# ---- block 1 ----
**Block 1: metal 4**

Bar = 50 um.
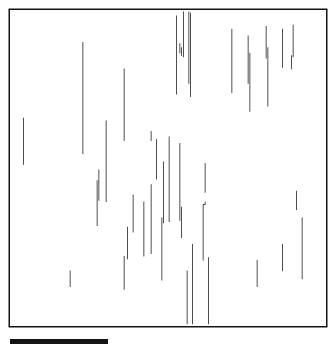

`src/rtl/bp_pkg.sv`:
```
// Shared types for the perceptron B-predictor training scheduler:
// FSM states, weight-row packing, saturation bounds, resolution entry.
package bp_pkg;

  localparam int W_WIDTH  = 8;
  localparam int HIST_LEN = 8;
  localparam int BIAS_OFS = 64;
  localparam int ROW_W    = 72;

  localparam logic [7:0] W_MAX = 8'h7F;
  localparam logic [7:0] W_MIN = 8'h80;

  typedef enum logic [2:0] {
    ST_IDLE    = 3'd0,
    ST_RD_REQ  = 3'd1,
    ST_RD_WAIT = 3'd2,
    ST_WR_REQ  = 3'd3,
    ST_FLUSH   = 3'd4
  } state_t;

  typedef struct packed {
    logic [1:0]  slot;
    logic        taken;
    logic [7:0]  hist;
    logic [10:0] sum;
    logic        mispredict;
  } res_t;

  // One saturating +/-1 step of a signed 8-bit weight.
  function automatic logic [7:0] sat_step(
    input logic [7:0] w,
    input logic       up
  );
    logic [7:0] r;
    r = w;
    if (up && (w != W_MAX)) r = w + 8'd1;
    else if (!up && (w != W_MIN)) r = w - 8'd1;
    return r;
  endfunction

endpackage

```
`src/rtl/perceptron_row_update.sv`:
```
// Combinational saturating perceptron update of one 72-bit weight row.
// Ports: i_row_72 old row, i_taken outcome, i_hist_8 GHR bits, o_row_72 new row.
module perceptron_row_update
  import bp_pkg::*;
(
  input  logic [ROW_W-1:0] i_row_72,
  input  logic             i_taken,
  input  logic [7:0]       i_hist_8,
  output logic [ROW_W-1:0] o_row_72
);

  always_comb begin
    o_row_72 = i_row_72;
    for (int j = 0; j < HIST_LEN; j++) begin
      o_row_72[j*W_WIDTH +: W_WIDTH] =
        sat_step(i_row_72[j*W_WIDTH +: W_WIDTH],
                 i_hist_8[j] == i_taken);
    end
    o_row_72[BIAS_OFS +: W_WIDTH] =
      sat_step(i_row_72[BIAS_OFS +: W_WIDTH], i_taken);
  end

endmodule

```
`src/rtl/perceptron_train_scheduler.sv`:
```
// Perceptron training scheduler: resolution FIFO, RMW of the weight table
// through a req/gnt port, pending-B counter and mispredict flush.
// Ports: i_res* resolution push (o_resReady), i_issue* pending increments,
// o_wt*/i_wt* table access, o_pendingB_8, o_flush, o_busy.
// Option: PERCEPTRON_WB_FORWARD_EN forwards the last written row.
module perceptron_train_scheduler #(
  parameter int FIFO_DEPTH = 8,
  parameter int HIST_LEN   = 8,
  parameter int W_WIDTH    = 8,
  parameter int THETA      = 15
) (
  input  logic        i_clk,
  input  logic        i_rst_n,
  input  logic        i_resValid,
  output logic        o_resReady,
  input  logic [1:0]  i_resSlot_2,
  input  logic        i_resTaken,
  input  logic [7:0]  i_resHist_8,
  input  logic [10:0] i_resSum_11,
  input  logic        i_resMispredict,
  input  logic        i_issueValid,
  input  logic [2:0]  i_issueNum_3,
  output logic        o_wtReq,
  input  logic        i_wtGnt,
  output logic        o_wtWe,
  output logic [1:0]  o_wtRow_2,
  output logic [71:0] o_wtWdata_72,
  input  logic [71:0] i_wtRdata_72,
  output logic [7:0]  o_pendingB_8,
  output logic        o_flush,
  output logic        o_busy
);
  import bp_pkg::*;

  localparam int AW = $clog2(FIFO_DEPTH);
  localparam int ROW_BITS = (HIST_LEN + 1) * W_WIDTH;
  localparam logic [AW:0] PTR_ONE = 1;

  state_t r_state;
  state_t w_state_nxt;

  res_t        r_mem [FIFO_DEPTH];
  logic [AW:0] r_wp;
  logic [AW:0] r_rp;
  logic [7:0]  r_pend;
  logic [ROW_BITS-1:0] r_row;

  res_t        w_entry;
  res_t        w_head;
  logic        w_empty;
  logic        w_full;
  logic        w_push;
  logic        w_pop;
  logic [10:0] w_abs;
  logic        w_need;
  logic        w_fwd_hit;
  logic        w_fwd_load;
  logic [ROW_BITS-1:0] w_fwd_row;
  logic [ROW_BITS-1:0] w_upd;
  logic [9:0]  w_pend_add;
  logic [9:0]  w_pend_sub;
  logic [7:0]  w_pend_nxt;

  assign w_entry = {i_resSlot_2, i_resTaken, i_resHist_8,
                    i_resSum_11, i_resMispredict};
  assign w_head  = r_mem[r_rp[AW-1:0]];
  assign w_empty = (r_wp == r_rp);
  assign w_full  = (r_wp[AW] != r_rp[AW]) &&
                   (r_wp[AW-1:0] == r_rp[AW-1:0]);

  // A full FIFO still accepts when the head leaves this same cycle.
  assign o_resReady = (!w_full || w_pop) && (r_state != ST_FLUSH);
  assign w_push     = i_resValid && o_resReady;

  assign w_abs  = w_head.sum[10] ? (~w_head.sum + 11'd1) : w_head.sum;
  assign w_need = w_head.mispredict || (w_abs <= 11'(THETA));

`ifdef PERCEPTRON_WB_FORWARD_EN
  logic                r_fwd_vld;
  logic [1:0]          r_fwd_idx;
  logic [ROW_BITS-1:0] r_fwd_row;

  assign w_fwd_hit = r_fwd_vld && (r_fwd_idx == w_head.slot);
  assign w_fwd_row = r_fwd_row;

  always_ff @(posedge i_clk or negedge i_rst_n) begin
    if (!i_rst_n) begin
      r_fwd_vld <= 1'b0;
      r_fwd_idx <= '0;
      r_fwd_row <= '0;
    end else if (r_state == ST_FLUSH) begin
      r_fwd_vld <= 1'b0;
    end else if ((r_state == ST_WR_REQ) && i_wtGnt) begin
      r_fwd_vld <= 1'b1;
      r_fwd_idx <= w_head.slot;
      r_fwd_row <= w_upd;
    end
  end
`else
  assign w_fwd_hit = 1'b0;
  assign w_fwd_row = '0;
`endif

  always_comb begin
    w_state_nxt = r_state;
    w_pop       = 1'b0;
    w_fwd_load  = 1'b0;
    unique case (r_state)
      ST_IDLE: begin
        if (!w_empty) begin
          if (!w_need) begin
            w_pop = 1'b1;
          end else if (w_fwd_hit) begin
            w_fwd_load  = 1'b1;
            w_state_nxt = ST_WR_REQ;
          end else begin
            w_state_nxt = ST_RD_REQ;
          end
        end
      end
      ST_RD_REQ: begin
        if (i_wtGnt) w_state_nxt = ST_RD_WAIT;
      end
      ST_RD_WAIT: begin
        w_state_nxt = ST_WR_REQ;
      end
      ST_WR_REQ: begin
        if (i_wtGnt) begin
          w_pop       = 1'b1;
          w_state_nxt = w_head.mispredict ? ST_FLUSH : ST_IDLE;
        end
      end
      ST_FLUSH: begin
        w_state_nxt = ST_IDLE;
      end
      default: begin
        w_state_nxt = ST_IDLE;
      end
    endcase
  end

  // Issue and resolve combine before clamping so 254+4-1 lands on 255.
  assign w_pend_add = {2'b00, r_pend} +
                      (i_issueValid ? {7'd0, i_issueNum_3} : 10'd0);
  assign w_pend_sub = (w_push && (w_pend_add != 10'd0)) ?
                      (w_pend_add - 10'd1) : w_pend_add;
  assign w_pend_nxt = (w_pend_sub > 10'd255) ? 8'hFF : w_pend_sub[7:0];

  always_ff @(posedge i_clk) begin
    if (w_push) r_mem[r_wp[AW-1:0]] <= w_entry;
  end

  always_ff @(posedge i_clk or negedge i_rst_n) begin
    if (!i_rst_n) begin
      r_state <= ST_IDLE;
      r_wp    <= '0;
      r_rp    <= '0;
      r_pend  <= '0;
      r_row   <= '0;
    end else begin
      r_state <= w_state_nxt;
      if (w_push) r_wp <= r_wp + PTR_ONE;
      // Entries behind a mispredict are wrong-path: drop them all.
      if (r_state == ST_FLUSH) r_rp <= r_wp;
      else if (w_pop) r_rp <= r_rp + PTR_ONE;
      r_pend <= (r_state == ST_FLUSH) ? 8'd0 : w_pend_nxt;
      if (r_state == ST_RD_WAIT) r_row <= i_wtRdata_72;
      else if (w_fwd_load) r_row <= w_fwd_row;
    end
  end

  perceptron_row_update u_upd (
    .i_row_72 (r_row),
    .i_taken  (w_head.taken),
    .i_hist_8 (w_head.hist),
    .o_row_72 (w_upd)
  );

  assign o_wtReq      = (r_state == ST_RD_REQ) || (r_state == ST_WR_REQ);
  assign o_wtWe       = (r_state == ST_WR_REQ);
  assign o_wtRow_2    = o_wtReq ? w_head.slot : 2'd0;
  assign o_wtWdata_72 = (r_state == ST_WR_REQ) ? w_upd : 72'd0;
  assign o_pendingB_8 = r_pend;
  assign o_flush      = (r_state == ST_FLUSH);
  assign o_busy       = (r_state != ST_IDLE) || !w_empty;

endmodule

```
`config.mk`:
```
export PLATFORM = sky130hd
export DESIGN_NAME = perceptron_train_scheduler
export DESIGN_NICKNAME = d
export VERILOG_FILES = /design/src/rtl/bp_pkg.sv /design/src/rtl/perceptron_row_update.sv /design/src/rtl/perceptron_train_scheduler.sv
export SDC_FILE = /design/constraint.sdc
export NUM_CORES = 1
export LEC_CHECK = 0
export CAP_MARGIN = 20
export CORE_MARGIN = 2
export CORE_UTILIZATION = 56
export DETAILED_ROUTE_END_ITERATION = 6
export PLACE_DENSITY = 0.92
export SETUP_SLACK_MARGIN = 0.05
export SLEW_MARGIN = 20
export SYNTH_ARGS = -nofsm -noshare
export SYNTH_HDL_FRONTEND = slang
export SYNTH_SLANG_ARGS = --single-unit
```
`constraint.sdc`:
```
create_clock -name i_clk -period 7.1 [get_ports i_clk]
set_input_delay 1.42 -clock i_clk [delete_from_list [all_inputs] [get_ports i_clk]]
set_output_delay 1.42 -clock i_clk [all_outputs]
set_load 0.02 [all_outputs]
```
# ---- block 2 ----
$ cat src/rtl/laplace_pkg.sv
// Shared state type, default pixel width and counter sizing for the Laplacian window front end.
package laplace_pkg;

    typedef enum logic [1:0] {
        FILL  = 2'd0,
        RUN   = 2'd1,
        FLUSH = 2'd2
    } state_t;

    localparam int PIX_W_DEF = 8;

    // Width of a counter spanning 0..n-1, never narrower than one bit.
    function automatic int CNT_W(input int n);
        return (n <= 2) ? 1 : $clog2(n);
    endfunction

endpackage

$ cat src/rtl/laplace_line_buffer.sv
// One image row of circular storage; the registered read port forwards a same-cycle write.
module laplace_line_buffer
    import laplace_pkg::*;
#(
    parameter int PIX_W = PIX_W_DEF,
    parameter int DEPTH = 64,
    localparam int AW = CNT_W(DEPTH)
) (
    input  logic             clk,
    input  logic             we,
    input  logic [AW-1:0]    wr_addr,
    input  logic [PIX_W-1:0] wr_data,
    input  logic [AW-1:0]    rd_addr,
    output logic [PIX_W-1:0] rd_data
);

    logic [PIX_W-1:0] mem [DEPTH];

    // NOTE: the row store has no reset; every location is rewritten before it is read for a real window.
    always_ff @(posedge clk) begin
        if (we) begin
            mem[wr_addr] <= wr_data;
        end
        rd_data <= (we && (wr_addr == rd_addr)) ? wr_data : mem[rd_addr];
    end

endmodule

$ cat src/rtl/laplace_window_gen.sv
// Streams a raster frame and emits each pixel's 4-neighbour cross using two line buffers.
// Build option: define LAPLACE_BORDER_ZERO_EN to force out-of-image neighbours to 0 instead of replicating the centre.
module laplace_window_gen
    import laplace_pkg::*;
#(
    parameter int PIX_W = PIX_W_DEF,
    parameter int IMG_W = 64,
    parameter int IMG_H = 64
) (
    input  logic             clk,
    input  logic             rst,
    input  logic [PIX_W-1:0] in_pix,
    input  logic             in_valid,
    output logic             in_ready,
    output logic [PIX_W-1:0] out_b,
    output logic [PIX_W-1:0] out_d,
    output logic [PIX_W-1:0] out_e,
    output logic [PIX_W-1:0] out_f,
    output logic [PIX_W-1:0] out_h,
    output logic             out_valid,
    input  logic             out_ready,
    output logic             out_last,
    output logic             busy
);

    localparam int CW = CNT_W(IMG_W);
    localparam int RW = CNT_W(IMG_H);
    localparam logic [CW-1:0] COL_LAST = CW'(IMG_W - 1);
    localparam logic [RW-1:0] ROW_LAST = RW'(IMG_H - 1);

    state_t           state;
    logic [CW-1:0]    in_col, col_n, la_addr;
    logic [RW-1:0]    in_row;
    logic [PIX_W-1:0] tap_d, tap_e, lb0_q, lb1_q;
    logic [PIX_W-1:0] border, win_b, win_d, win_f, win_h;
    logic             can_load, accept, flush_step, advance;
    logic             top_edge, left_edge, right_edge;

    assign can_load = !out_valid || out_ready;

    // NOTE: every always_comb output gets a default first so no path leaves it unassigned (no latch).
    always_comb begin
        in_ready = 1'b0;
        case (state)
            FILL:    in_ready = 1'b1;
            RUN:     in_ready = can_load;
            default: in_ready = 1'b0;
        endcase
    end

    assign accept     = in_valid && in_ready;
    assign flush_step = (state == FLUSH) && !(out_valid && out_last) && can_load;
    assign advance    = accept || flush_step;

    // Read ports run one column ahead so their registered data lines up with the current column.
    assign col_n   = rst ? '0 : (!advance ? in_col : ((in_col == COL_LAST) ? '0 : in_col + CW'(1)));
    assign la_addr = (col_n == COL_LAST) ? '0 : col_n + CW'(1);

    // lb0 holds row r and supplies the right neighbour; lb1 holds row r-1 for the up neighbour.
    laplace_line_buffer #(.PIX_W(PIX_W), .DEPTH(IMG_W)) u_lb0 (
        .clk     (clk),
        .we      (accept),
        .wr_addr (in_col),
        .wr_data (in_pix),
        .rd_addr (la_addr),
        .rd_data (lb0_q)
    );

    laplace_line_buffer #(.PIX_W(PIX_W), .DEPTH(IMG_W)) u_lb1 (
        .clk     (clk),
        .we      (accept && (state == RUN)),
        .wr_addr (in_col),
        .wr_data (tap_e),
        .rd_addr (col_n),
        .rd_data (lb1_q)
    );

`ifdef LAPLACE_BORDER_ZERO_EN
    assign border = '0;
`else
    assign border = tap_e;
`endif

    assign top_edge   = (state == RUN) && (in_row == RW'(1));
    assign left_edge  = (in_col == '0);
    assign right_edge = (in_col == COL_LAST);

    assign win_b = top_edge   ? border : lb1_q;
    assign win_d = left_edge  ? border : tap_d;
    assign win_f = right_edge ? border : lb0_q;
    assign win_h = (state == FLUSH) ? border : in_pix;

    assign busy = (state != FILL) || (in_col != '0) || (in_row != '0);

    always_ff @(posedge clk) begin
        if (rst) begin
            state     <= FILL;
            in_col    <= '0;
            in_row    <= '0;
            tap_d     <= '0;
            tap_e     <= '0;
            out_b     <= '0;
            out_d     <= '0;
            out_e     <= '0;
            out_f     <= '0;
            out_h     <= '0;
            out_valid <= 1'b0;
            out_last  <= 1'b0;
        end else begin
            in_col <= col_n;
            if (advance) begin
                tap_d <= tap_e;
                tap_e <= lb0_q;
            end
            if (accept && (in_col == COL_LAST)) begin
                in_row <= (in_row == ROW_LAST) ? '0 : in_row + RW'(1);
            end

            case (state)
                FILL: if (accept && (in_col == COL_LAST)) state <= RUN;
                RUN: if (accept && (in_col == COL_LAST) && (in_row == ROW_LAST)) state <= FLUSH;
                FLUSH: if (out_valid && out_last && out_ready) state <= FILL;
                default: state <= FILL;
            endcase

            if ((state != FILL) && advance) begin
                out_b     <= win_b;
                out_d     <= win_d;
                out_e     <= tap_e;
                out_f     <= win_f;
                out_h     <= win_h;
                out_valid <= 1'b1;
                out_last  <= (state == FLUSH) && (in_col == COL_LAST);
            end else if (out_ready) begin
                out_valid <= 1'b0;
                out_last  <= 1'b0;
            end
        end
    end

endmodule

$ cat config.mk
export PLATFORM = sky130hd
export DESIGN_NAME = laplace_window_gen
export DESIGN_NICKNAME = d
export VERILOG_FILES = /design/src/rtl/laplace_pkg.sv /design/src/rtl/laplace_line_buffer.sv /design/src/rtl/laplace_window_gen.sv
export SDC_FILE = /design/constraint.sdc
export NUM_CORES = 1
export LEC_CHECK = 0
export CAP_MARGIN = 20
export CELL_PAD_IN_SITES_DETAIL_PLACEMENT = 1
export CELL_PAD_IN_SITES_GLOBAL_PLACEMENT = 1
export CORE_MARGIN = 3
export CORE_UTILIZATION = 50
export CTS_BUF_LIST = sky130_fd_sc_hd__clkbuf_8
export CTS_CLUSTER_SIZE = 40
export DETAILED_ROUTE_END_ITERATION = 16
export HOLD_SLACK_MARGIN = 0.08
export PLACE_DENSITY = 0.73
export SYNTH_ARGS = -nofsm -noshare
export SYNTH_HDL_FRONTEND = slang
export SYNTH_HIERARCHICAL = 1
export SYNTH_SLANG_ARGS = --single-unit
$ cat constraint.sdc
create_clock -name clk -period 4.8 [get_ports clk]
set_input_delay 1.44 -clock clk [delete_from_list [all_inputs] [get_ports clk]]
set_output_delay 1.44 -clock clk [all_outputs]
set_load 0.01 [all_outputs]
# ---- block 3 ----
<file path="config.mk">
export PLATFORM = sky130hd
export DESIGN_NAME = cpu_control_unit
export DESIGN_NICKNAME = d
export VERILOG_FILES = /design/src/rtl/cpu_control_unit.sv
export SDC_FILE = /design/constraint.sdc
export NUM_CORES = 1
export LEC_CHECK = 0
export CELL_PAD_IN_SITES_DETAIL_PLACEMENT = 1
export CELL_PAD_IN_SITES_GLOBAL_PLACEMENT = 2
export CORE_MARGIN = 2
export CORE_UTILIZATION = 27
export DETAILED_ROUTE_END_ITERATION = 8
export PLACE_DENSITY_LB_ADDON = 0.1
export SLEW_MARGIN = 0
export SYNTH_ARGS = -nofsm -noshare
export SYNTH_HDL_FRONTEND = slang
export SYNTH_SLANG_ARGS = --single-unit
</file>
<file path="constraint.sdc">
create_clock -name clk -period 2.7 [get_ports clk]
set_input_delay 0.54 -clock clk [delete_from_list [all_inputs] [get_ports clk]]
set_output_delay 0.54 -clock clk [all_outputs]
set_load 0.1 [all_outputs]
</file>
<file path="src/rtl/cpu_control_unit.sv">
// Multi-cycle fetch/decode/execute/writeback sequencer for a 16x8 register file and an external ALU.
// Every non-HALT instruction spends four cycles: FETCH, DECODE, EXECUTE, WRITEBACK.
module cpu_control_unit #(
  parameter int PC_W = 8,
  parameter int OP_W = 4
) (
  input  logic            clk,
  input  logic            rst,
  input  logic            start,
  input  logic [15:0]     instr_data,
  input  logic [7:0]      alu_result,
  input  logic            alu_zero,
  output logic [PC_W-1:0] pc,
  output logic [3:0]      A_sel,
  output logic [3:0]      B_sel,
  output logic [OP_W-1:0] alu_op,
  output logic [3:0]      replaceSel,
  output logic [7:0]      replaceData,
  output logic            writeEnable,
  output logic            busy,
  output logic            halted
);

  typedef enum logic [2:0] {
    S_IDLE, S_FETCH, S_DECODE, S_EXECUTE, S_WRITEBACK, S_HALT
  } state_t;

  localparam logic [3:0] OP_ADD  = 4'h1;
  localparam logic [3:0] OP_LDI  = 4'h6;
  localparam logic [3:0] OP_MOV  = 4'h7;
  localparam logic [3:0] OP_JMP  = 4'h8;
  localparam logic [3:0] OP_JZ   = 4'h9;
  localparam logic [3:0] OP_HALT = 4'hF;

  state_t          state;
  logic [15:0]     ir;
  logic [7:0]      wdata;
  logic            we_q;
  logic [3:0]      op;
  logic [3:0]      rd;
  logic [3:0]      ra;
  logic [3:0]      rb;
  logic [7:0]      imm8;
  logic [PC_W-1:0] imm_pc;
  logic            writes_reg;

  assign op         = ir[15:12];
  assign rd         = ir[11:8];
  assign ra         = ir[7:4];
  assign rb         = ir[3:0];
  assign imm8       = ir[7:0];
  assign imm_pc     = PC_W'(imm8);
  assign writes_reg = (op >= OP_ADD) && (op <= OP_MOV);

  // Decode is taken from the latched IR only, so it is stable from DECODE onward.
  assign alu_op      = OP_W'(op);
  assign replaceSel  = rd;
  assign replaceData = wdata;
  // A write already scheduled for WRITEBACK must be dropped if reset arrives in that same cycle.
  assign writeEnable = we_q & ~rst;

  // NOTE: every output of an always_comb gets a default first, so no path leaves it unassigned (no latch).
  always_comb begin
    A_sel = ra;
    B_sel = rb;
    if (op == OP_MOV) begin
      B_sel = ra;
    end else if (op == OP_JZ) begin
      A_sel = rd;
      B_sel = rd;
    end
  end

  // NOTE: sequential state uses non-blocking assignments so every register sees pre-edge values.
  always_ff @(posedge clk) begin
    if (rst) begin
      state  <= S_IDLE;
      pc     <= '0;
      ir     <= '0;
      wdata  <= '0;
      we_q   <= 1'b0;
      busy   <= 1'b0;
      halted <= 1'b0;
    end else begin
      case (state)
        S_IDLE: begin
          if (start) begin
            state <= S_FETCH;
            busy  <= 1'b1;
          end
        end
        S_FETCH: begin
          ir    <= instr_data;
          state <= S_DECODE;
        end
        S_DECODE: state <= S_EXECUTE;
        S_EXECUTE: begin
          wdata <= (op == OP_LDI) ? imm8 : alu_result;
          if (op == OP_HALT) begin
            state  <= S_HALT;
            busy   <= 1'b0;
            halted <= 1'b1;
          end else begin
            state <= S_WRITEBACK;
            we_q  <= writes_reg;
            if (op == OP_JMP || (op == OP_JZ && alu_zero)) pc <= imm_pc;
            else                                            pc <= pc + PC_W'(1);
          end
        end
        S_WRITEBACK: begin
          we_q  <= 1'b0;
          state <= S_FETCH;
        end
        S_HALT: ;
        default: begin
          state  <= S_IDLE;
          we_q   <= 1'b0;
          busy   <= 1'b0;
          halted <= 1'b0;
        end
      endcase
    end
  end

endmodule
</file>
**Block 1: gate-type map**

Bar = 50 um.
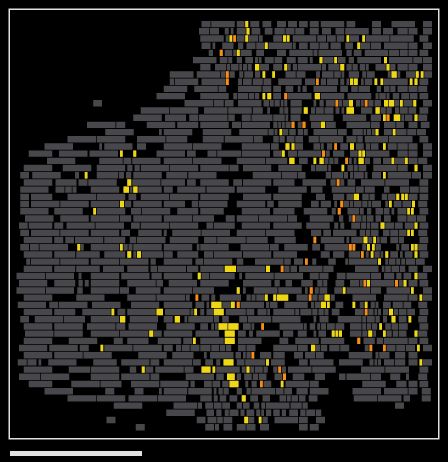
[orange] inverters | cells: 39 | most used: inv_1
[yellow] NOR gates | cells: 155 | most used: nor2_1 | where: spread over the die
non-filler instance count after layout: 1642
fraction of standard cell area in multi-input logic: 33.8%
most common cell after layout, fill and taps aside: sky130_fd_sc_hd__clkdlybuf4s50_1

## Picture notes: 'metal 4' of block 1
main direction: vertical
share of all routed wire: 3.1%
wire length on this layer: 1050 um
longest straight run: 57.1 um
nets with wire on the layer: 33
total wire length after detailed routing: 34100 um
vias after detailed routing: 9874

==> impl_metrics.toml, block 1 <==
# generated from flow reports
[run_status]
outcome = "completed"

[layout]
clock_cell_area_share_pct = 5.87
share_of_layout_cells_above_drive_strength_1_pct = 13.0
logic_area_um2 = 5790
seqCellArea_um2 = 7810
num_antenna_cells = 1
nets = 1434

[grt]
overflow = 0
first_global_vias = 9946
gr-usage-all-layers_pct = 26.0

[detailed_routing]
routed_wire_length_per_instance_um = 20.7
via_per_inst = 6.01
wl_met2_um = 17000
drt.antenna.violating_nets = 0

[placed_design]
place_congestion = 0.961
dpl_cell_area_um2 = 16100

[synthesis]
synth.area.top_cells = "sky130_fd_sc_hd__edfxtp_1 40%, sky130_fd_sc_hd__dfrtp_1 16%, sky130_fd_sc_hd__mux4_2 6.1%"
synth_top_cell_by_count = "sky130_fd_sc_hd__edfxtp_1"
post_synth_inst_count = 1122
flop_cell = "sky130_fd_sc_hd__edfxtp_1"
ys_warn_count = 0
yosys-dominant-comb-family = "multiplexers"

[power]
static-leakage-power_nw = 6.21
seq_power_share_pct = 31.0
vdd_ir_drop_max_v = 0.000279

[clock_network]
numClockSinks = 275

[critical_path]
r2r-start = "r_rp[0]"
critical_path.startpoint = "r_rp[1]"

[timing]
setup_ws_ns = 0.828
hold_slack_ns = 0.522
timing_max_transition_violations_final = 0

[floorplanning]
overall_chip_area_um2 = 26200
num_io_pins = 190
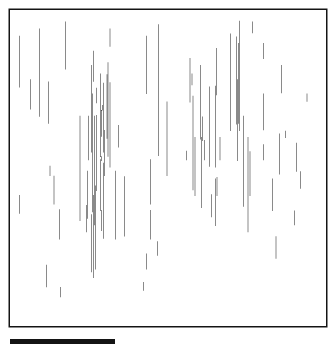
**Above:** block 2 (metal 4).
Bar = 100 um.
share of all routed wire: 3.6%
nets with wire on the layer: 59
longest straight run: 125 um
main direction: vertical
wire length on this layer: 3930 um
total wire length after detailed routing: 109000 um
vias after detailed routing: 23032

==> impl_metrics.toml, block 2 <==
# generated from flow reports
[detailed_routing]
drt.antenna.violating_nets = 0
detail_route.wirelength.met1_um = 44000
maxUsedRoutingLayer = "met4"

[synthesis]
synth_top_cell_by_count = "sky130_fd_sc_hd__edfxtp_1"
synth.area.top_cells = "sky130_fd_sc_hd__edfxtp_1 71%, sky130_fd_sc_hd__mux4_2 13%, sky130_fd_sc_hd__dfxtp_1 3.9%"
xor_area_share_pct = 0.141
synth.top_cell.area_share_pct = 70.6
ys_warn_count = 6
flip_flops_with_a_built_in_enable = 1024

[timing]
skew_ns = 0.0300
hold_slack_ns = 0.459
final.setup.tns_ns = 0

[power]
power_clock_mw = 6.98
comb-power_mw = 1.03
internal-power_mw = 14.4
static-leakage-power_nw = 15.7
power_mw = 18.7
power.share.clock_pct = 37.3
power.share.switching_pct = 22.9

[layout]
layout.cells.most_common_list = "1024 x sky130_fd_sc_hd__edfxtp_1, 252 x sky130_fd_sc_hd__mux4_2, 215 x sky130_fd_sc_hd__nor2_1, 177 x sky130_fd_sc_hd__clkbuf_8, 166 x sky130_fd_sc_hd__buf_4"
inverters = 12
lay_top_count = "sky130_fd_sc_hd__edfxtp_1"
seq_total_area_pct = 66.0
area_growth_pct = 12.9
nNonClkBuffers = 229

[grt]
gr-max-usage-layer = "met2"
met3_usage_pct = 4.28

[worst_hold_path]
min_path_cells = 2

[placed_design]
place_congestion = 0.814
dp_worst_setup_slack_ns = 0.351

[critical_path]
path_delay_family = "buffers and inverters"
crit_path_max_incr_delay_ns = 0.50
crit_chain = "clkdlybuf4s50_1, nor2b_1, a21oi_1, clkdlybuf4s50_1"
worstSetupEndpointType = "output port"

[floorplanning]
total_number_of_tap_cells = 1144
num_io_pins = 56
overall_chip_area_um2 = 90700

[clock_network]
ctsLongestPathBuffers = 3
cts_tree = "yes"

[run_status]
outcome = "completed"
**Block 3: cell classes on the final placement**

Bar = 20 um. Fill, decap, tap and diode cells in grey.
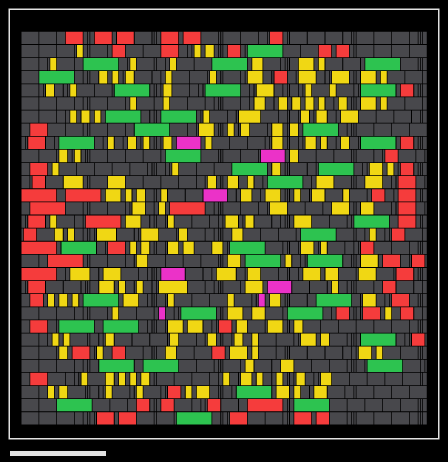
[green] flip-flops | cells: 38
[magenta] clock drivers and dummy loads | cells: 7
[yellow] all other logic | cells: 178
[red] other buffers and delay cells | cells: 65
Final Cell Area: 2680 um2
Seq/total area: 28.4%
area inside the core boundary: 6870 um2
Final Core Density: 39.0%

==> impl_metrics.toml, block 3 <==
# generated from flow reports
[grt]
grtUsageMet2_pct = 23.7
gr-usage-all-layers_pct = 15.8

[power]
power.share.switching_pct = 38.5
max_power_group = "sequential cells"
power_mw = 1.50
internal-power_uw = 923
static-leakage-power_nw = 1.01
power_clock_uw = 377

[placed_design]
io_buffer_count = 62
hpwl_um = 4300

[clock_network]
cts-buffers-inserted = 5

[layout]
regMostFlops = "ir"
n_fill_cell = 845

[critical_path]
worstSetupEndpointType = "output port"
cp.depth = 4
timing.critical_path.required_ns = 2.16
crit_chain = "nand3_1, mux2i_1, a21oi_2, buf_12"

[detailed_routing]
wl_met2_um = 2510
remaining_drc_errors = 0

[synthesis]
number_of_cells_in_yosys_stat = 240
yosysTopAreaCell = "sky130_fd_sc_hd__dfxtp_1"
yosysUniqueCellTypes = 42
synth_top_cell_by_count = "sky130_fd_sc_hd__nand2_1"
ys_async_sr_fraction_pct = 0

[timing]
setup_ws_ns = 0.206
max_slew.worst_pin.slew_ns = 0.596
timing_max_transition_violations_final = 0

[run_status]
outcome = "completed"

[floorplanning]
die_h_um = 88.8
dieWidth_um = 88.8

## Gallery

Placement view.
panel A
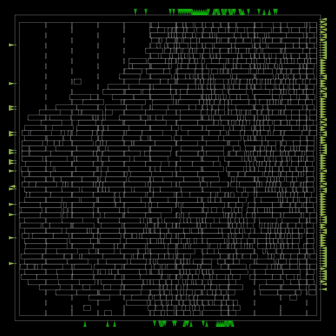
panel B
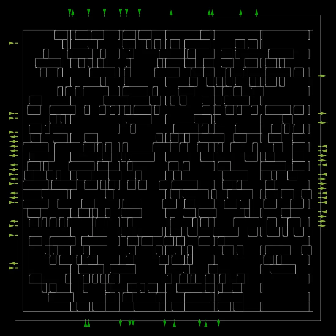
panel C
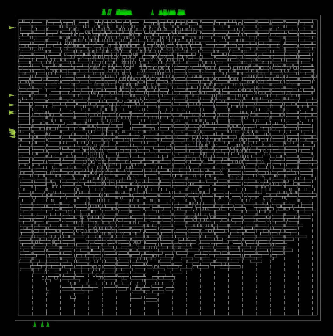
| from | picture |
|---|---|
| block 3 | panel B |
| block 2 | panel C |
| block 1 | panel A |
The one with the most cells is panel C.
The one with the fewest sequential cells is panel B.


# ---- block 4 ----
$ cat src/rtl/saturating_counter.sv
// Up/down counter clamped to 0..RANGE-1; out-of-range requests are ignored, simultaneous requests cancel.
// Optional SATURATING_COUNTER_SATURATION_EVENTS_EN adds registered overflow/underflow attempt pulses.
module saturating_counter #(
  parameter int RANGE       = 4,
  parameter int RESET_VALUE = 0
) (
  input  logic                  clock,
  input  logic                  reset,
  input  logic                  increment,
  input  logic                  decrement,
  output logic [$clog2(RANGE)-1:0] count,
`ifdef SATURATING_COUNTER_SATURATION_EVENTS_EN
  output logic                  overflow_attempt,
  output logic                  underflow_attempt,
`endif
  output logic                  is_minimum,
  output logic                  is_maximum
);

  localparam int RANGE_LOG2 = $clog2(RANGE);
  localparam logic [RANGE_LOG2-1:0] MAX_COUNT   = RANGE_LOG2'(RANGE - 1);
  localparam logic [RANGE_LOG2-1:0] RESET_COUNT = RANGE_LOG2'(RESET_VALUE);

  if (RANGE < 2 || RESET_VALUE < 0 || RESET_VALUE >= RANGE) begin : g_bad_params
    $error("saturating_counter: RANGE must be >= 2 and RESET_VALUE in 0..RANGE-1");
  end

  logic                  inc_only;
  logic                  dec_only;
  logic [RANGE_LOG2-1:0] count_next;

  assign is_minimum = (count == '0);
  assign is_maximum = (count == MAX_COUNT);
  assign inc_only   = increment & ~decrement;
  assign dec_only   = decrement & ~increment;

  // Bound checks gate the step, so values >= RANGE are never produced.
  always_comb begin
    count_next = count;
    if (inc_only && !is_maximum) begin
      count_next = count + RANGE_LOG2'(1);
    end else if (dec_only && !is_minimum) begin
      count_next = count - RANGE_LOG2'(1);
    end
  end

  always_ff @(posedge clock or posedge reset) begin
    if (reset) begin
      count <= RESET_COUNT;
    end else begin
      count <= count_next;
    end
  end

`ifdef SATURATING_COUNTER_SATURATION_EVENTS_EN
  always_ff @(posedge clock or posedge reset) begin
    if (reset) begin
      overflow_attempt  <= 1'b0;
      underflow_attempt <= 1'b0;
    end else begin
      overflow_attempt  <= inc_only & is_maximum;
      underflow_attempt <= dec_only & is_minimum;
    end
  end
`endif

endmodule

$ cat config.mk
export PLATFORM = sky130hd
export DESIGN_NAME = saturating_counter
export DESIGN_NICKNAME = d
export VERILOG_FILES = /design/src/rtl/saturating_counter.sv
export SDC_FILE = /design/constraint.sdc
export NUM_CORES = 1
export LEC_CHECK = 0
export ABC_AREA = 1
export CORE_AREA = 5 5 42 44
export CTS_CLUSTER_DIAMETER = 30
export DETAILED_ROUTE_END_ITERATION = 10
export DIE_AREA = 0 0 47 49
export SLEW_MARGIN = 20
export SYNTH_ARGS = -nofsm -noshare
export SYNTH_HDL_FRONTEND = slang
export SYNTH_SLANG_ARGS = --single-unit
$ cat constraint.sdc
create_clock -name clock -period 0.9 [get_ports clock]
set_clock_uncertainty 0.15 [all_clocks]
set_input_delay 0.18 -clock clock [delete_from_list [all_inputs] [get_ports clock]]
set_output_delay 0.18 -clock clock [all_outputs]
set_load 0.01 [all_outputs]
# ---- block 5 ----
File: src/rtl/cu_pkg.sv
// Shared sizing constants and sequencer state encoding for the cu_engine
// control path.
package cu_pkg;

  localparam int unsigned DATA_W   = 8;
  localparam int unsigned PE_ROWS  = 3;
  localparam int unsigned PE_COLS  = 3;
  localparam int unsigned FILTER_W = PE_ROWS * PE_COLS * DATA_W;
  localparam int unsigned PIX_W    = PE_COLS * DATA_W;
  localparam int unsigned EN_W     = PE_ROWS * PE_COLS;

  typedef enum logic [2:0] {
    StIdle,
    StLoadW,
    StStream,
    StDrain,
    StFlush
  } seq_state_e;

endpackage

File: src/rtl/cu_en_mask_gen.sv
// Row-staggered PE enable mask: row r is live on step k when the beat that
// reaches it (k - r) is one of the job's num_beats beats.
module cu_en_mask_gen
  import cu_pkg::*;
#(
  parameter int unsigned BEATS_W = 16
) (
  input  logic [BEATS_W+1:0] k_i,
  input  logic [BEATS_W-1:0] num_beats_i,
  output logic [EN_W-1:0]    mask_o
);

  localparam int unsigned KW = BEATS_W + 2;

  logic [KW-1:0] nb_ext;

  assign nb_ext = KW'(num_beats_i);

  always_comb begin
    mask_o = '0;
    for (int unsigned r = 0; r < PE_ROWS; r++) begin
      // The k >= r guard keeps k - r from wrapping.
      if ((k_i >= KW'(r)) && ((k_i - KW'(r)) < nb_ext)) begin
        mask_o[r*PE_COLS +: PE_COLS] = '1;
      end
    end
  end

endmodule

File: src/rtl/cu_seq_ctrl.sv
// Job sequencer for the 3x3 cu_engine: loads a filter, streams pixel beats,
// drains the array and reports pe_out validity and job completion.
module cu_seq_ctrl
  import cu_pkg::*;
#(
  parameter int unsigned BEATS_W = 16,
  parameter int unsigned PE_LAT  = 1
) (
  input  logic                clk,
  input  logic                nrst,
  input  logic                start,
  input  logic [BEATS_W-1:0]  num_beats,
  input  logic                w_valid,
  input  logic [FILTER_W-1:0] w_data,
  output logic                w_ready,
  input  logic                d_valid,
  input  logic [PIX_W-1:0]    d_data,
  output logic                d_ready,
  output logic [FILTER_W-1:0] filter,
  output logic [PIX_W-1:0]    data_in,
  output logic [EN_W-1:0]     pe_en_ctrl,
  output logic                out_valid,
  output logic                busy,
  output logic                done
);

  localparam int unsigned KW      = BEATS_W + 2;
  localparam int unsigned FLUSH_W = (PE_LAT > 1) ? $clog2(PE_LAT) : 1;

  seq_state_e          state_q;
  logic [BEATS_W-1:0]  nb_q;
  logic [KW-1:0]       k_q;
  logic [KW-1:0]       nb_ext;
  logic [FLUSH_W-1:0]  flush_q;
  logic [FILTER_W-1:0] filter_q;
  logic [PIX_W-1:0]    data_q;
  logic [EN_W-1:0]     en_q;
  logic [EN_W-1:0]     mask;
  logic                w_ready_q;
  logic                d_ready_q;
  logic                busy_q;
  logic                done_q;
  logic [PE_LAT-1:0]   ov_q;

  assign nb_ext = KW'(nb_q);

  cu_en_mask_gen #(
    .BEATS_W (BEATS_W)
  ) u_mask (
    .k_i         (k_q),
    .num_beats_i (nb_q),
    .mask_o      (mask)
  );

  always_ff @(posedge clk) begin
    if (nrst) begin
      state_q   <= StIdle;
      nb_q      <= '0;
      k_q       <= '0;
      flush_q   <= '0;
      filter_q  <= '0;
      data_q    <= '0;
      en_q      <= '0;
      w_ready_q <= 1'b0;
      d_ready_q <= 1'b0;
      busy_q    <= 1'b0;
      done_q    <= 1'b0;
    end else begin
      done_q <= 1'b0;
      en_q   <= '0;
      unique case (state_q)
        StIdle: begin
          if (start) begin
            nb_q    <= num_beats;
            k_q     <= '0;
            flush_q <= '0;
            busy_q  <= 1'b1;
            if (num_beats == '0) begin
              state_q <= StFlush;
            end else begin
              state_q   <= StLoadW;
              w_ready_q <= 1'b1;
            end
          end
        end

        StLoadW: begin
          if (w_valid && w_ready_q) begin
            filter_q  <= w_data;
            w_ready_q <= 1'b0;
            d_ready_q <= 1'b1;
            k_q       <= '0;
            state_q   <= StStream;
          end
        end

        StStream: begin
          // Without a handshake the cycle is a bubble: enables drop, data holds.
          if (d_valid && d_ready_q) begin
            data_q <= d_data;
            en_q   <= mask;
            k_q    <= k_q + 1'b1;
            if (k_q + 1'b1 == nb_ext) begin
              d_ready_q <= 1'b0;
              flush_q   <= '0;
              state_q   <= (PE_ROWS > 1) ? StDrain : StFlush;
            end
          end
        end

        StDrain: begin
          data_q <= '0;
          en_q   <= mask;
          k_q    <= k_q + 1'b1;
          if (k_q == nb_ext + KW'(PE_ROWS - 2)) begin
            flush_q <= '0;
            state_q <= StFlush;
          end
        end

        StFlush: begin
          // Hold until the last step's pe_out has emerged from the engine.
          if (flush_q == FLUSH_W'(PE_LAT - 1)) begin
            done_q  <= 1'b1;
            busy_q  <= 1'b0;
            state_q <= StIdle;
          end else begin
            flush_q <= flush_q + 1'b1;
          end
        end

        default: begin
          state_q <= StIdle;
        end
      endcase
    end
  end

  // out_valid tracks issued steps through the engine's pipeline latency.
  always_ff @(posedge clk) begin
    if (nrst) begin
      ov_q <= '0;
    end else begin
      ov_q[0] <= |en_q;
      for (int unsigned i = 1; i < PE_LAT; i++) begin
        ov_q[i] <= ov_q[i-1];
      end
    end
  end

  assign w_ready    = w_ready_q;
  assign d_ready    = d_ready_q;
  assign filter     = filter_q;
  assign data_in    = data_q;
  assign pe_en_ctrl = en_q;
  assign out_valid  = ov_q[PE_LAT-1];
  assign busy       = busy_q;
  assign done       = done_q;

endmodule

File: config.mk
export PLATFORM = sky130hd
export DESIGN_NAME = cu_seq_ctrl
export DESIGN_NICKNAME = d
export VERILOG_FILES = /design/src/rtl/cu_pkg.sv /design/src/rtl/cu_en_mask_gen.sv /design/src/rtl/cu_seq_ctrl.sv
export SDC_FILE = /design/constraint.sdc
export NUM_CORES = 1
export LEC_CHECK = 0
export CORE_MARGIN = 5
export CORE_UTILIZATION = 54
export CTS_BUF_LIST = sky130_fd_sc_hd__clkbuf_4
export CTS_CLUSTER_SIZE = 20
export DETAILED_ROUTE_END_ITERATION = 12
export HOLD_SLACK_MARGIN = 0.05
export PLACE_DENSITY_LB_ADDON = 0.05
export SYNTH_ARGS = -nofsm -noshare
export SYNTH_HDL_FRONTEND = slang
export SYNTH_SLANG_ARGS = --single-unit
File: constraint.sdc
create_clock -name clk -period 5 [get_ports clk]
set_clock_uncertainty 0.2 [all_clocks]
set_input_delay 0.75 -clock clk [delete_from_list [all_inputs] [get_ports clk]]
set_output_delay 0.75 -clock clk [all_outputs]
set_load 0.05 [all_outputs]
**Block 4: cell classes on the final placement**

Bar = 10 um. Fill, decap, tap and diode cells in grey.
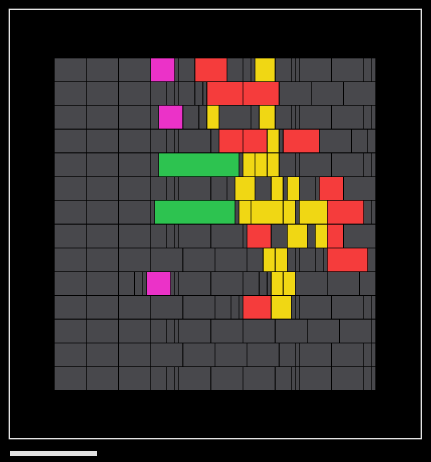
[yellow] all other logic | cells: 21
[green] flip-flops | cells: 2
[red] other buffers and delay cells | cells: 12
[magenta] cells driving clock nets | cells: 3
Placement Rows: 14
area inside the core boundary: 1400 um2
Final Cell Area: 305 um2
Final Core Density: 21.8%

**Block 4: signal wires by layer**

Bar = 10 um.
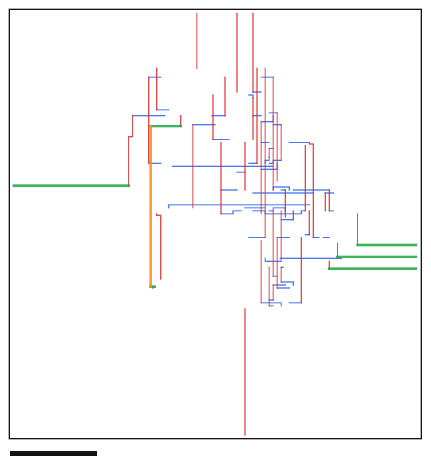
[green] met3 | wire length: 42.3 um
[orange] met4 | wire length: 18.4 um
[red] met2 | wire length: 252 um
[blue] met1 | wire length: 118 um
total wire length after detailed routing: 430 um
final routed wire length divided by cell count: 7.96 um
Tot GR Track Use: 3.94%

==> impl_metrics.toml, block 4 <==
# generated from flow reports
[clock_network]
cts-resized-gates = 22
cts-buffers-inserted = 3
ctsHtreeMaxLevel = 1
cts_post_setup_buffers_inserted = 1
clkSlewWorstSetupHoldPaths_ns = 0.03

[critical_path]
r2r_slack_ns = -0.15
timing.critical_path.required_ns = 0.57
worstRegToRegCells = 5
crit_chain = "inv_2, nand2_2, inv_2, buf_6"
slowest_stage = "sky130_fd_sc_hd__dfrtp_1"
worstPathArrival_ns = 0.91
worstSetupEndpointType = "output port"

[power]
seq_power_share_pct = 17.4
static-leakage-power_nw = 0.184
power_mw = 1.03

[placed_design]
dp_worst_setup_slack_ns = -0.540
place_congestion = 0.748

[timing]
finalHoldViolCount = 2
finalSetupViolCount = 6
max-slew-margin-rel_pct = 89.2
setup_ws_ns = -0.339
hold_slack_ns = -0.0396

[detailed_routing]
remaining_drc_errors = 0
wl_met3_um = 42

[layout]
n_fill_cell = 167
reg.largest.list = "count: 2 flops"
largest_register_ffs = 2

[synthesis]
yosys_adder_share_pct = 0
xor_area_share_pct = 0
yosys-dominant-comb-family = "simple AND/OR/NAND/NOR gates"

[run_status]
violated_checks = "negative hold slack, negative setup slack"
outcome = "complete, but fails checks"

[floorplanning]
dieWidth_um = 47

[grt]
grtUsageMet2_pct = 5.43
first_global_vias = 160
**Block 5: cell classes on the final placement**

Bar = 50 um. Fill, decap, tap and diode cells in grey.
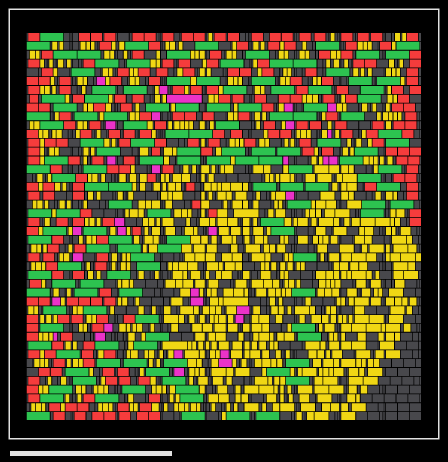
[magenta] clock drivers and dummy loads | cells: 32
[yellow] all other logic | cells: 827
[green] flip-flops | cells: 141
[red] other buffers and delay cells | cells: 232
Placement Rows: 44
area inside the core boundary: 14600 um2
Final Cell Area: 10400 um2
Seq/total area: 27.1%

**Block 5: gate-type map**

Bar = 50 um.
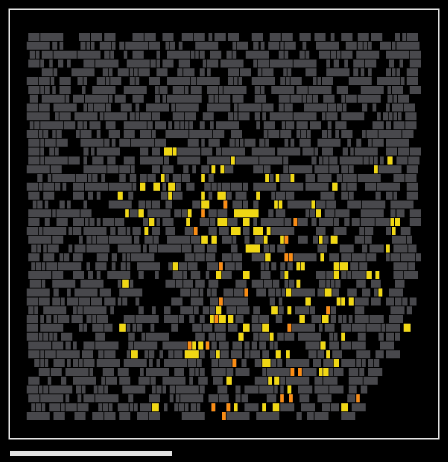
[orange] inverters | cells: 24 | most used: inv_1
[yellow] NOR gates | cells: 108 | most used: nor2_1
fraction of standard cell area in multi-input logic: 45.1%
most common cell after layout, fill and taps aside: sky130_fd_sc_hd__nand2_1

==> impl_metrics.toml, block 5 <==
# generated from flow reports
[run_status]
outcome = "completed"

[critical_path]
worstSetupEndpoint = "pe_en_ctrl[7]"
cp.depth = 11
path_common_cell = "sky130_fd_sc_hd__a211oi_1"
timing.critical_path.required_ns = 5.29
r2r_slack_ns = 1.31
r2r-start = "k_q[4]"
worstSetupEndpointType = "flip-flop"

[detailed_routing]
routed_wire_length_per_instance_um = 16.1
vias_after_detailed_routing = 7915
totalWireLength_um = 22800

[synthesis]
yosysChipArea_um2 = 8050
ys_ff = 141
synth.cellmix.compoundShare_pct = 17.3
yosys-dominant-comb-family = "simple AND/OR/NAND/NOR gates"
flop_cell = "sky130_fd_sc_hd__dfxtp_1"
postSynthAreaPerCell_um2 = 7.65
synth.top_cell.area_share_pct = 35.1

[timing]
max-slew-margin-rel_pct = 31.3
hold_slack_ns = 0.259
final.setup.tns_ns = 0
fmaxAchievable_mhz = 271
rsz0062_at_grt = "false"

[layout]
layout.cells.most_common_list = "266 x sky130_fd_sc_hd__nand2_1, 225 x sky130_fd_sc_hd__clkdlybuf4s50_1, 144 x sky130_fd_sc_hd__a21oi_1, 141 x sky130_fd_sc_hd__dfxtp_1, 53 x sky130_fd_sc_hd__ha_1"
comb_cells = 803
share_of_layout_cells_above_drive_strength_1_pct = 4.55
logic_area_um2 = 4690

[grt]
met3_usage_pct = 9.35
grt_first_pass_wirelength_um = 37200
first_global_vias = 7367
grtUsageMet2_pct = 43.3

[job]
tool_warnings = 31

[power]
seq_power_mw = 1.25
p_per_area_nw_per_um2 = 259
comb_power_share_pct = 27.4
max_power_group = "sequential cells"
power_switching_uw = 953
internal-power_mw = 1.74

[placed_design]
hpwl_um = 17100

[clock_network]
clkSlewWorstSetupHoldPaths_ns = 0.13
cts_tree = "yes"

# ---- block 6 ----
$ cat config.mk
export PLATFORM = sky130hd
export DESIGN_NAME = msg_out_port_flat
export DESIGN_NICKNAME = d
export VERILOG_FILES = /design/src/rtl/msg_out_pkg.sv /design/src/rtl/msg_out_port_if.sv /design/src/rtl/msg_fifo.sv /design/src/rtl/msg_out_port.sv /design/src/flat_wrapper.sv
export SDC_FILE = /design/constraint.sdc
export NUM_CORES = 1
export LEC_CHECK = 0
export CELL_PAD_IN_SITES_DETAIL_PLACEMENT = 2
export CELL_PAD_IN_SITES_GLOBAL_PLACEMENT = 2
export CORE_ASPECT_RATIO = 1.25
export CORE_MARGIN = 3
export CORE_UTILIZATION = 35
export DETAILED_ROUTE_END_ITERATION = 16
export PLACE_DENSITY_LB_ADDON = 0.08
export SLEW_MARGIN = 20
export SYNTH_ARGS = -nofsm -noshare
export SYNTH_HDL_FRONTEND = slang
export SYNTH_SLANG_ARGS = --single-unit
$ cat constraint.sdc
create_clock -name clk -period 3.6 [get_ports clk]
set_input_delay 1.08 -clock clk [delete_from_list [all_inputs] [get_ports clk]]
set_output_delay 1.08 -clock clk [all_outputs]
set_load 0.01 [all_outputs]
$ cat src/rtl/msg_out_pkg.sv
// Shared definitions for the character output port: register map,
// STATUS/CTRL bit positions and the register-select decode.
package msg_out_pkg;

  localparam logic [3:0] OFF_DATA   = 4'h0;
  localparam logic [3:0] OFF_STATUS = 4'h4;
  localparam logic [3:0] OFF_CTRL   = 4'h8;

  localparam int ST_EMPTY   = 0;
  localparam int ST_FULL    = 1;
  localparam int ST_OVF     = 2;
  localparam int ST_CNT_LSB = 8;

  localparam int CTRL_FLUSH   = 0;
  localparam int CTRL_CLR_OVF = 1;

  typedef enum logic [1:0] {SEL_NONE, SEL_DATA, SEL_STATUS, SEL_CTRL} reg_sel_e;

  // Map the low nibble of a byte address to a register; 0xC and
  // unaligned offsets select nothing.
  function automatic reg_sel_e decode_off(logic [3:0] off);
    case (off)
      OFF_DATA:   return SEL_DATA;
      OFF_STATUS: return SEL_STATUS;
      OFF_CTRL:   return SEL_CTRL;
      default:    return SEL_NONE;
    endcase
  endfunction

endpackage

$ cat src/rtl/msg_out_port_if.sv
// CPU bus + character stream bundle for msg_out_port.
// master = CPU/consumer side, slave = the peripheral.
interface msg_out_port_if #(
  parameter int ADDR_W = 11,
  parameter int CHAR_W = 8
);
  logic              mem_write;
  logic [ADDR_W-1:0] addr;
  logic [31:0]       write_data;
  logic              hit;
  logic [31:0]       read_data;
  logic [CHAR_W-1:0] out_char;
  logic              out_valid;
  logic              out_ready;
  logic              irq;

  modport master (
    output mem_write, addr, write_data, out_ready,
    input  hit, read_data, out_char, out_valid, irq
  );

  modport slave (
    input  mem_write, addr, write_data, out_ready,
    output hit, read_data, out_char, out_valid, irq
  );
endinterface

$ cat src/rtl/msg_fifo.sv
// Generic first-word-fall-through FIFO. Pointers carry an extra wrap bit
// so full/empty come from pointer compares; occupancy is its own counter.
// Storage is deliberately not reset.
module msg_fifo #(
  parameter int W     = 8,
  parameter int DEPTH = 16,
  localparam int AW   = $clog2(DEPTH)
) (
  input  logic         clk,
  input  logic         rst,
  input  logic         push,
  input  logic [W-1:0] din,
  input  logic         pop,
  input  logic         flush,
  output logic [W-1:0] dout,
  output logic         full,
  output logic         empty,
  output logic [AW:0]  count
);

  logic [W-1:0] mem [DEPTH];
  logic [AW:0]  wptr, rptr;
  logic         push_ok, pop_ok;

  assign empty = (wptr == rptr);
  assign full  = (wptr[AW] != rptr[AW]) && (wptr[AW-1:0] == rptr[AW-1:0]);
  // A push into a full FIFO is only taken when the head leaves the same edge.
  assign pop_ok  = pop && !empty;
  assign push_ok = push && (!full || pop_ok);
  assign dout    = mem[rptr[AW-1:0]];

  // Entry storage, written on accepted push.
  always_ff @(posedge clk) begin
    if (push_ok) mem[wptr[AW-1:0]] <= din;
  end

  // Pointers and count; flush beats any same-edge pop or push.
  always_ff @(posedge clk or negedge rst) begin
    if (!rst) begin
      wptr  <= '0;
      rptr  <= '0;
      count <= '0;
    end else if (flush) begin
      wptr  <= '0;
      rptr  <= '0;
      count <= '0;
    end else begin
      if (push_ok) wptr <= wptr + 1'b1;
      if (pop_ok)  rptr <= rptr + 1'b1;
      case ({push_ok, pop_ok})
        2'b10:   count <= count + 1'b1;
        2'b01:   count <= count - 1'b1;
        default: count <= count;
      endcase
    end
  end

endmodule

$ cat src/rtl/msg_out_port.sv
// Memory-mapped character output port: DATA/STATUS/CTRL window at BASE,
// buffered into msg_fifo and drained over valid/ready.
// Build option: MSG_OUT_NUL_FILTER_EN drops DATA writes of a zero char.
module msg_out_port
  import msg_out_pkg::*;
#(
  parameter int              ADDR_W = 11,
  parameter logic [ADDR_W-1:0] BASE = 11'h400,
  parameter int              CHAR_W = 8,
  parameter int              DEPTH  = 16
) (
  input  logic           clk,
  input  logic           rst,
  msg_out_port_if.slave  bus
);

  localparam int AW = $clog2(DEPTH);

  reg_sel_e          sel;
  logic              wr_data, wr_ctrl, push, pop, flush, clr_ovf;
  logic              full, empty, overflow;
  logic [AW:0]       count;
  logic [CHAR_W-1:0] wchar;
  logic [31:0]       status;
  logic              unused_wd;

  // Window decode is purely combinational on the address.
  assign sel     = (bus.addr[ADDR_W-1:4] == BASE[ADDR_W-1:4]) ? decode_off(bus.addr[3:0])
                                                               : SEL_NONE;
  assign bus.hit = (sel != SEL_NONE);

  assign wchar   = bus.write_data[CHAR_W-1:0];
  assign wr_data = bus.mem_write && (sel == SEL_DATA);
  assign wr_ctrl = bus.mem_write && (sel == SEL_CTRL);
  assign flush   = wr_ctrl && bus.write_data[CTRL_FLUSH];
  assign clr_ovf = wr_ctrl && bus.write_data[CTRL_CLR_OVF];
  assign pop     = bus.out_valid && bus.out_ready;

`ifdef MSG_OUT_NUL_FILTER_EN
  // NUL chars vanish before reaching the FIFO or the overflow logic.
  assign push = wr_data && (wchar != '0);
`else
  assign push = wr_data;
`endif

  assign unused_wd = ^bus.write_data[31:CHAR_W];

  msg_fifo #(.W(CHAR_W), .DEPTH(DEPTH)) u_fifo (
    .clk   (clk),
    .rst   (rst),
    .push  (push),
    .din   (wchar),
    .pop   (pop),
    .flush (flush),
    .dout  (bus.out_char),
    .full  (full),
    .empty (empty),
    .count (count)
  );

  // Sticky overflow: a push lost because the FIFO was full with no pop.
  always_ff @(posedge clk or negedge rst) begin
    if (!rst)                          overflow <= 1'b0;
    else if (clr_ovf)                  overflow <= 1'b0;
    else if (push && full && !pop)     overflow <= 1'b1;
  end

  // STATUS word assembly.
  always_comb begin
    status                      = '0;
    status[ST_EMPTY]            = empty;
    status[ST_FULL]             = full;
    status[ST_OVF]              = overflow;
    status[ST_CNT_LSB +: AW+1]  = count;
  end

  assign bus.read_data = (sel == SEL_STATUS) ? status : 32'h0;
  assign bus.out_valid = !empty;
  assign bus.irq       = (count >= (AW+1)'(DEPTH/2)) || overflow;

endmodule

$ cat src/flat_wrapper.sv
// flat-port wrapper written by rule: the top's interface ports become plain ports
module msg_out_port_flat import msg_out_pkg::*;
#(
  parameter int              ADDR_W = 11,
  parameter logic [ADDR_W-1:0] BASE = 11'h400,
  parameter int              CHAR_W = 8,
  parameter int              DEPTH  = 16
)
  (clk, rst, bus_mem_write, bus_addr, bus_write_data, bus_out_ready, bus_hit, bus_read_data, bus_out_char, bus_out_valid, bus_irq);
  msg_out_port_if #(.ADDR_W(ADDR_W), .CHAR_W(CHAR_W)) bus_i ();
  input  logic clk;
  input  logic rst;
  input wire logic [$bits(bus_i.mem_write)-1:0] bus_mem_write;
  input wire logic [$bits(bus_i.addr)-1:0] bus_addr;
  input wire logic [$bits(bus_i.write_data)-1:0] bus_write_data;
  input wire logic [$bits(bus_i.out_ready)-1:0] bus_out_ready;
  output wire logic [$bits(bus_i.hit)-1:0] bus_hit;
  output wire logic [$bits(bus_i.read_data)-1:0] bus_read_data;
  output wire logic [$bits(bus_i.out_char)-1:0] bus_out_char;
  output wire logic [$bits(bus_i.out_valid)-1:0] bus_out_valid;
  output wire logic [$bits(bus_i.irq)-1:0] bus_irq;
  assign bus_i.mem_write = bus_mem_write;
  assign bus_i.addr = bus_addr;
  assign bus_i.write_data = bus_write_data;
  assign bus_i.out_ready = bus_out_ready;
  assign bus_hit = bus_i.hit;
  assign bus_read_data = bus_i.read_data;
  assign bus_out_char = bus_i.out_char;
  assign bus_out_valid = bus_i.out_valid;
  assign bus_irq = bus_i.irq;
  msg_out_port #(.ADDR_W(ADDR_W), .BASE(BASE), .CHAR_W(CHAR_W), .DEPTH(DEPTH)) u_core (.clk(clk), .rst(rst), .bus(bus_i));
endmodule
# ---- block 7 ----
<file path="config.mk">
export PLATFORM = sky130hd
export DESIGN_NAME = image_axi_slave
export DESIGN_NICKNAME = d
export VERILOG_FILES = /design/src/rtl/image_axi_slave.sv
export SDC_FILE = /design/constraint.sdc
export NUM_CORES = 1
export LEC_CHECK = 0
export ABC_AREA = 0
export ABC_CLOCK_PERIOD_IN_PS = 2600
export CORE_AREA = 2 2 259 261
export CTS_CLUSTER_SIZE = 16
export DETAILED_ROUTE_END_ITERATION = 7
export DIE_AREA = 0 0 261 263
export PLACE_DENSITY = 0.45
export SETUP_SLACK_MARGIN = 0.1
export SYNTH_ARGS = -nofsm -noshare
export SYNTH_HDL_FRONTEND = slang
export SYNTH_SLANG_ARGS = --single-unit
</file>
<file path="constraint.sdc">
create_clock -name s_axi_aclk -period 2.6 [get_ports s_axi_aclk]
set_clock_uncertainty 0.05 [all_clocks]
set_input_delay 0.39 -clock s_axi_aclk [delete_from_list [all_inputs] [get_ports s_axi_aclk]]
set_output_delay 0.39 -clock s_axi_aclk [all_outputs]
set_load 0.005 [all_outputs]
</file>
<file path="src/rtl/image_axi_slave.sv">
// AXI4 slave for the ImageController register/data window.
// Write side: image size register, pixel streaming port with downstream
// backpressure, and interrupt acknowledge. Read side: status register.
// Read and write channels run on independent state machines.
module image_axi_slave #(
  parameter int unsigned AXI_ADDR_WIDTH = 39,
  parameter int unsigned AXI_DATA_WIDTH = 128,
  parameter int unsigned AXI_ID_WIDTH   = 17,
  parameter logic [AXI_ADDR_WIDTH-1:0] BASE_ADDR = 39'h00_A001_0000
) (
  input  logic                      s_axi_aclk,
  input  logic                      s_axi_aresetn,
  // write address
  input  logic [AXI_ADDR_WIDTH-1:0] s_axi_awaddr,
  input  logic [AXI_ID_WIDTH-1:0]   s_axi_awid,
  input  logic [7:0]                s_axi_awlen,
  input  logic [2:0]                s_axi_awsize,
  input  logic [1:0]                s_axi_awburst,
  input  logic                      s_axi_awvalid,
  output logic                      s_axi_awready,
  // write data
  input  logic [AXI_DATA_WIDTH-1:0] s_axi_wdata,
  input  logic [15:0]               s_axi_wstrb,
  input  logic                      s_axi_wlast,
  input  logic                      s_axi_wvalid,
  output logic                      s_axi_wready,
  // write response
  output logic [AXI_ID_WIDTH-1:0]   s_axi_bid,
  output logic [1:0]                s_axi_bresp,
  output logic                      s_axi_bvalid,
  input  logic                      s_axi_bready,
  // read address
  input  logic [AXI_ADDR_WIDTH-1:0] s_axi_araddr,
  input  logic [AXI_ID_WIDTH-1:0]   s_axi_arid,
  input  logic [7:0]                s_axi_arlen,
  input  logic [2:0]                s_axi_arsize,
  input  logic [1:0]                s_axi_arburst,
  input  logic                      s_axi_arvalid,
  output logic                      s_axi_arready,
  // read data
  output logic [AXI_DATA_WIDTH-1:0] s_axi_rdata,
  output logic [AXI_ID_WIDTH-1:0]   s_axi_rid,
  output logic [1:0]                s_axi_rresp,
  output logic                      s_axi_rlast,
  output logic                      s_axi_rvalid,
  input  logic                      s_axi_rready,
  // image buffer side
  output logic [31:0]               image_width,
  output logic [31:0]               image_height,
  output logic [AXI_DATA_WIDTH-1:0] pix_data,
  output logic                      pix_valid,
  input  logic                      pix_ready,
  input  logic                      data_request,
  output logic                      data_done,
  output logic                      irq_signal
);

  localparam logic [7:0] OFF_STATUS = 8'h00;
  localparam logic [7:0] OFF_SIZE   = 8'h20;
  localparam logic [7:0] OFF_PIX    = 8'h30;
  localparam logic [7:0] OFF_ACK    = 8'h40;
  localparam logic [1:0] RESP_OKAY   = 2'b00;
  localparam logic [1:0] RESP_SLVERR = 2'b10;

  typedef enum logic [1:0] {W_IDLE, W_DATA, W_RESP} wstate_t;
  typedef enum logic       {R_IDLE, R_DATA}         rstate_t;

  // write channel state
  wstate_t                   r_wstate;
  logic                      r_awready;
  logic [7:0]                r_aw_off;
  logic [AXI_ID_WIDTH-1:0]   r_bid;
  logic [1:0]                r_bresp;
  logic                      r_bvalid;

  // read channel state
  rstate_t                   r_rstate;
  logic                      r_arready;
  logic [7:0]                r_ar_off;
  logic [7:0]                r_arlen;
  logic [7:0]                r_rbeat;
  logic [AXI_ID_WIDTH-1:0]   r_rid;
  logic [AXI_DATA_WIDTH-1:0] r_rdata;
  logic [1:0]                r_rresp;
  logic                      r_rlast;
  logic                      r_rvalid;

  // register file
  logic [31:0]               r_width;
  logic [31:0]               r_height;
  logic [15:0]               r_beat_cnt;
  logic                      r_irq;
  logic                      r_data_done;

  logic                      w_pix_off;
  logic                      w_wready;
  logic                      w_wbeat;
  logic                      w_pix_beat;
  logic                      w_ack_beat;
  logic                      w_size_beat;
  logic                      w_wr_mapped;
  logic [AXI_DATA_WIDTH-1:0] w_status;
  logic                      w_unused;

  assign w_pix_off   = (r_aw_off == OFF_PIX);
  assign w_wready    = (r_wstate == W_DATA) && (!w_pix_off || pix_ready);
  assign w_wbeat     = w_wready && s_axi_wvalid;
  assign w_pix_beat  = w_wbeat && w_pix_off;
  assign w_ack_beat  = w_wbeat && (r_aw_off == OFF_ACK);
  assign w_size_beat = w_wbeat && (r_aw_off == OFF_SIZE);
  assign w_wr_mapped = (r_aw_off == OFF_SIZE) || (r_aw_off == OFF_PIX) ||
                       (r_aw_off == OFF_ACK);
  assign w_status    = {64'h0, 16'h0, r_beat_cnt, 31'h0, r_irq};

  // Address bits above the 8-bit offset, size/burst/len on AW, and strobes
  // carry no meaning for this window.
  assign w_unused = ^{s_axi_awaddr[AXI_ADDR_WIDTH-1:8], s_axi_awsize,
                      s_axi_awburst, s_axi_awlen, s_axi_wstrb,
                      s_axi_araddr[AXI_ADDR_WIDTH-1:8], s_axi_arsize,
                      s_axi_arburst, BASE_ADDR};

  assign s_axi_awready = r_awready;
  assign s_axi_wready  = w_wready;
  assign s_axi_bid     = r_bid;
  assign s_axi_bresp   = r_bresp;
  assign s_axi_bvalid  = r_bvalid;
  assign s_axi_arready = r_arready;
  assign s_axi_rdata   = r_rdata;
  assign s_axi_rid     = r_rid;
  assign s_axi_rresp   = r_rresp;
  assign s_axi_rlast   = r_rlast;
  assign s_axi_rvalid  = r_rvalid;
  assign image_width   = r_width;
  assign image_height  = r_height;
  assign pix_valid     = (r_wstate == W_DATA) && w_pix_off && s_axi_wvalid;
  assign pix_data      = pix_valid ? s_axi_wdata : '0;
  assign data_done     = r_data_done;
  assign irq_signal    = r_irq;

  // Write FSM: address latch, data beats until wlast, then single B response.
  // awready is a register mirroring W_IDLE so it stays low while in reset.
  always_ff @(posedge s_axi_aclk or negedge s_axi_aresetn) begin
    if (!s_axi_aresetn) begin
      r_wstate  <= W_IDLE;
      r_awready <= 1'b0;
      r_aw_off  <= '0;
      r_bid     <= '0;
      r_bresp   <= RESP_OKAY;
      r_bvalid  <= 1'b0;
    end else begin
      case (r_wstate)
        W_IDLE: begin
          if (r_awready && s_axi_awvalid) begin
            r_wstate  <= W_DATA;
            r_awready <= 1'b0;
            r_bid     <= s_axi_awid;
            r_aw_off  <= s_axi_awaddr[7:0];
          end else begin
            r_awready <= 1'b1;
          end
        end
        W_DATA: begin
          if (w_wbeat && s_axi_wlast) begin
            r_wstate <= W_RESP;
            r_bvalid <= 1'b1;
            r_bresp  <= w_wr_mapped ? RESP_OKAY : RESP_SLVERR;
          end
        end
        W_RESP: begin
          if (s_axi_bready) begin
            r_wstate  <= W_IDLE;
            r_bvalid  <= 1'b0;
            r_awready <= 1'b1;
          end
        end
        default: begin
          r_wstate  <= W_IDLE;
          r_awready <= 1'b0;
          r_bvalid  <= 1'b0;
        end
      endcase
    end
  end

  // Register side effects of accepted write beats and the interrupt level.
  // A request in the same cycle as an ack keeps the interrupt raised.
  always_ff @(posedge s_axi_aclk or negedge s_axi_aresetn) begin
    if (!s_axi_aresetn) begin
      r_width     <= '0;
      r_height    <= '0;
      r_beat_cnt  <= '0;
      r_irq       <= 1'b0;
      r_data_done <= 1'b0;
    end else begin
      r_data_done <= w_ack_beat;
      if (w_size_beat) begin
        r_width  <= s_axi_wdata[31:0];
        r_height <= s_axi_wdata[63:32];
      end
      if (w_ack_beat) begin
        r_beat_cnt <= '0;
      end else if (w_pix_beat) begin
        r_beat_cnt <= r_beat_cnt + 16'd1;
      end
      if (data_request) begin
        r_irq <= 1'b1;
      end else if (w_ack_beat) begin
        r_irq <= 1'b0;
      end
    end
  end

  // Read FSM: one beat per cycle while rready, register re-sampled per beat,
  // outputs held while the master stalls.
  always_ff @(posedge s_axi_aclk or negedge s_axi_aresetn) begin
    if (!s_axi_aresetn) begin
      r_rstate  <= R_IDLE;
      r_arready <= 1'b0;
      r_ar_off  <= '0;
      r_arlen   <= '0;
      r_rbeat   <= '0;
      r_rid     <= '0;
      r_rdata   <= '0;
      r_rresp   <= RESP_OKAY;
      r_rlast   <= 1'b0;
      r_rvalid  <= 1'b0;
    end else begin
      case (r_rstate)
        R_IDLE: begin
          if (r_arready && s_axi_arvalid) begin
            r_rstate  <= R_DATA;
            r_arready <= 1'b0;
            r_rid     <= s_axi_arid;
            r_ar_off  <= s_axi_araddr[7:0];
            r_arlen   <= s_axi_arlen;
            r_rbeat   <= '0;
            r_rvalid  <= 1'b1;
            r_rlast   <= (s_axi_arlen == 8'd0);
            if (s_axi_araddr[7:0] == OFF_STATUS) begin
              r_rdata <= w_status;
              r_rresp <= RESP_OKAY;
            end else begin
              r_rdata <= '0;
              r_rresp <= RESP_SLVERR;
            end
          end else begin
            r_arready <= 1'b1;
          end
        end
        R_DATA: begin
          if (s_axi_rready) begin
            if (r_rlast) begin
              r_rstate  <= R_IDLE;
              r_rvalid  <= 1'b0;
              r_rlast   <= 1'b0;
              r_rdata   <= '0;
              r_arready <= 1'b1;
            end else begin
              r_rbeat <= r_rbeat + 8'd1;
              r_rlast <= ((r_rbeat + 8'd1) == r_arlen);
              r_rdata <= (r_ar_off == OFF_STATUS) ? w_status : '0;
            end
          end
        end
        default: begin
          r_rstate  <= R_IDLE;
          r_arready <= 1'b0;
          r_rvalid  <= 1'b0;
        end
      endcase
    end
  end

endmodule
</file>
# ---- block 8 ----
===== config.mk =====
export PLATFORM = sky130hd
export DESIGN_NAME = mem_port_arbiter
export DESIGN_NICKNAME = d
export VERILOG_FILES = /design/src/rtl/mem_port_arbiter_pkg.sv /design/src/rtl/mem_arb_pick.sv /design/src/rtl/mem_port_arbiter.sv
export SDC_FILE = /design/constraint.sdc
export NUM_CORES = 1
export LEC_CHECK = 0
export CAP_MARGIN = 0
export CORE_ASPECT_RATIO = 1.25
export CORE_MARGIN = 2
export CORE_UTILIZATION = 37
export DETAILED_ROUTE_END_ITERATION = 7
export PLACE_DENSITY_LB_ADDON = 0.15
export SETUP_SLACK_MARGIN = 0.5
export SYNTH_ARGS = -nofsm -noshare
export SYNTH_HDL_FRONTEND = slang
export SYNTH_SLANG_ARGS = --single-unit

===== constraint.sdc =====
create_clock -name clk -period 1.66 [get_ports clk]
set_input_delay 0.332 -clock clk [delete_from_list [all_inputs] [get_ports clk]]
set_output_delay 0.332 -clock clk [all_outputs]
set_load 0.005 [all_outputs]

===== src/rtl/mem_port_arbiter_pkg.sv =====
// Shared definitions for the instruction/data memory port arbiter:
// FSM state encodings, grantee identifiers and small helpers.
package mem_port_arbiter_pkg;

  // Arbiter FSM states
  localparam logic [1:0] ARB_IDLE  = 2'd0;
  localparam logic [1:0] ARB_ISSUE = 2'd1;
  localparam logic [1:0] ARB_WAIT  = 2'd2;
  localparam logic [1:0] ARB_DONE  = 2'd3;

  // Grantee identifiers
  localparam logic ARB_GNT_I = 1'b0;
  localparam logic ARB_GNT_D = 1'b1;

  // Width of the streak and latency counters
  localparam int unsigned CNT_W = 4;

  // Saturating increment for the 4-bit data-streak counter
  function automatic logic [CNT_W-1:0] sat_inc4(input logic [CNT_W-1:0] v);
    return (v == {CNT_W{1'b1}}) ? v : v + 4'd1;
  endfunction

endpackage


===== src/rtl/mem_arb_pick.sv =====
// Combinational priority picker: data wins unless an instruction request has
// already been passed over D_STREAK_MAX times in a row.
module mem_arb_pick
  import mem_port_arbiter_pkg::*;
#(
  parameter int unsigned D_STREAK_MAX = 4
) (
  input  logic             i_req,
  input  logic             d_req,
  input  logic [CNT_W-1:0] streak,
  output logic             grant_valid,
  output logic             grant_id
);

  logic d_allowed;

  // Data may go first only while the instruction port is not starved
  always_comb begin
    d_allowed   = d_req & (~i_req | (streak < D_STREAK_MAX[CNT_W-1:0]));
    grant_valid = i_req | d_req;
    grant_id    = d_allowed ? ARB_GNT_D : ARB_GNT_I;
  end

endmodule


===== src/rtl/mem_port_arbiter.sv =====
// Shares one single-port memory between the instruction-fetch and data ports.
// One transaction at a time: IDLE arbitrates and latches the request, ISSUE
// strobes the memory, WAIT covers the read latency, DONE pulses ready.
// Optional perf counters (conflict_cnt, stall_cnt) when MEM_ARB_PERF_CNT_EN
// is defined.
module mem_port_arbiter
  import mem_port_arbiter_pkg::*;
#(
  parameter int unsigned ADDR_W       = 32,
  parameter int unsigned DATA_W       = 32,
  parameter int unsigned MEM_LAT      = 1,
  parameter int unsigned D_STREAK_MAX = 4
) (
  input  logic              clk,
  input  logic              rst,
  input  logic              i_req,
  input  logic [ADDR_W-1:0] i_addr,
  output logic [DATA_W-1:0] i_rdata,
  output logic              i_ready,
  input  logic              d_req,
  input  logic              d_wen,
  input  logic [ADDR_W-1:0] d_addr,
  input  logic [DATA_W-1:0] d_wdata,
  output logic [DATA_W-1:0] d_rdata,
  output logic              d_ready,
  output logic              mem_en,
  output logic              mem_wen,
  output logic [ADDR_W-1:0] mem_addr,
  output logic [DATA_W-1:0] mem_wdata,
  input  logic [DATA_W-1:0] mem_rdata,
  output logic              cpu_stall
`ifdef MEM_ARB_PERF_CNT_EN
  ,
  output logic [31:0]       conflict_cnt,
  output logic [31:0]       stall_cnt
`endif
);

  localparam logic [CNT_W-1:0] CNT_INIT = CNT_W'(MEM_LAT - 1);

  logic [1:0]       state;
  logic [CNT_W-1:0] cnt;
  logic [CNT_W-1:0] streak;
  logic             gnt_id;
  logic             lat_wen;
  logic             grant_valid;
  logic             grant_id;
  logic             take_grant;
  logic             capture;
  logic             finish;

  mem_arb_pick #(
    .D_STREAK_MAX(D_STREAK_MAX)
  ) u_pick (
    .i_req      (i_req),
    .d_req      (d_req),
    .streak     (streak),
    .grant_valid(grant_valid),
    .grant_id   (grant_id)
  );

  assign cpu_stall = (i_req & ~i_ready) | (d_req & ~d_ready);

  // Decode the cycles that start, finish and capture a transaction
  always_comb begin
    take_grant = (state == ARB_IDLE) & grant_valid;
    capture    = (state == ARB_WAIT) & (cnt == '0);
    finish     = ((state == ARB_ISSUE) & lat_wen) | capture;
  end

  // State register and read-latency down-counter
  always_ff @(posedge clk) begin
    if (rst) begin
      state <= ARB_IDLE;
      cnt   <= '0;
    end else begin
      unique case (state)
        ARB_IDLE: begin
          if (grant_valid) state <= ARB_ISSUE;
        end
        ARB_ISSUE: begin
          if (lat_wen) begin
            state <= ARB_DONE;
          end else begin
            state <= ARB_WAIT;
            cnt   <= CNT_INIT;
          end
        end
        ARB_WAIT: begin
          if (cnt == '0) state <= ARB_DONE;
          else           cnt   <= cnt - 4'd1;
        end
        ARB_DONE: state <= ARB_IDLE;
        default:  state <= ARB_IDLE;
      endcase
    end
  end

  // Grant bookkeeping: grantee, starvation streak and the latched request.
  // mem_addr/mem_wdata double as the latch so later input changes are ignored.
  always_ff @(posedge clk) begin
    if (rst) begin
      gnt_id    <= ARB_GNT_I;
      lat_wen   <= 1'b0;
      streak    <= '0;
      mem_addr  <= '0;
      mem_wdata <= '0;
    end else if (take_grant) begin
      gnt_id <= grant_id;
      if (grant_id == ARB_GNT_D) begin
        mem_addr  <= d_addr;
        mem_wdata <= d_wdata;
        lat_wen   <= d_wen;
        streak    <= i_req ? sat_inc4(streak) : '0;
      end else begin
        mem_addr  <= i_addr;
        mem_wdata <= '0;
        lat_wen   <= 1'b0;
        streak    <= '0;
      end
    end
  end

  // Memory strobes: high for exactly the ISSUE cycle
  always_ff @(posedge clk) begin
    if (rst) begin
      mem_en  <= 1'b0;
      mem_wen <= 1'b0;
    end else begin
      mem_en  <= take_grant;
      mem_wen <= take_grant & (grant_id == ARB_GNT_D) & d_wen;
    end
  end

  // Completion pulses: high for exactly the DONE cycle, grantee only
  always_ff @(posedge clk) begin
    if (rst) begin
      i_ready <= 1'b0;
      d_ready <= 1'b0;
    end else begin
      i_ready <= finish & (gnt_id == ARB_GNT_I);
      d_ready <= finish & (gnt_id == ARB_GNT_D);
    end
  end

  // Read data captured on the last WAIT cycle and held until the next read
  always_ff @(posedge clk) begin
    if (rst) begin
      i_rdata <= '0;
      d_rdata <= '0;
    end else if (capture) begin
      if (gnt_id == ARB_GNT_D) d_rdata <= mem_rdata;
      else                     i_rdata <= mem_rdata;
    end
  end

`ifdef MEM_ARB_PERF_CNT_EN
  // Count arbitration conflicts and pipeline stall cycles (wrapping)
  always_ff @(posedge clk) begin
    if (rst) begin
      conflict_cnt <= '0;
      stall_cnt    <= '0;
    end else begin
      if ((state == ARB_IDLE) & i_req & d_req) conflict_cnt <= conflict_cnt + 32'd1;
      if (cpu_stall)                           stall_cnt    <= stall_cnt + 32'd1;
    end
  end
`else
  // Counters are not built in this configuration
`endif

endmodule

# ---- block 9 ----
File: config.mk
export PLATFORM = sky130hd
export DESIGN_NAME = regfile_arbiter
export DESIGN_NICKNAME = d
export VERILOG_FILES = /design/src/rtl/regfile_arbiter.sv
export SDC_FILE = /design/constraint.sdc
export NUM_CORES = 1
export LEC_CHECK = 0
export CORE_MARGIN = 2
export CORE_UTILIZATION = 55
export CTS_BUF_LIST = sky130_fd_sc_hd__clkbuf_2
export DETAILED_ROUTE_END_ITERATION = 16
export DONT_BUFFER_PORTS = 1
export PLACE_DENSITY = 0.82
export SLEW_MARGIN = 20
export SYNTH_ARGS = -nofsm -noshare
export SYNTH_HDL_FRONTEND = slang
export SYNTH_SLANG_ARGS = --single-unit
File: constraint.sdc
create_clock -name clock -period 4.2 [get_ports clock]
set_clock_uncertainty 0.05 [all_clocks]
set_input_delay 0.63 -clock clock [delete_from_list [all_inputs] [get_ports clock]]
set_output_delay 0.63 -clock clock [all_outputs]
set_load 0.005 [all_outputs]
File: src/rtl/regfile_arbiter.sv
// regfile_arbiter
// Two-requester arbiter and sequencer for the 8 x 8 single-port register file.
// Each access is serialised as IDLE -> ACCESS -> RESP. Read data returns in a
// per-requester holding register, and the ack is a one-cycle pulse in RESP.
// Contention is resolved round-robin by default. Define
// REGFILE_ARB_FIXED_PRIO_EN to select fixed priority, where requester 0 always
// wins a tie and the last-winner tracking is removed.
module regfile_arbiter #(
  parameter int DW = 8,
  parameter int AW = 3
) (
  input  logic          clock,
  input  logic          reset_n,
  input  logic          req0,
  input  logic          req1,
  input  logic          we0,
  input  logic          we1,
  input  logic [AW-1:0] addr0,
  input  logic [AW-1:0] addr1,
  input  logic [DW-1:0] wdata0,
  input  logic [DW-1:0] wdata1,
  output logic          ack0,
  output logic          ack1,
  output logic [DW-1:0] rdata0,
  output logic [DW-1:0] rdata1,
  output logic          busy,
  output logic [DW-1:0] rf_d,
  output logic [AW-1:0] rf_address,
  output logic          rf_we,
  input  logic [DW-1:0] rf_out
);

  localparam logic [1:0] S_IDLE   = 2'd0;
  localparam logic [1:0] S_ACCESS = 2'd1;
  localparam logic [1:0] S_RESP   = 2'd2;

  logic [1:0]    r_state;
  logic          r_we;
  logic [AW-1:0] r_addr;
  logic [DW-1:0] r_wdata;
  logic          r_id;
  logic [DW-1:0] r_rdata0;
  logic [DW-1:0] r_rdata1;

  logic          w_any_req;
  logic          w_grant1;
  logic          w_in_access;
  logic          w_in_resp;

  assign w_any_req   = req0 | req1;
  assign w_in_access = (r_state == S_ACCESS);
  assign w_in_resp   = (r_state == S_RESP);

`ifdef REGFILE_ARB_FIXED_PRIO_EN
  // Requester 1 wins only when requester 0 is silent.
  assign w_grant1 = req1 & ~req0;
`else
  // Id of the most recent grant. It resets to 1 so requester 0 takes the first tie.
  logic r_last;

  // Requester 1 wins alone, or on a tie when requester 0 was granted last.
  assign w_grant1 = req1 & (~req0 | ~r_last);

  // Record the winner of every grant made in IDLE.
  always_ff @(posedge clock) begin
    if (!reset_n) begin
      r_last <= 1'b1;
    end else if (r_state == S_IDLE && w_any_req) begin
      r_last <= w_grant1;
    end
  end
`endif

  // Sequencer: take a request in IDLE, drive the register file for one cycle, then acknowledge.
  always_ff @(posedge clock) begin
    if (!reset_n) begin
      r_state <= S_IDLE;
      r_id    <= 1'b0;
      r_we    <= 1'b0;
      r_addr  <= '0;
      r_wdata <= '0;
    end else begin
      case (r_state)
        S_IDLE: begin
          if (w_any_req) begin
            // Latch the winner's command so later input changes are harmless.
            r_state <= S_ACCESS;
            r_id    <= w_grant1;
            r_we    <= w_grant1 ? we1    : we0;
            r_addr  <= w_grant1 ? addr1  : addr0;
            r_wdata <= w_grant1 ? wdata1 : wdata0;
          end
        end
        S_ACCESS: r_state <= S_RESP;
        S_RESP:   r_state <= S_IDLE;
        default:  r_state <= S_IDLE;
      endcase
    end
  end

  // Capture the register file's combinational read output at the end of a read ACCESS.
  always_ff @(posedge clock) begin
    if (!reset_n) begin
      r_rdata0 <= '0;
      r_rdata1 <= '0;
    end else if (w_in_access && !r_we) begin
      if (r_id) begin
        r_rdata1 <= rf_out;
      end else begin
        r_rdata0 <= rf_out;
      end
    end
  end

  // The address and data buses hold their latched values. The write strobe is
  // qualified to the ACCESS cycle only.
  assign rf_address = r_addr;
  assign rf_d       = r_wdata;
  assign rf_we      = w_in_access & r_we;

  assign ack0   = w_in_resp & ~r_id;
  assign ack1   = w_in_resp &  r_id;
  assign busy   = (r_state != S_IDLE);
  assign rdata0 = r_rdata0;
  assign rdata1 = r_rdata1;

endmodule

**Block 6: signal wires by layer**

Bar = 50 um.
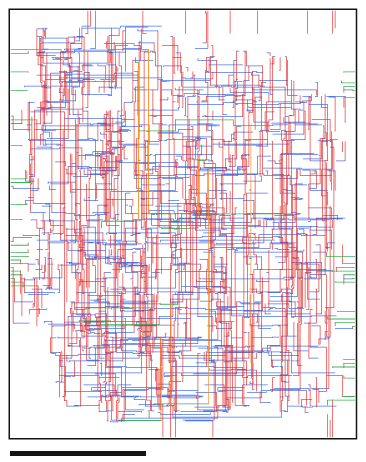
[green] met3 | wire length: 611 um
[blue] met1 | wire length: 6520 um
[orange] met4 | wire length: 403 um
[red] met2 | wire length: 9390 um
Tot GR Track Use: 17.9%
final routed wire length divided by cell count: 23.0 um
total wire length after detailed routing: 16900 um
vias after detailed routing: 3808

==> impl_metrics.toml, block 6 <==
# generated from flow reports
[run_status]
outcome = "completed"

[clock_network]
clkLatencyLatePin_ns = 0.43
cts-resized-gates = 57
cts_post_setup_buffers_inserted = 6
ctsHtreeMaxLevel = 4

[detailed_routing]
drt_pre_antenna_iters = 4
drt_first_iter_violations = 185
detail_route.wirelength.met1_um = 6520

[power]
comb-power_mw = 1.94
power_mw = 5.72
seq_power_mw = 1.97
p_per_area_nw_per_um2 = 698
power_switching_mw = 1.71
vdd_ir_drop_max_v = 0.000347

[critical_path]
timing.critical_path.required_ns = 2.52
setup.worst_path.class = "input port to output port"
regToRegEndpoint = "u_core.u_fifo.count[4]"
timing.critical_path.from_type = "input port"
slowest_stage = "sky130_fd_sc_hd__clkdlybuf4s50_1"
worstPathArrival_ns = 2.43
crit_path_max_incr_delay_ns = 0.55

[grt]
met1_usage_pct = 20.2
overflow = 0
grtUsageMet2_pct = 33.1
gr-max-usage-layer = "met2"

[worst_hold_path]
worstHoldEndpoint = "u_core.u_fifo.rptr[4]"
timing.hold.worst.start = "u_core.u_fifo.rptr[4]"

[synthesis]
yosys_adder_share_pct = 1.75
simple_gate_area_share_pct = 8.21
post_synth_inst_count = 390
flip_flops_with_a_built_in_enable = 128
synth.area.top_cells = "sky130_fd_sc_hd__edfxtp_1 60%, sky130_fd_sc_hd__mux4_2 11%, sky130_fd_sc_hd__dfrtp_1 6.2%"
common_cells = "128 x sky130_fd_sc_hd__edfxtp_1, 32 x sky130_fd_sc_hd__mux4_2, 27 x sky130_fd_sc_hd__buf_4, 19 x sky130_fd_sc_hd__a21oi_1, 16 x sky130_fd_sc_hd__dfrtp_1"
synth.area.mux_share_pct = 12.9

[layout]
final_cell_count_no_fill = 736
area_growth_pct = 27.1
nNonClkBuffers = 109
lay_top_count = "sky130_fd_sc_hd__edfxtp_1"
inverters = 9
stdcell_area_um2 = 8200
largest_class = "sequential cells"
num_antenna_cells = 0
nets = 555
comb_cells = 218

[timing]
max-slew-margin-rel_pct = 37.2
setup_ws_ns = 0.0910
final.min_clock_period_ns = 3.51

[floorplanning]
num_rows = 54

[placed_design]
place_inst = 688
**Block 8: signal wires by layer**

Bar = 20 um.
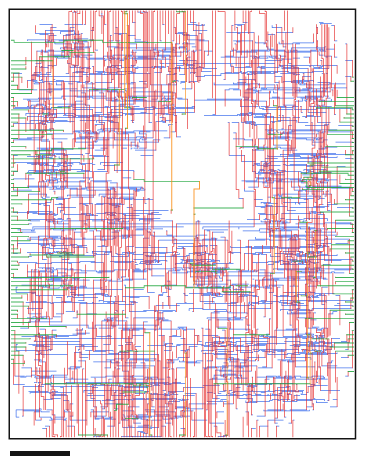
[green] met3 | wire length: 1310 um
[blue] met1 | wire length: 8180 um
[orange] met4 | wire length: 474 um
[red] met2 | wire length: 11100 um
final routed wire length divided by cell count: 18.7 um
total wire length after detailed routing: 21100 um
Tot GR Track Use: 23.5%

**Block 8: cell classes on the final placement**

Bar = 20 um. Fill, decap, tap and diode cells in grey.
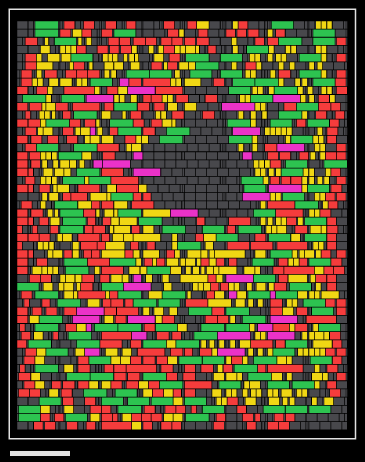
[green] flip-flops | cells: 144
[red] other buffers and delay cells | cells: 351
[magenta] clock drivers and dummy loads | cells: 32
[yellow] all other logic | cells: 422
Placement Rows: 50
Final Core Density: 69.6%
Seq/total area: 28.6%
Final Cell Area: 10400 um2

==> impl_metrics.toml, block 8 <==
# generated from flow reports
[critical_path]
r2r-start = "cnt[0]"
timing.critical_path.required_ns = 1.98
crit_chain = "inv_2, ha_4, or3b_4, a221o_1, a221oi_2"
worstSetupEndpoint = "state[0]"

[layout]
final_cell_count_no_fill = 1131
num-clock-buffers = 20
largest_class = "buffers"
num_antenna_cells = 0
sh_comb_area_pct = 26.9
inverters = 8

[floorplanning]
die_h_um = 142

[power]
p_per_area_nw_per_um2 = 1540
max_power_group = "combinational cells"
internal-power_mw = 10.7

[worst_hold_path]
min_path_cells = 2

[detailed_routing]
drt_first_iter_violations = 446
wl_met3_um = 1310

[placed_design]
place_congestion = 0.798
place_inst = 1039

[timing]
skew_ns = 0.00728
fmaxAchievable_mhz = 646
hold_slack_ns = 0.209

[run_status]
outcome = "completed"

[grt]
pin_count_of_the_biggest_net_entering_global_routing = 107
grt_first_pass_wirelength_um = 30600

[synthesis]
common_cells = "144 x sky130_fd_sc_hd__dfxtp_1, 97 x sky130_fd_sc_hd__nand3_1, 93 x sky130_fd_sc_hd__o21ai_0, 73 x sky130_fd_sc_hd__a21oi_1"
ys_warn_count = 0
ys_async_sr_fraction_pct = 0
syn_area_um2 = 5670
number_of_cells_in_yosys_stat = 633
synth-seq-area-share_pct = 50.9

[clock_network]
cts_tree = "yes"
cts-resized-gates = 348
**Block 7: placement view**

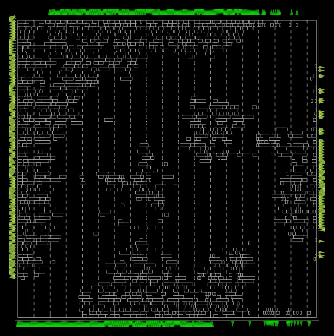
Placement Rows: 94
number of flip-flops and latches: 175
Seq/total area: 27.4%

==> impl_metrics.toml, block 7 <==
# generated from flow reports
[critical_path]
timing.critical_path.required_ns = 2.16

[detailed_routing]
remaining_drc_errors = 0
routed_wire_length_per_instance_um = 16.7

[synthesis]
ys_async_sr_fraction_pct = 100

[layout]
stdcell_area_um2 = 16000

[power]
max_power_group = "sequential cells"

[clock_network]
ctsLongestPathBuffers = 2
clkSlewWorstSetupHoldPaths_ns = 0.08

[grt]
overflow = 0

[run_status]
outcome = "complete, but fails checks"
violated_checks = "negative setup slack"

[timing]
final.setup.tns_ns = -36.96
max_slew.worst_pin.slew_ns = 0.796
setup_ws_ns = -0.435
finalSetupViolCount = 129
finalHoldViolCount = 0
timing.final.crit_share_pct = 117

[placed_design]
io_buffer_count = 449
**Block 9: where the registers sit**

Bar = 20 um. Other sequential cells in the stronger grey, the rest of the logic in the fainter grey.
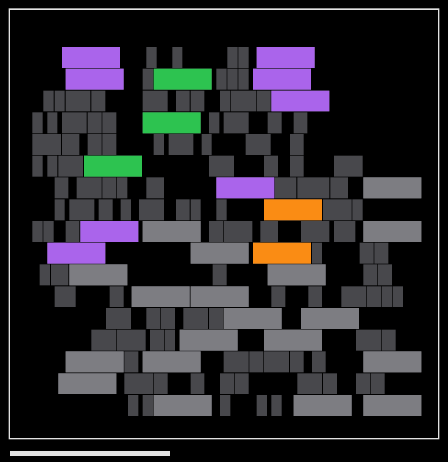
[orange] `r_state` | flops: 2
[purple] `rf_d` | flops: 8
[green] `rf_address` | flops: 3
not coloured: 19
Final Core Density: 58.9%
sequential cell power: 346 uW
Seq/total area: 47.8%
Sequential cell area: 641 um2

==> impl_metrics.toml, block 9 <==
# generated from flow reports
[critical_path]
timing.critical_path.from_type = "flip-flop"
worstPathArrival_ns = 1.44
worstRegToRegCells = 3
crit_path_max_incr_delay_ns = 0.56
crit_chain = "nor2_2, inv_1"
worstSetupEndpoint = "busy"
timing.critical_path.fanout_max = 19
setup.worst_path.class = "flip-flop to output port"
r2r-start = "r_state[1]"
r2r_slack_ns = 2.44

[grt]
antenna_found_initial = 0
met3_usage_pct = 6.94
gr-max-usage-layer = "met2"
first_global_vias = 946
met1_usage_pct = 24.6

[placed_design]
hpwl_um = 1980
dp_worst_setup_slack_ns = 2.19
place_inst = 168
io_buffer_count = 0

[layout]
final_cell_count_no_fill = 176
share_of_layout_cells_above_drive_strength_1_pct = 14.9
nNonClkBuffers = 0
layout.cells.most_common_list = "33 x sky130_fd_sc_hd__nand2_1, 32 x sky130_fd_sc_hd__dfxtp_1, 14 x sky130_fd_sc_hd__a21oi_1, 14 x sky130_fd_sc_hd__nand3_1, 12 x sky130_fd_sc_hd__a311oi_1"
clock_cell_area_share_pct = 2.89
n_fill_cell = 211
sh_comb_area_pct = 46.2
nets = 183
logic_area_um2 = 619
area_growth_pct = -0.648
num_antenna_cells = 0
comb_cells = 106

[timing]
timing.final.crit_share_pct = 50.4
finalHoldViolCount = 0
timing_max_transition_violations_final = 0
finalSetupViolCount = 0

[job]
cap_viol_max_count = 0
tool_warnings = 26

[synthesis]
synth.top_cell.area_share_pct = 47.5
syn_area_um2 = 1350
xor_area_share_pct = 0
yosysTopAreaCell = "sky130_fd_sc_hd__dfxtp_1"
synth.cellmix.compoundShare_pct = 23.5
synth-seq-area-share_pct = 47.5
flip_flops_with_a_built_in_enable = 0
yosysUniqueCellTypes = 24
ys_warn_count = 0
post_synth_inst_count = 154
yosys_adder_share_pct = 0
synth_top_cell_by_count = "sky130_fd_sc_hd__nand2_1"

[power]
seq_power_share_pct = 62.6
power.share.switching_pct = 29.4
vdd_ir_drop_max_v = 0.000234
power_clock_uw = 138
internal-power_uw = 390

[clock_network]
numClockSinks = 32
clkSlewWorstSetupHoldPaths_ns = 0.16

[worst_hold_path]
hold_class = "input port to flip-flop"
min_path_cells = 1

[floorplanning]
num_io_pins = 67
die_h_um = 53.5
core_region_area_um2 = 2280

[run_status]
outcome = "completed"

[detailed_routing]
detail_route.wirelength.met1_um = 1080
drt.antenna.violating_nets = 0
routed_wire_length_per_instance_um = 15.4
wl_met2_um = 1330
drt_first_iter_violations = 15
via_per_inst = 6.07
drt_pre_antenna_iters = 4

## Gallery

Metal 4.
shot_01.png
Bar = 20 um.
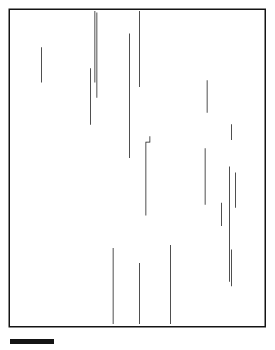
shot_02.png
Bar = 50 um.
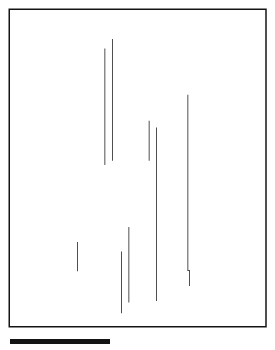
shot_03.png
Bar = 100 um.
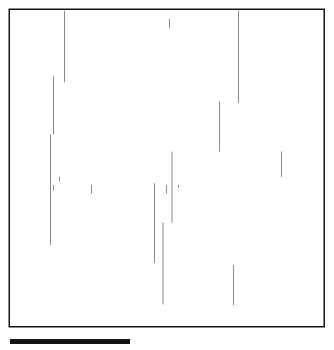
shot_01.png: block 8
shot_02.png: block 6
shot_03.png: block 7
Of these, largest die: shot_03.png



## Gallery

Gate-type map.
(a)
Bar = 20 um.
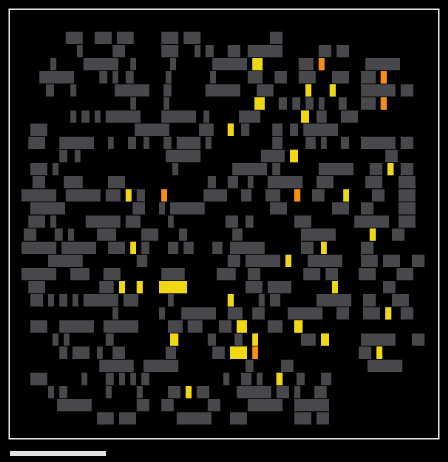
(b)
Bar = 100 um.
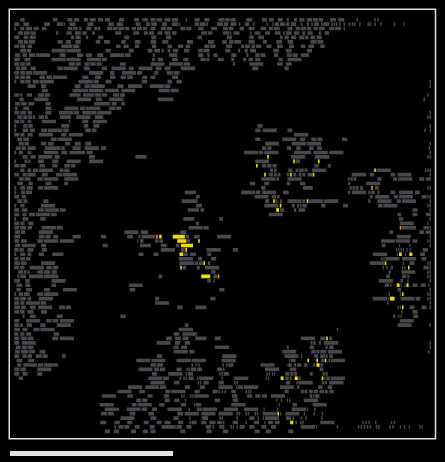
(c)
Bar = 100 um.
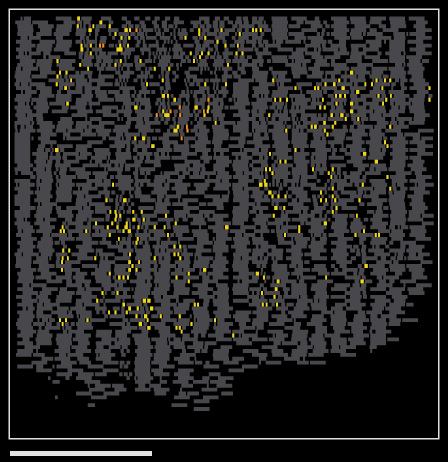
(d)
Bar = 20 um.
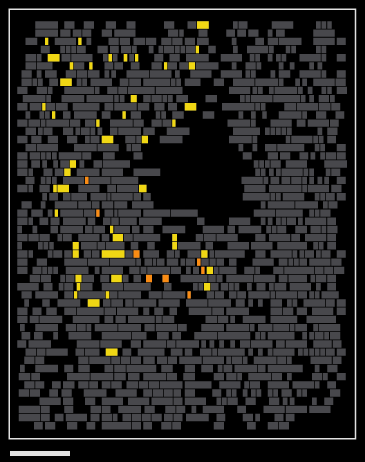
(e)
Bar = 10 um.
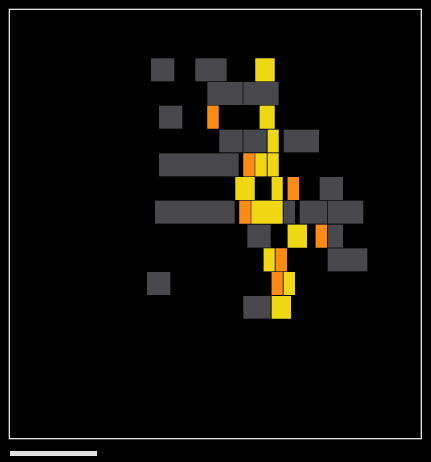
(f)
Bar = 50 um.
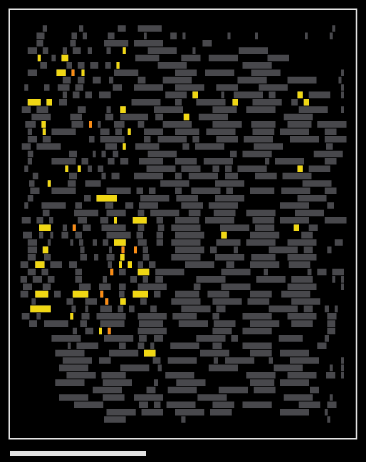
The one with the smallest die is (e).
The one with the fewest cells is (e).
(a): block 3
(c): block 2
(e): block 4
(b): block 7
(f): block 6
(d): block 8


==> gallery <==
Signal wires by layer.
Plate I
Bar = 20 um.
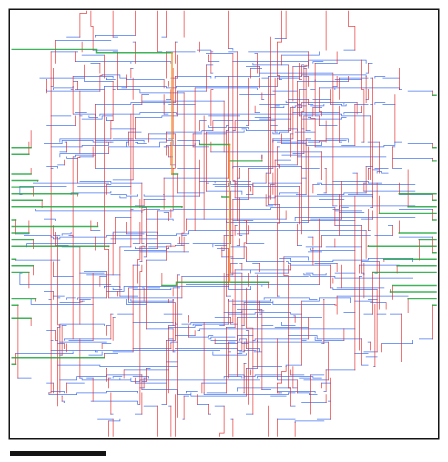
Plate II
Bar = 50 um.
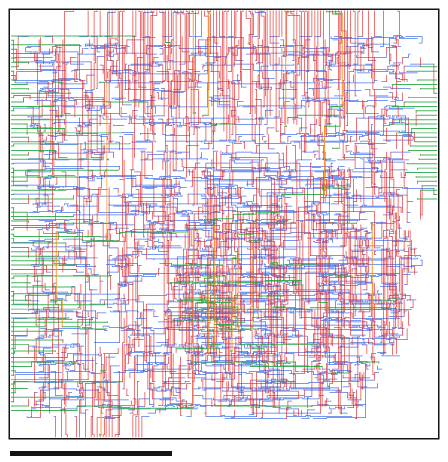
Plate III
Bar = 100 um.
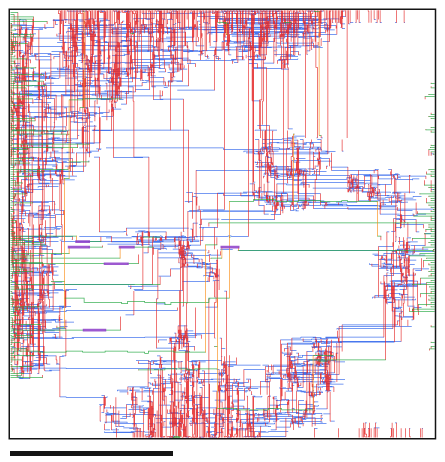
Plate IV
Bar = 50 um.
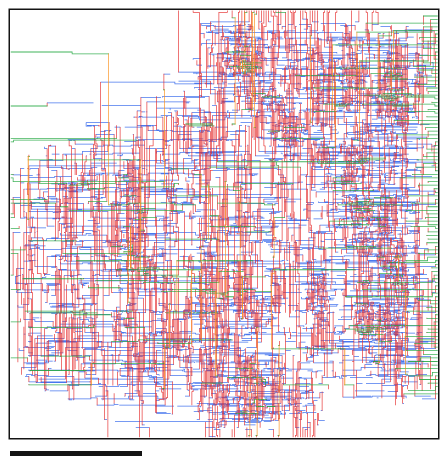
Plate V
Bar = 20 um.
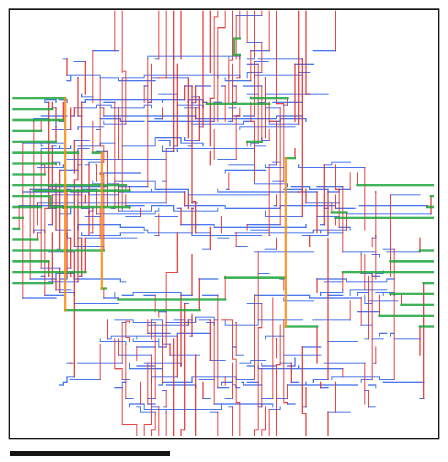
Plate VI
Bar = 100 um.
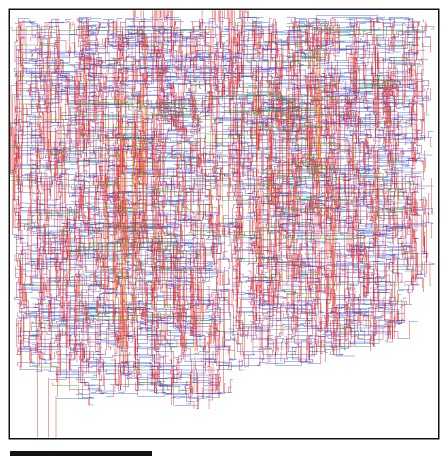
Plate II comes from block 5.
Plate I comes from block 3.
Plate IV comes from block 1.
Plate VI comes from block 2.
Plate V comes from block 9.
Plate III comes from block 7.

No activity file was given, so power comes from the tool's default toggle rates.
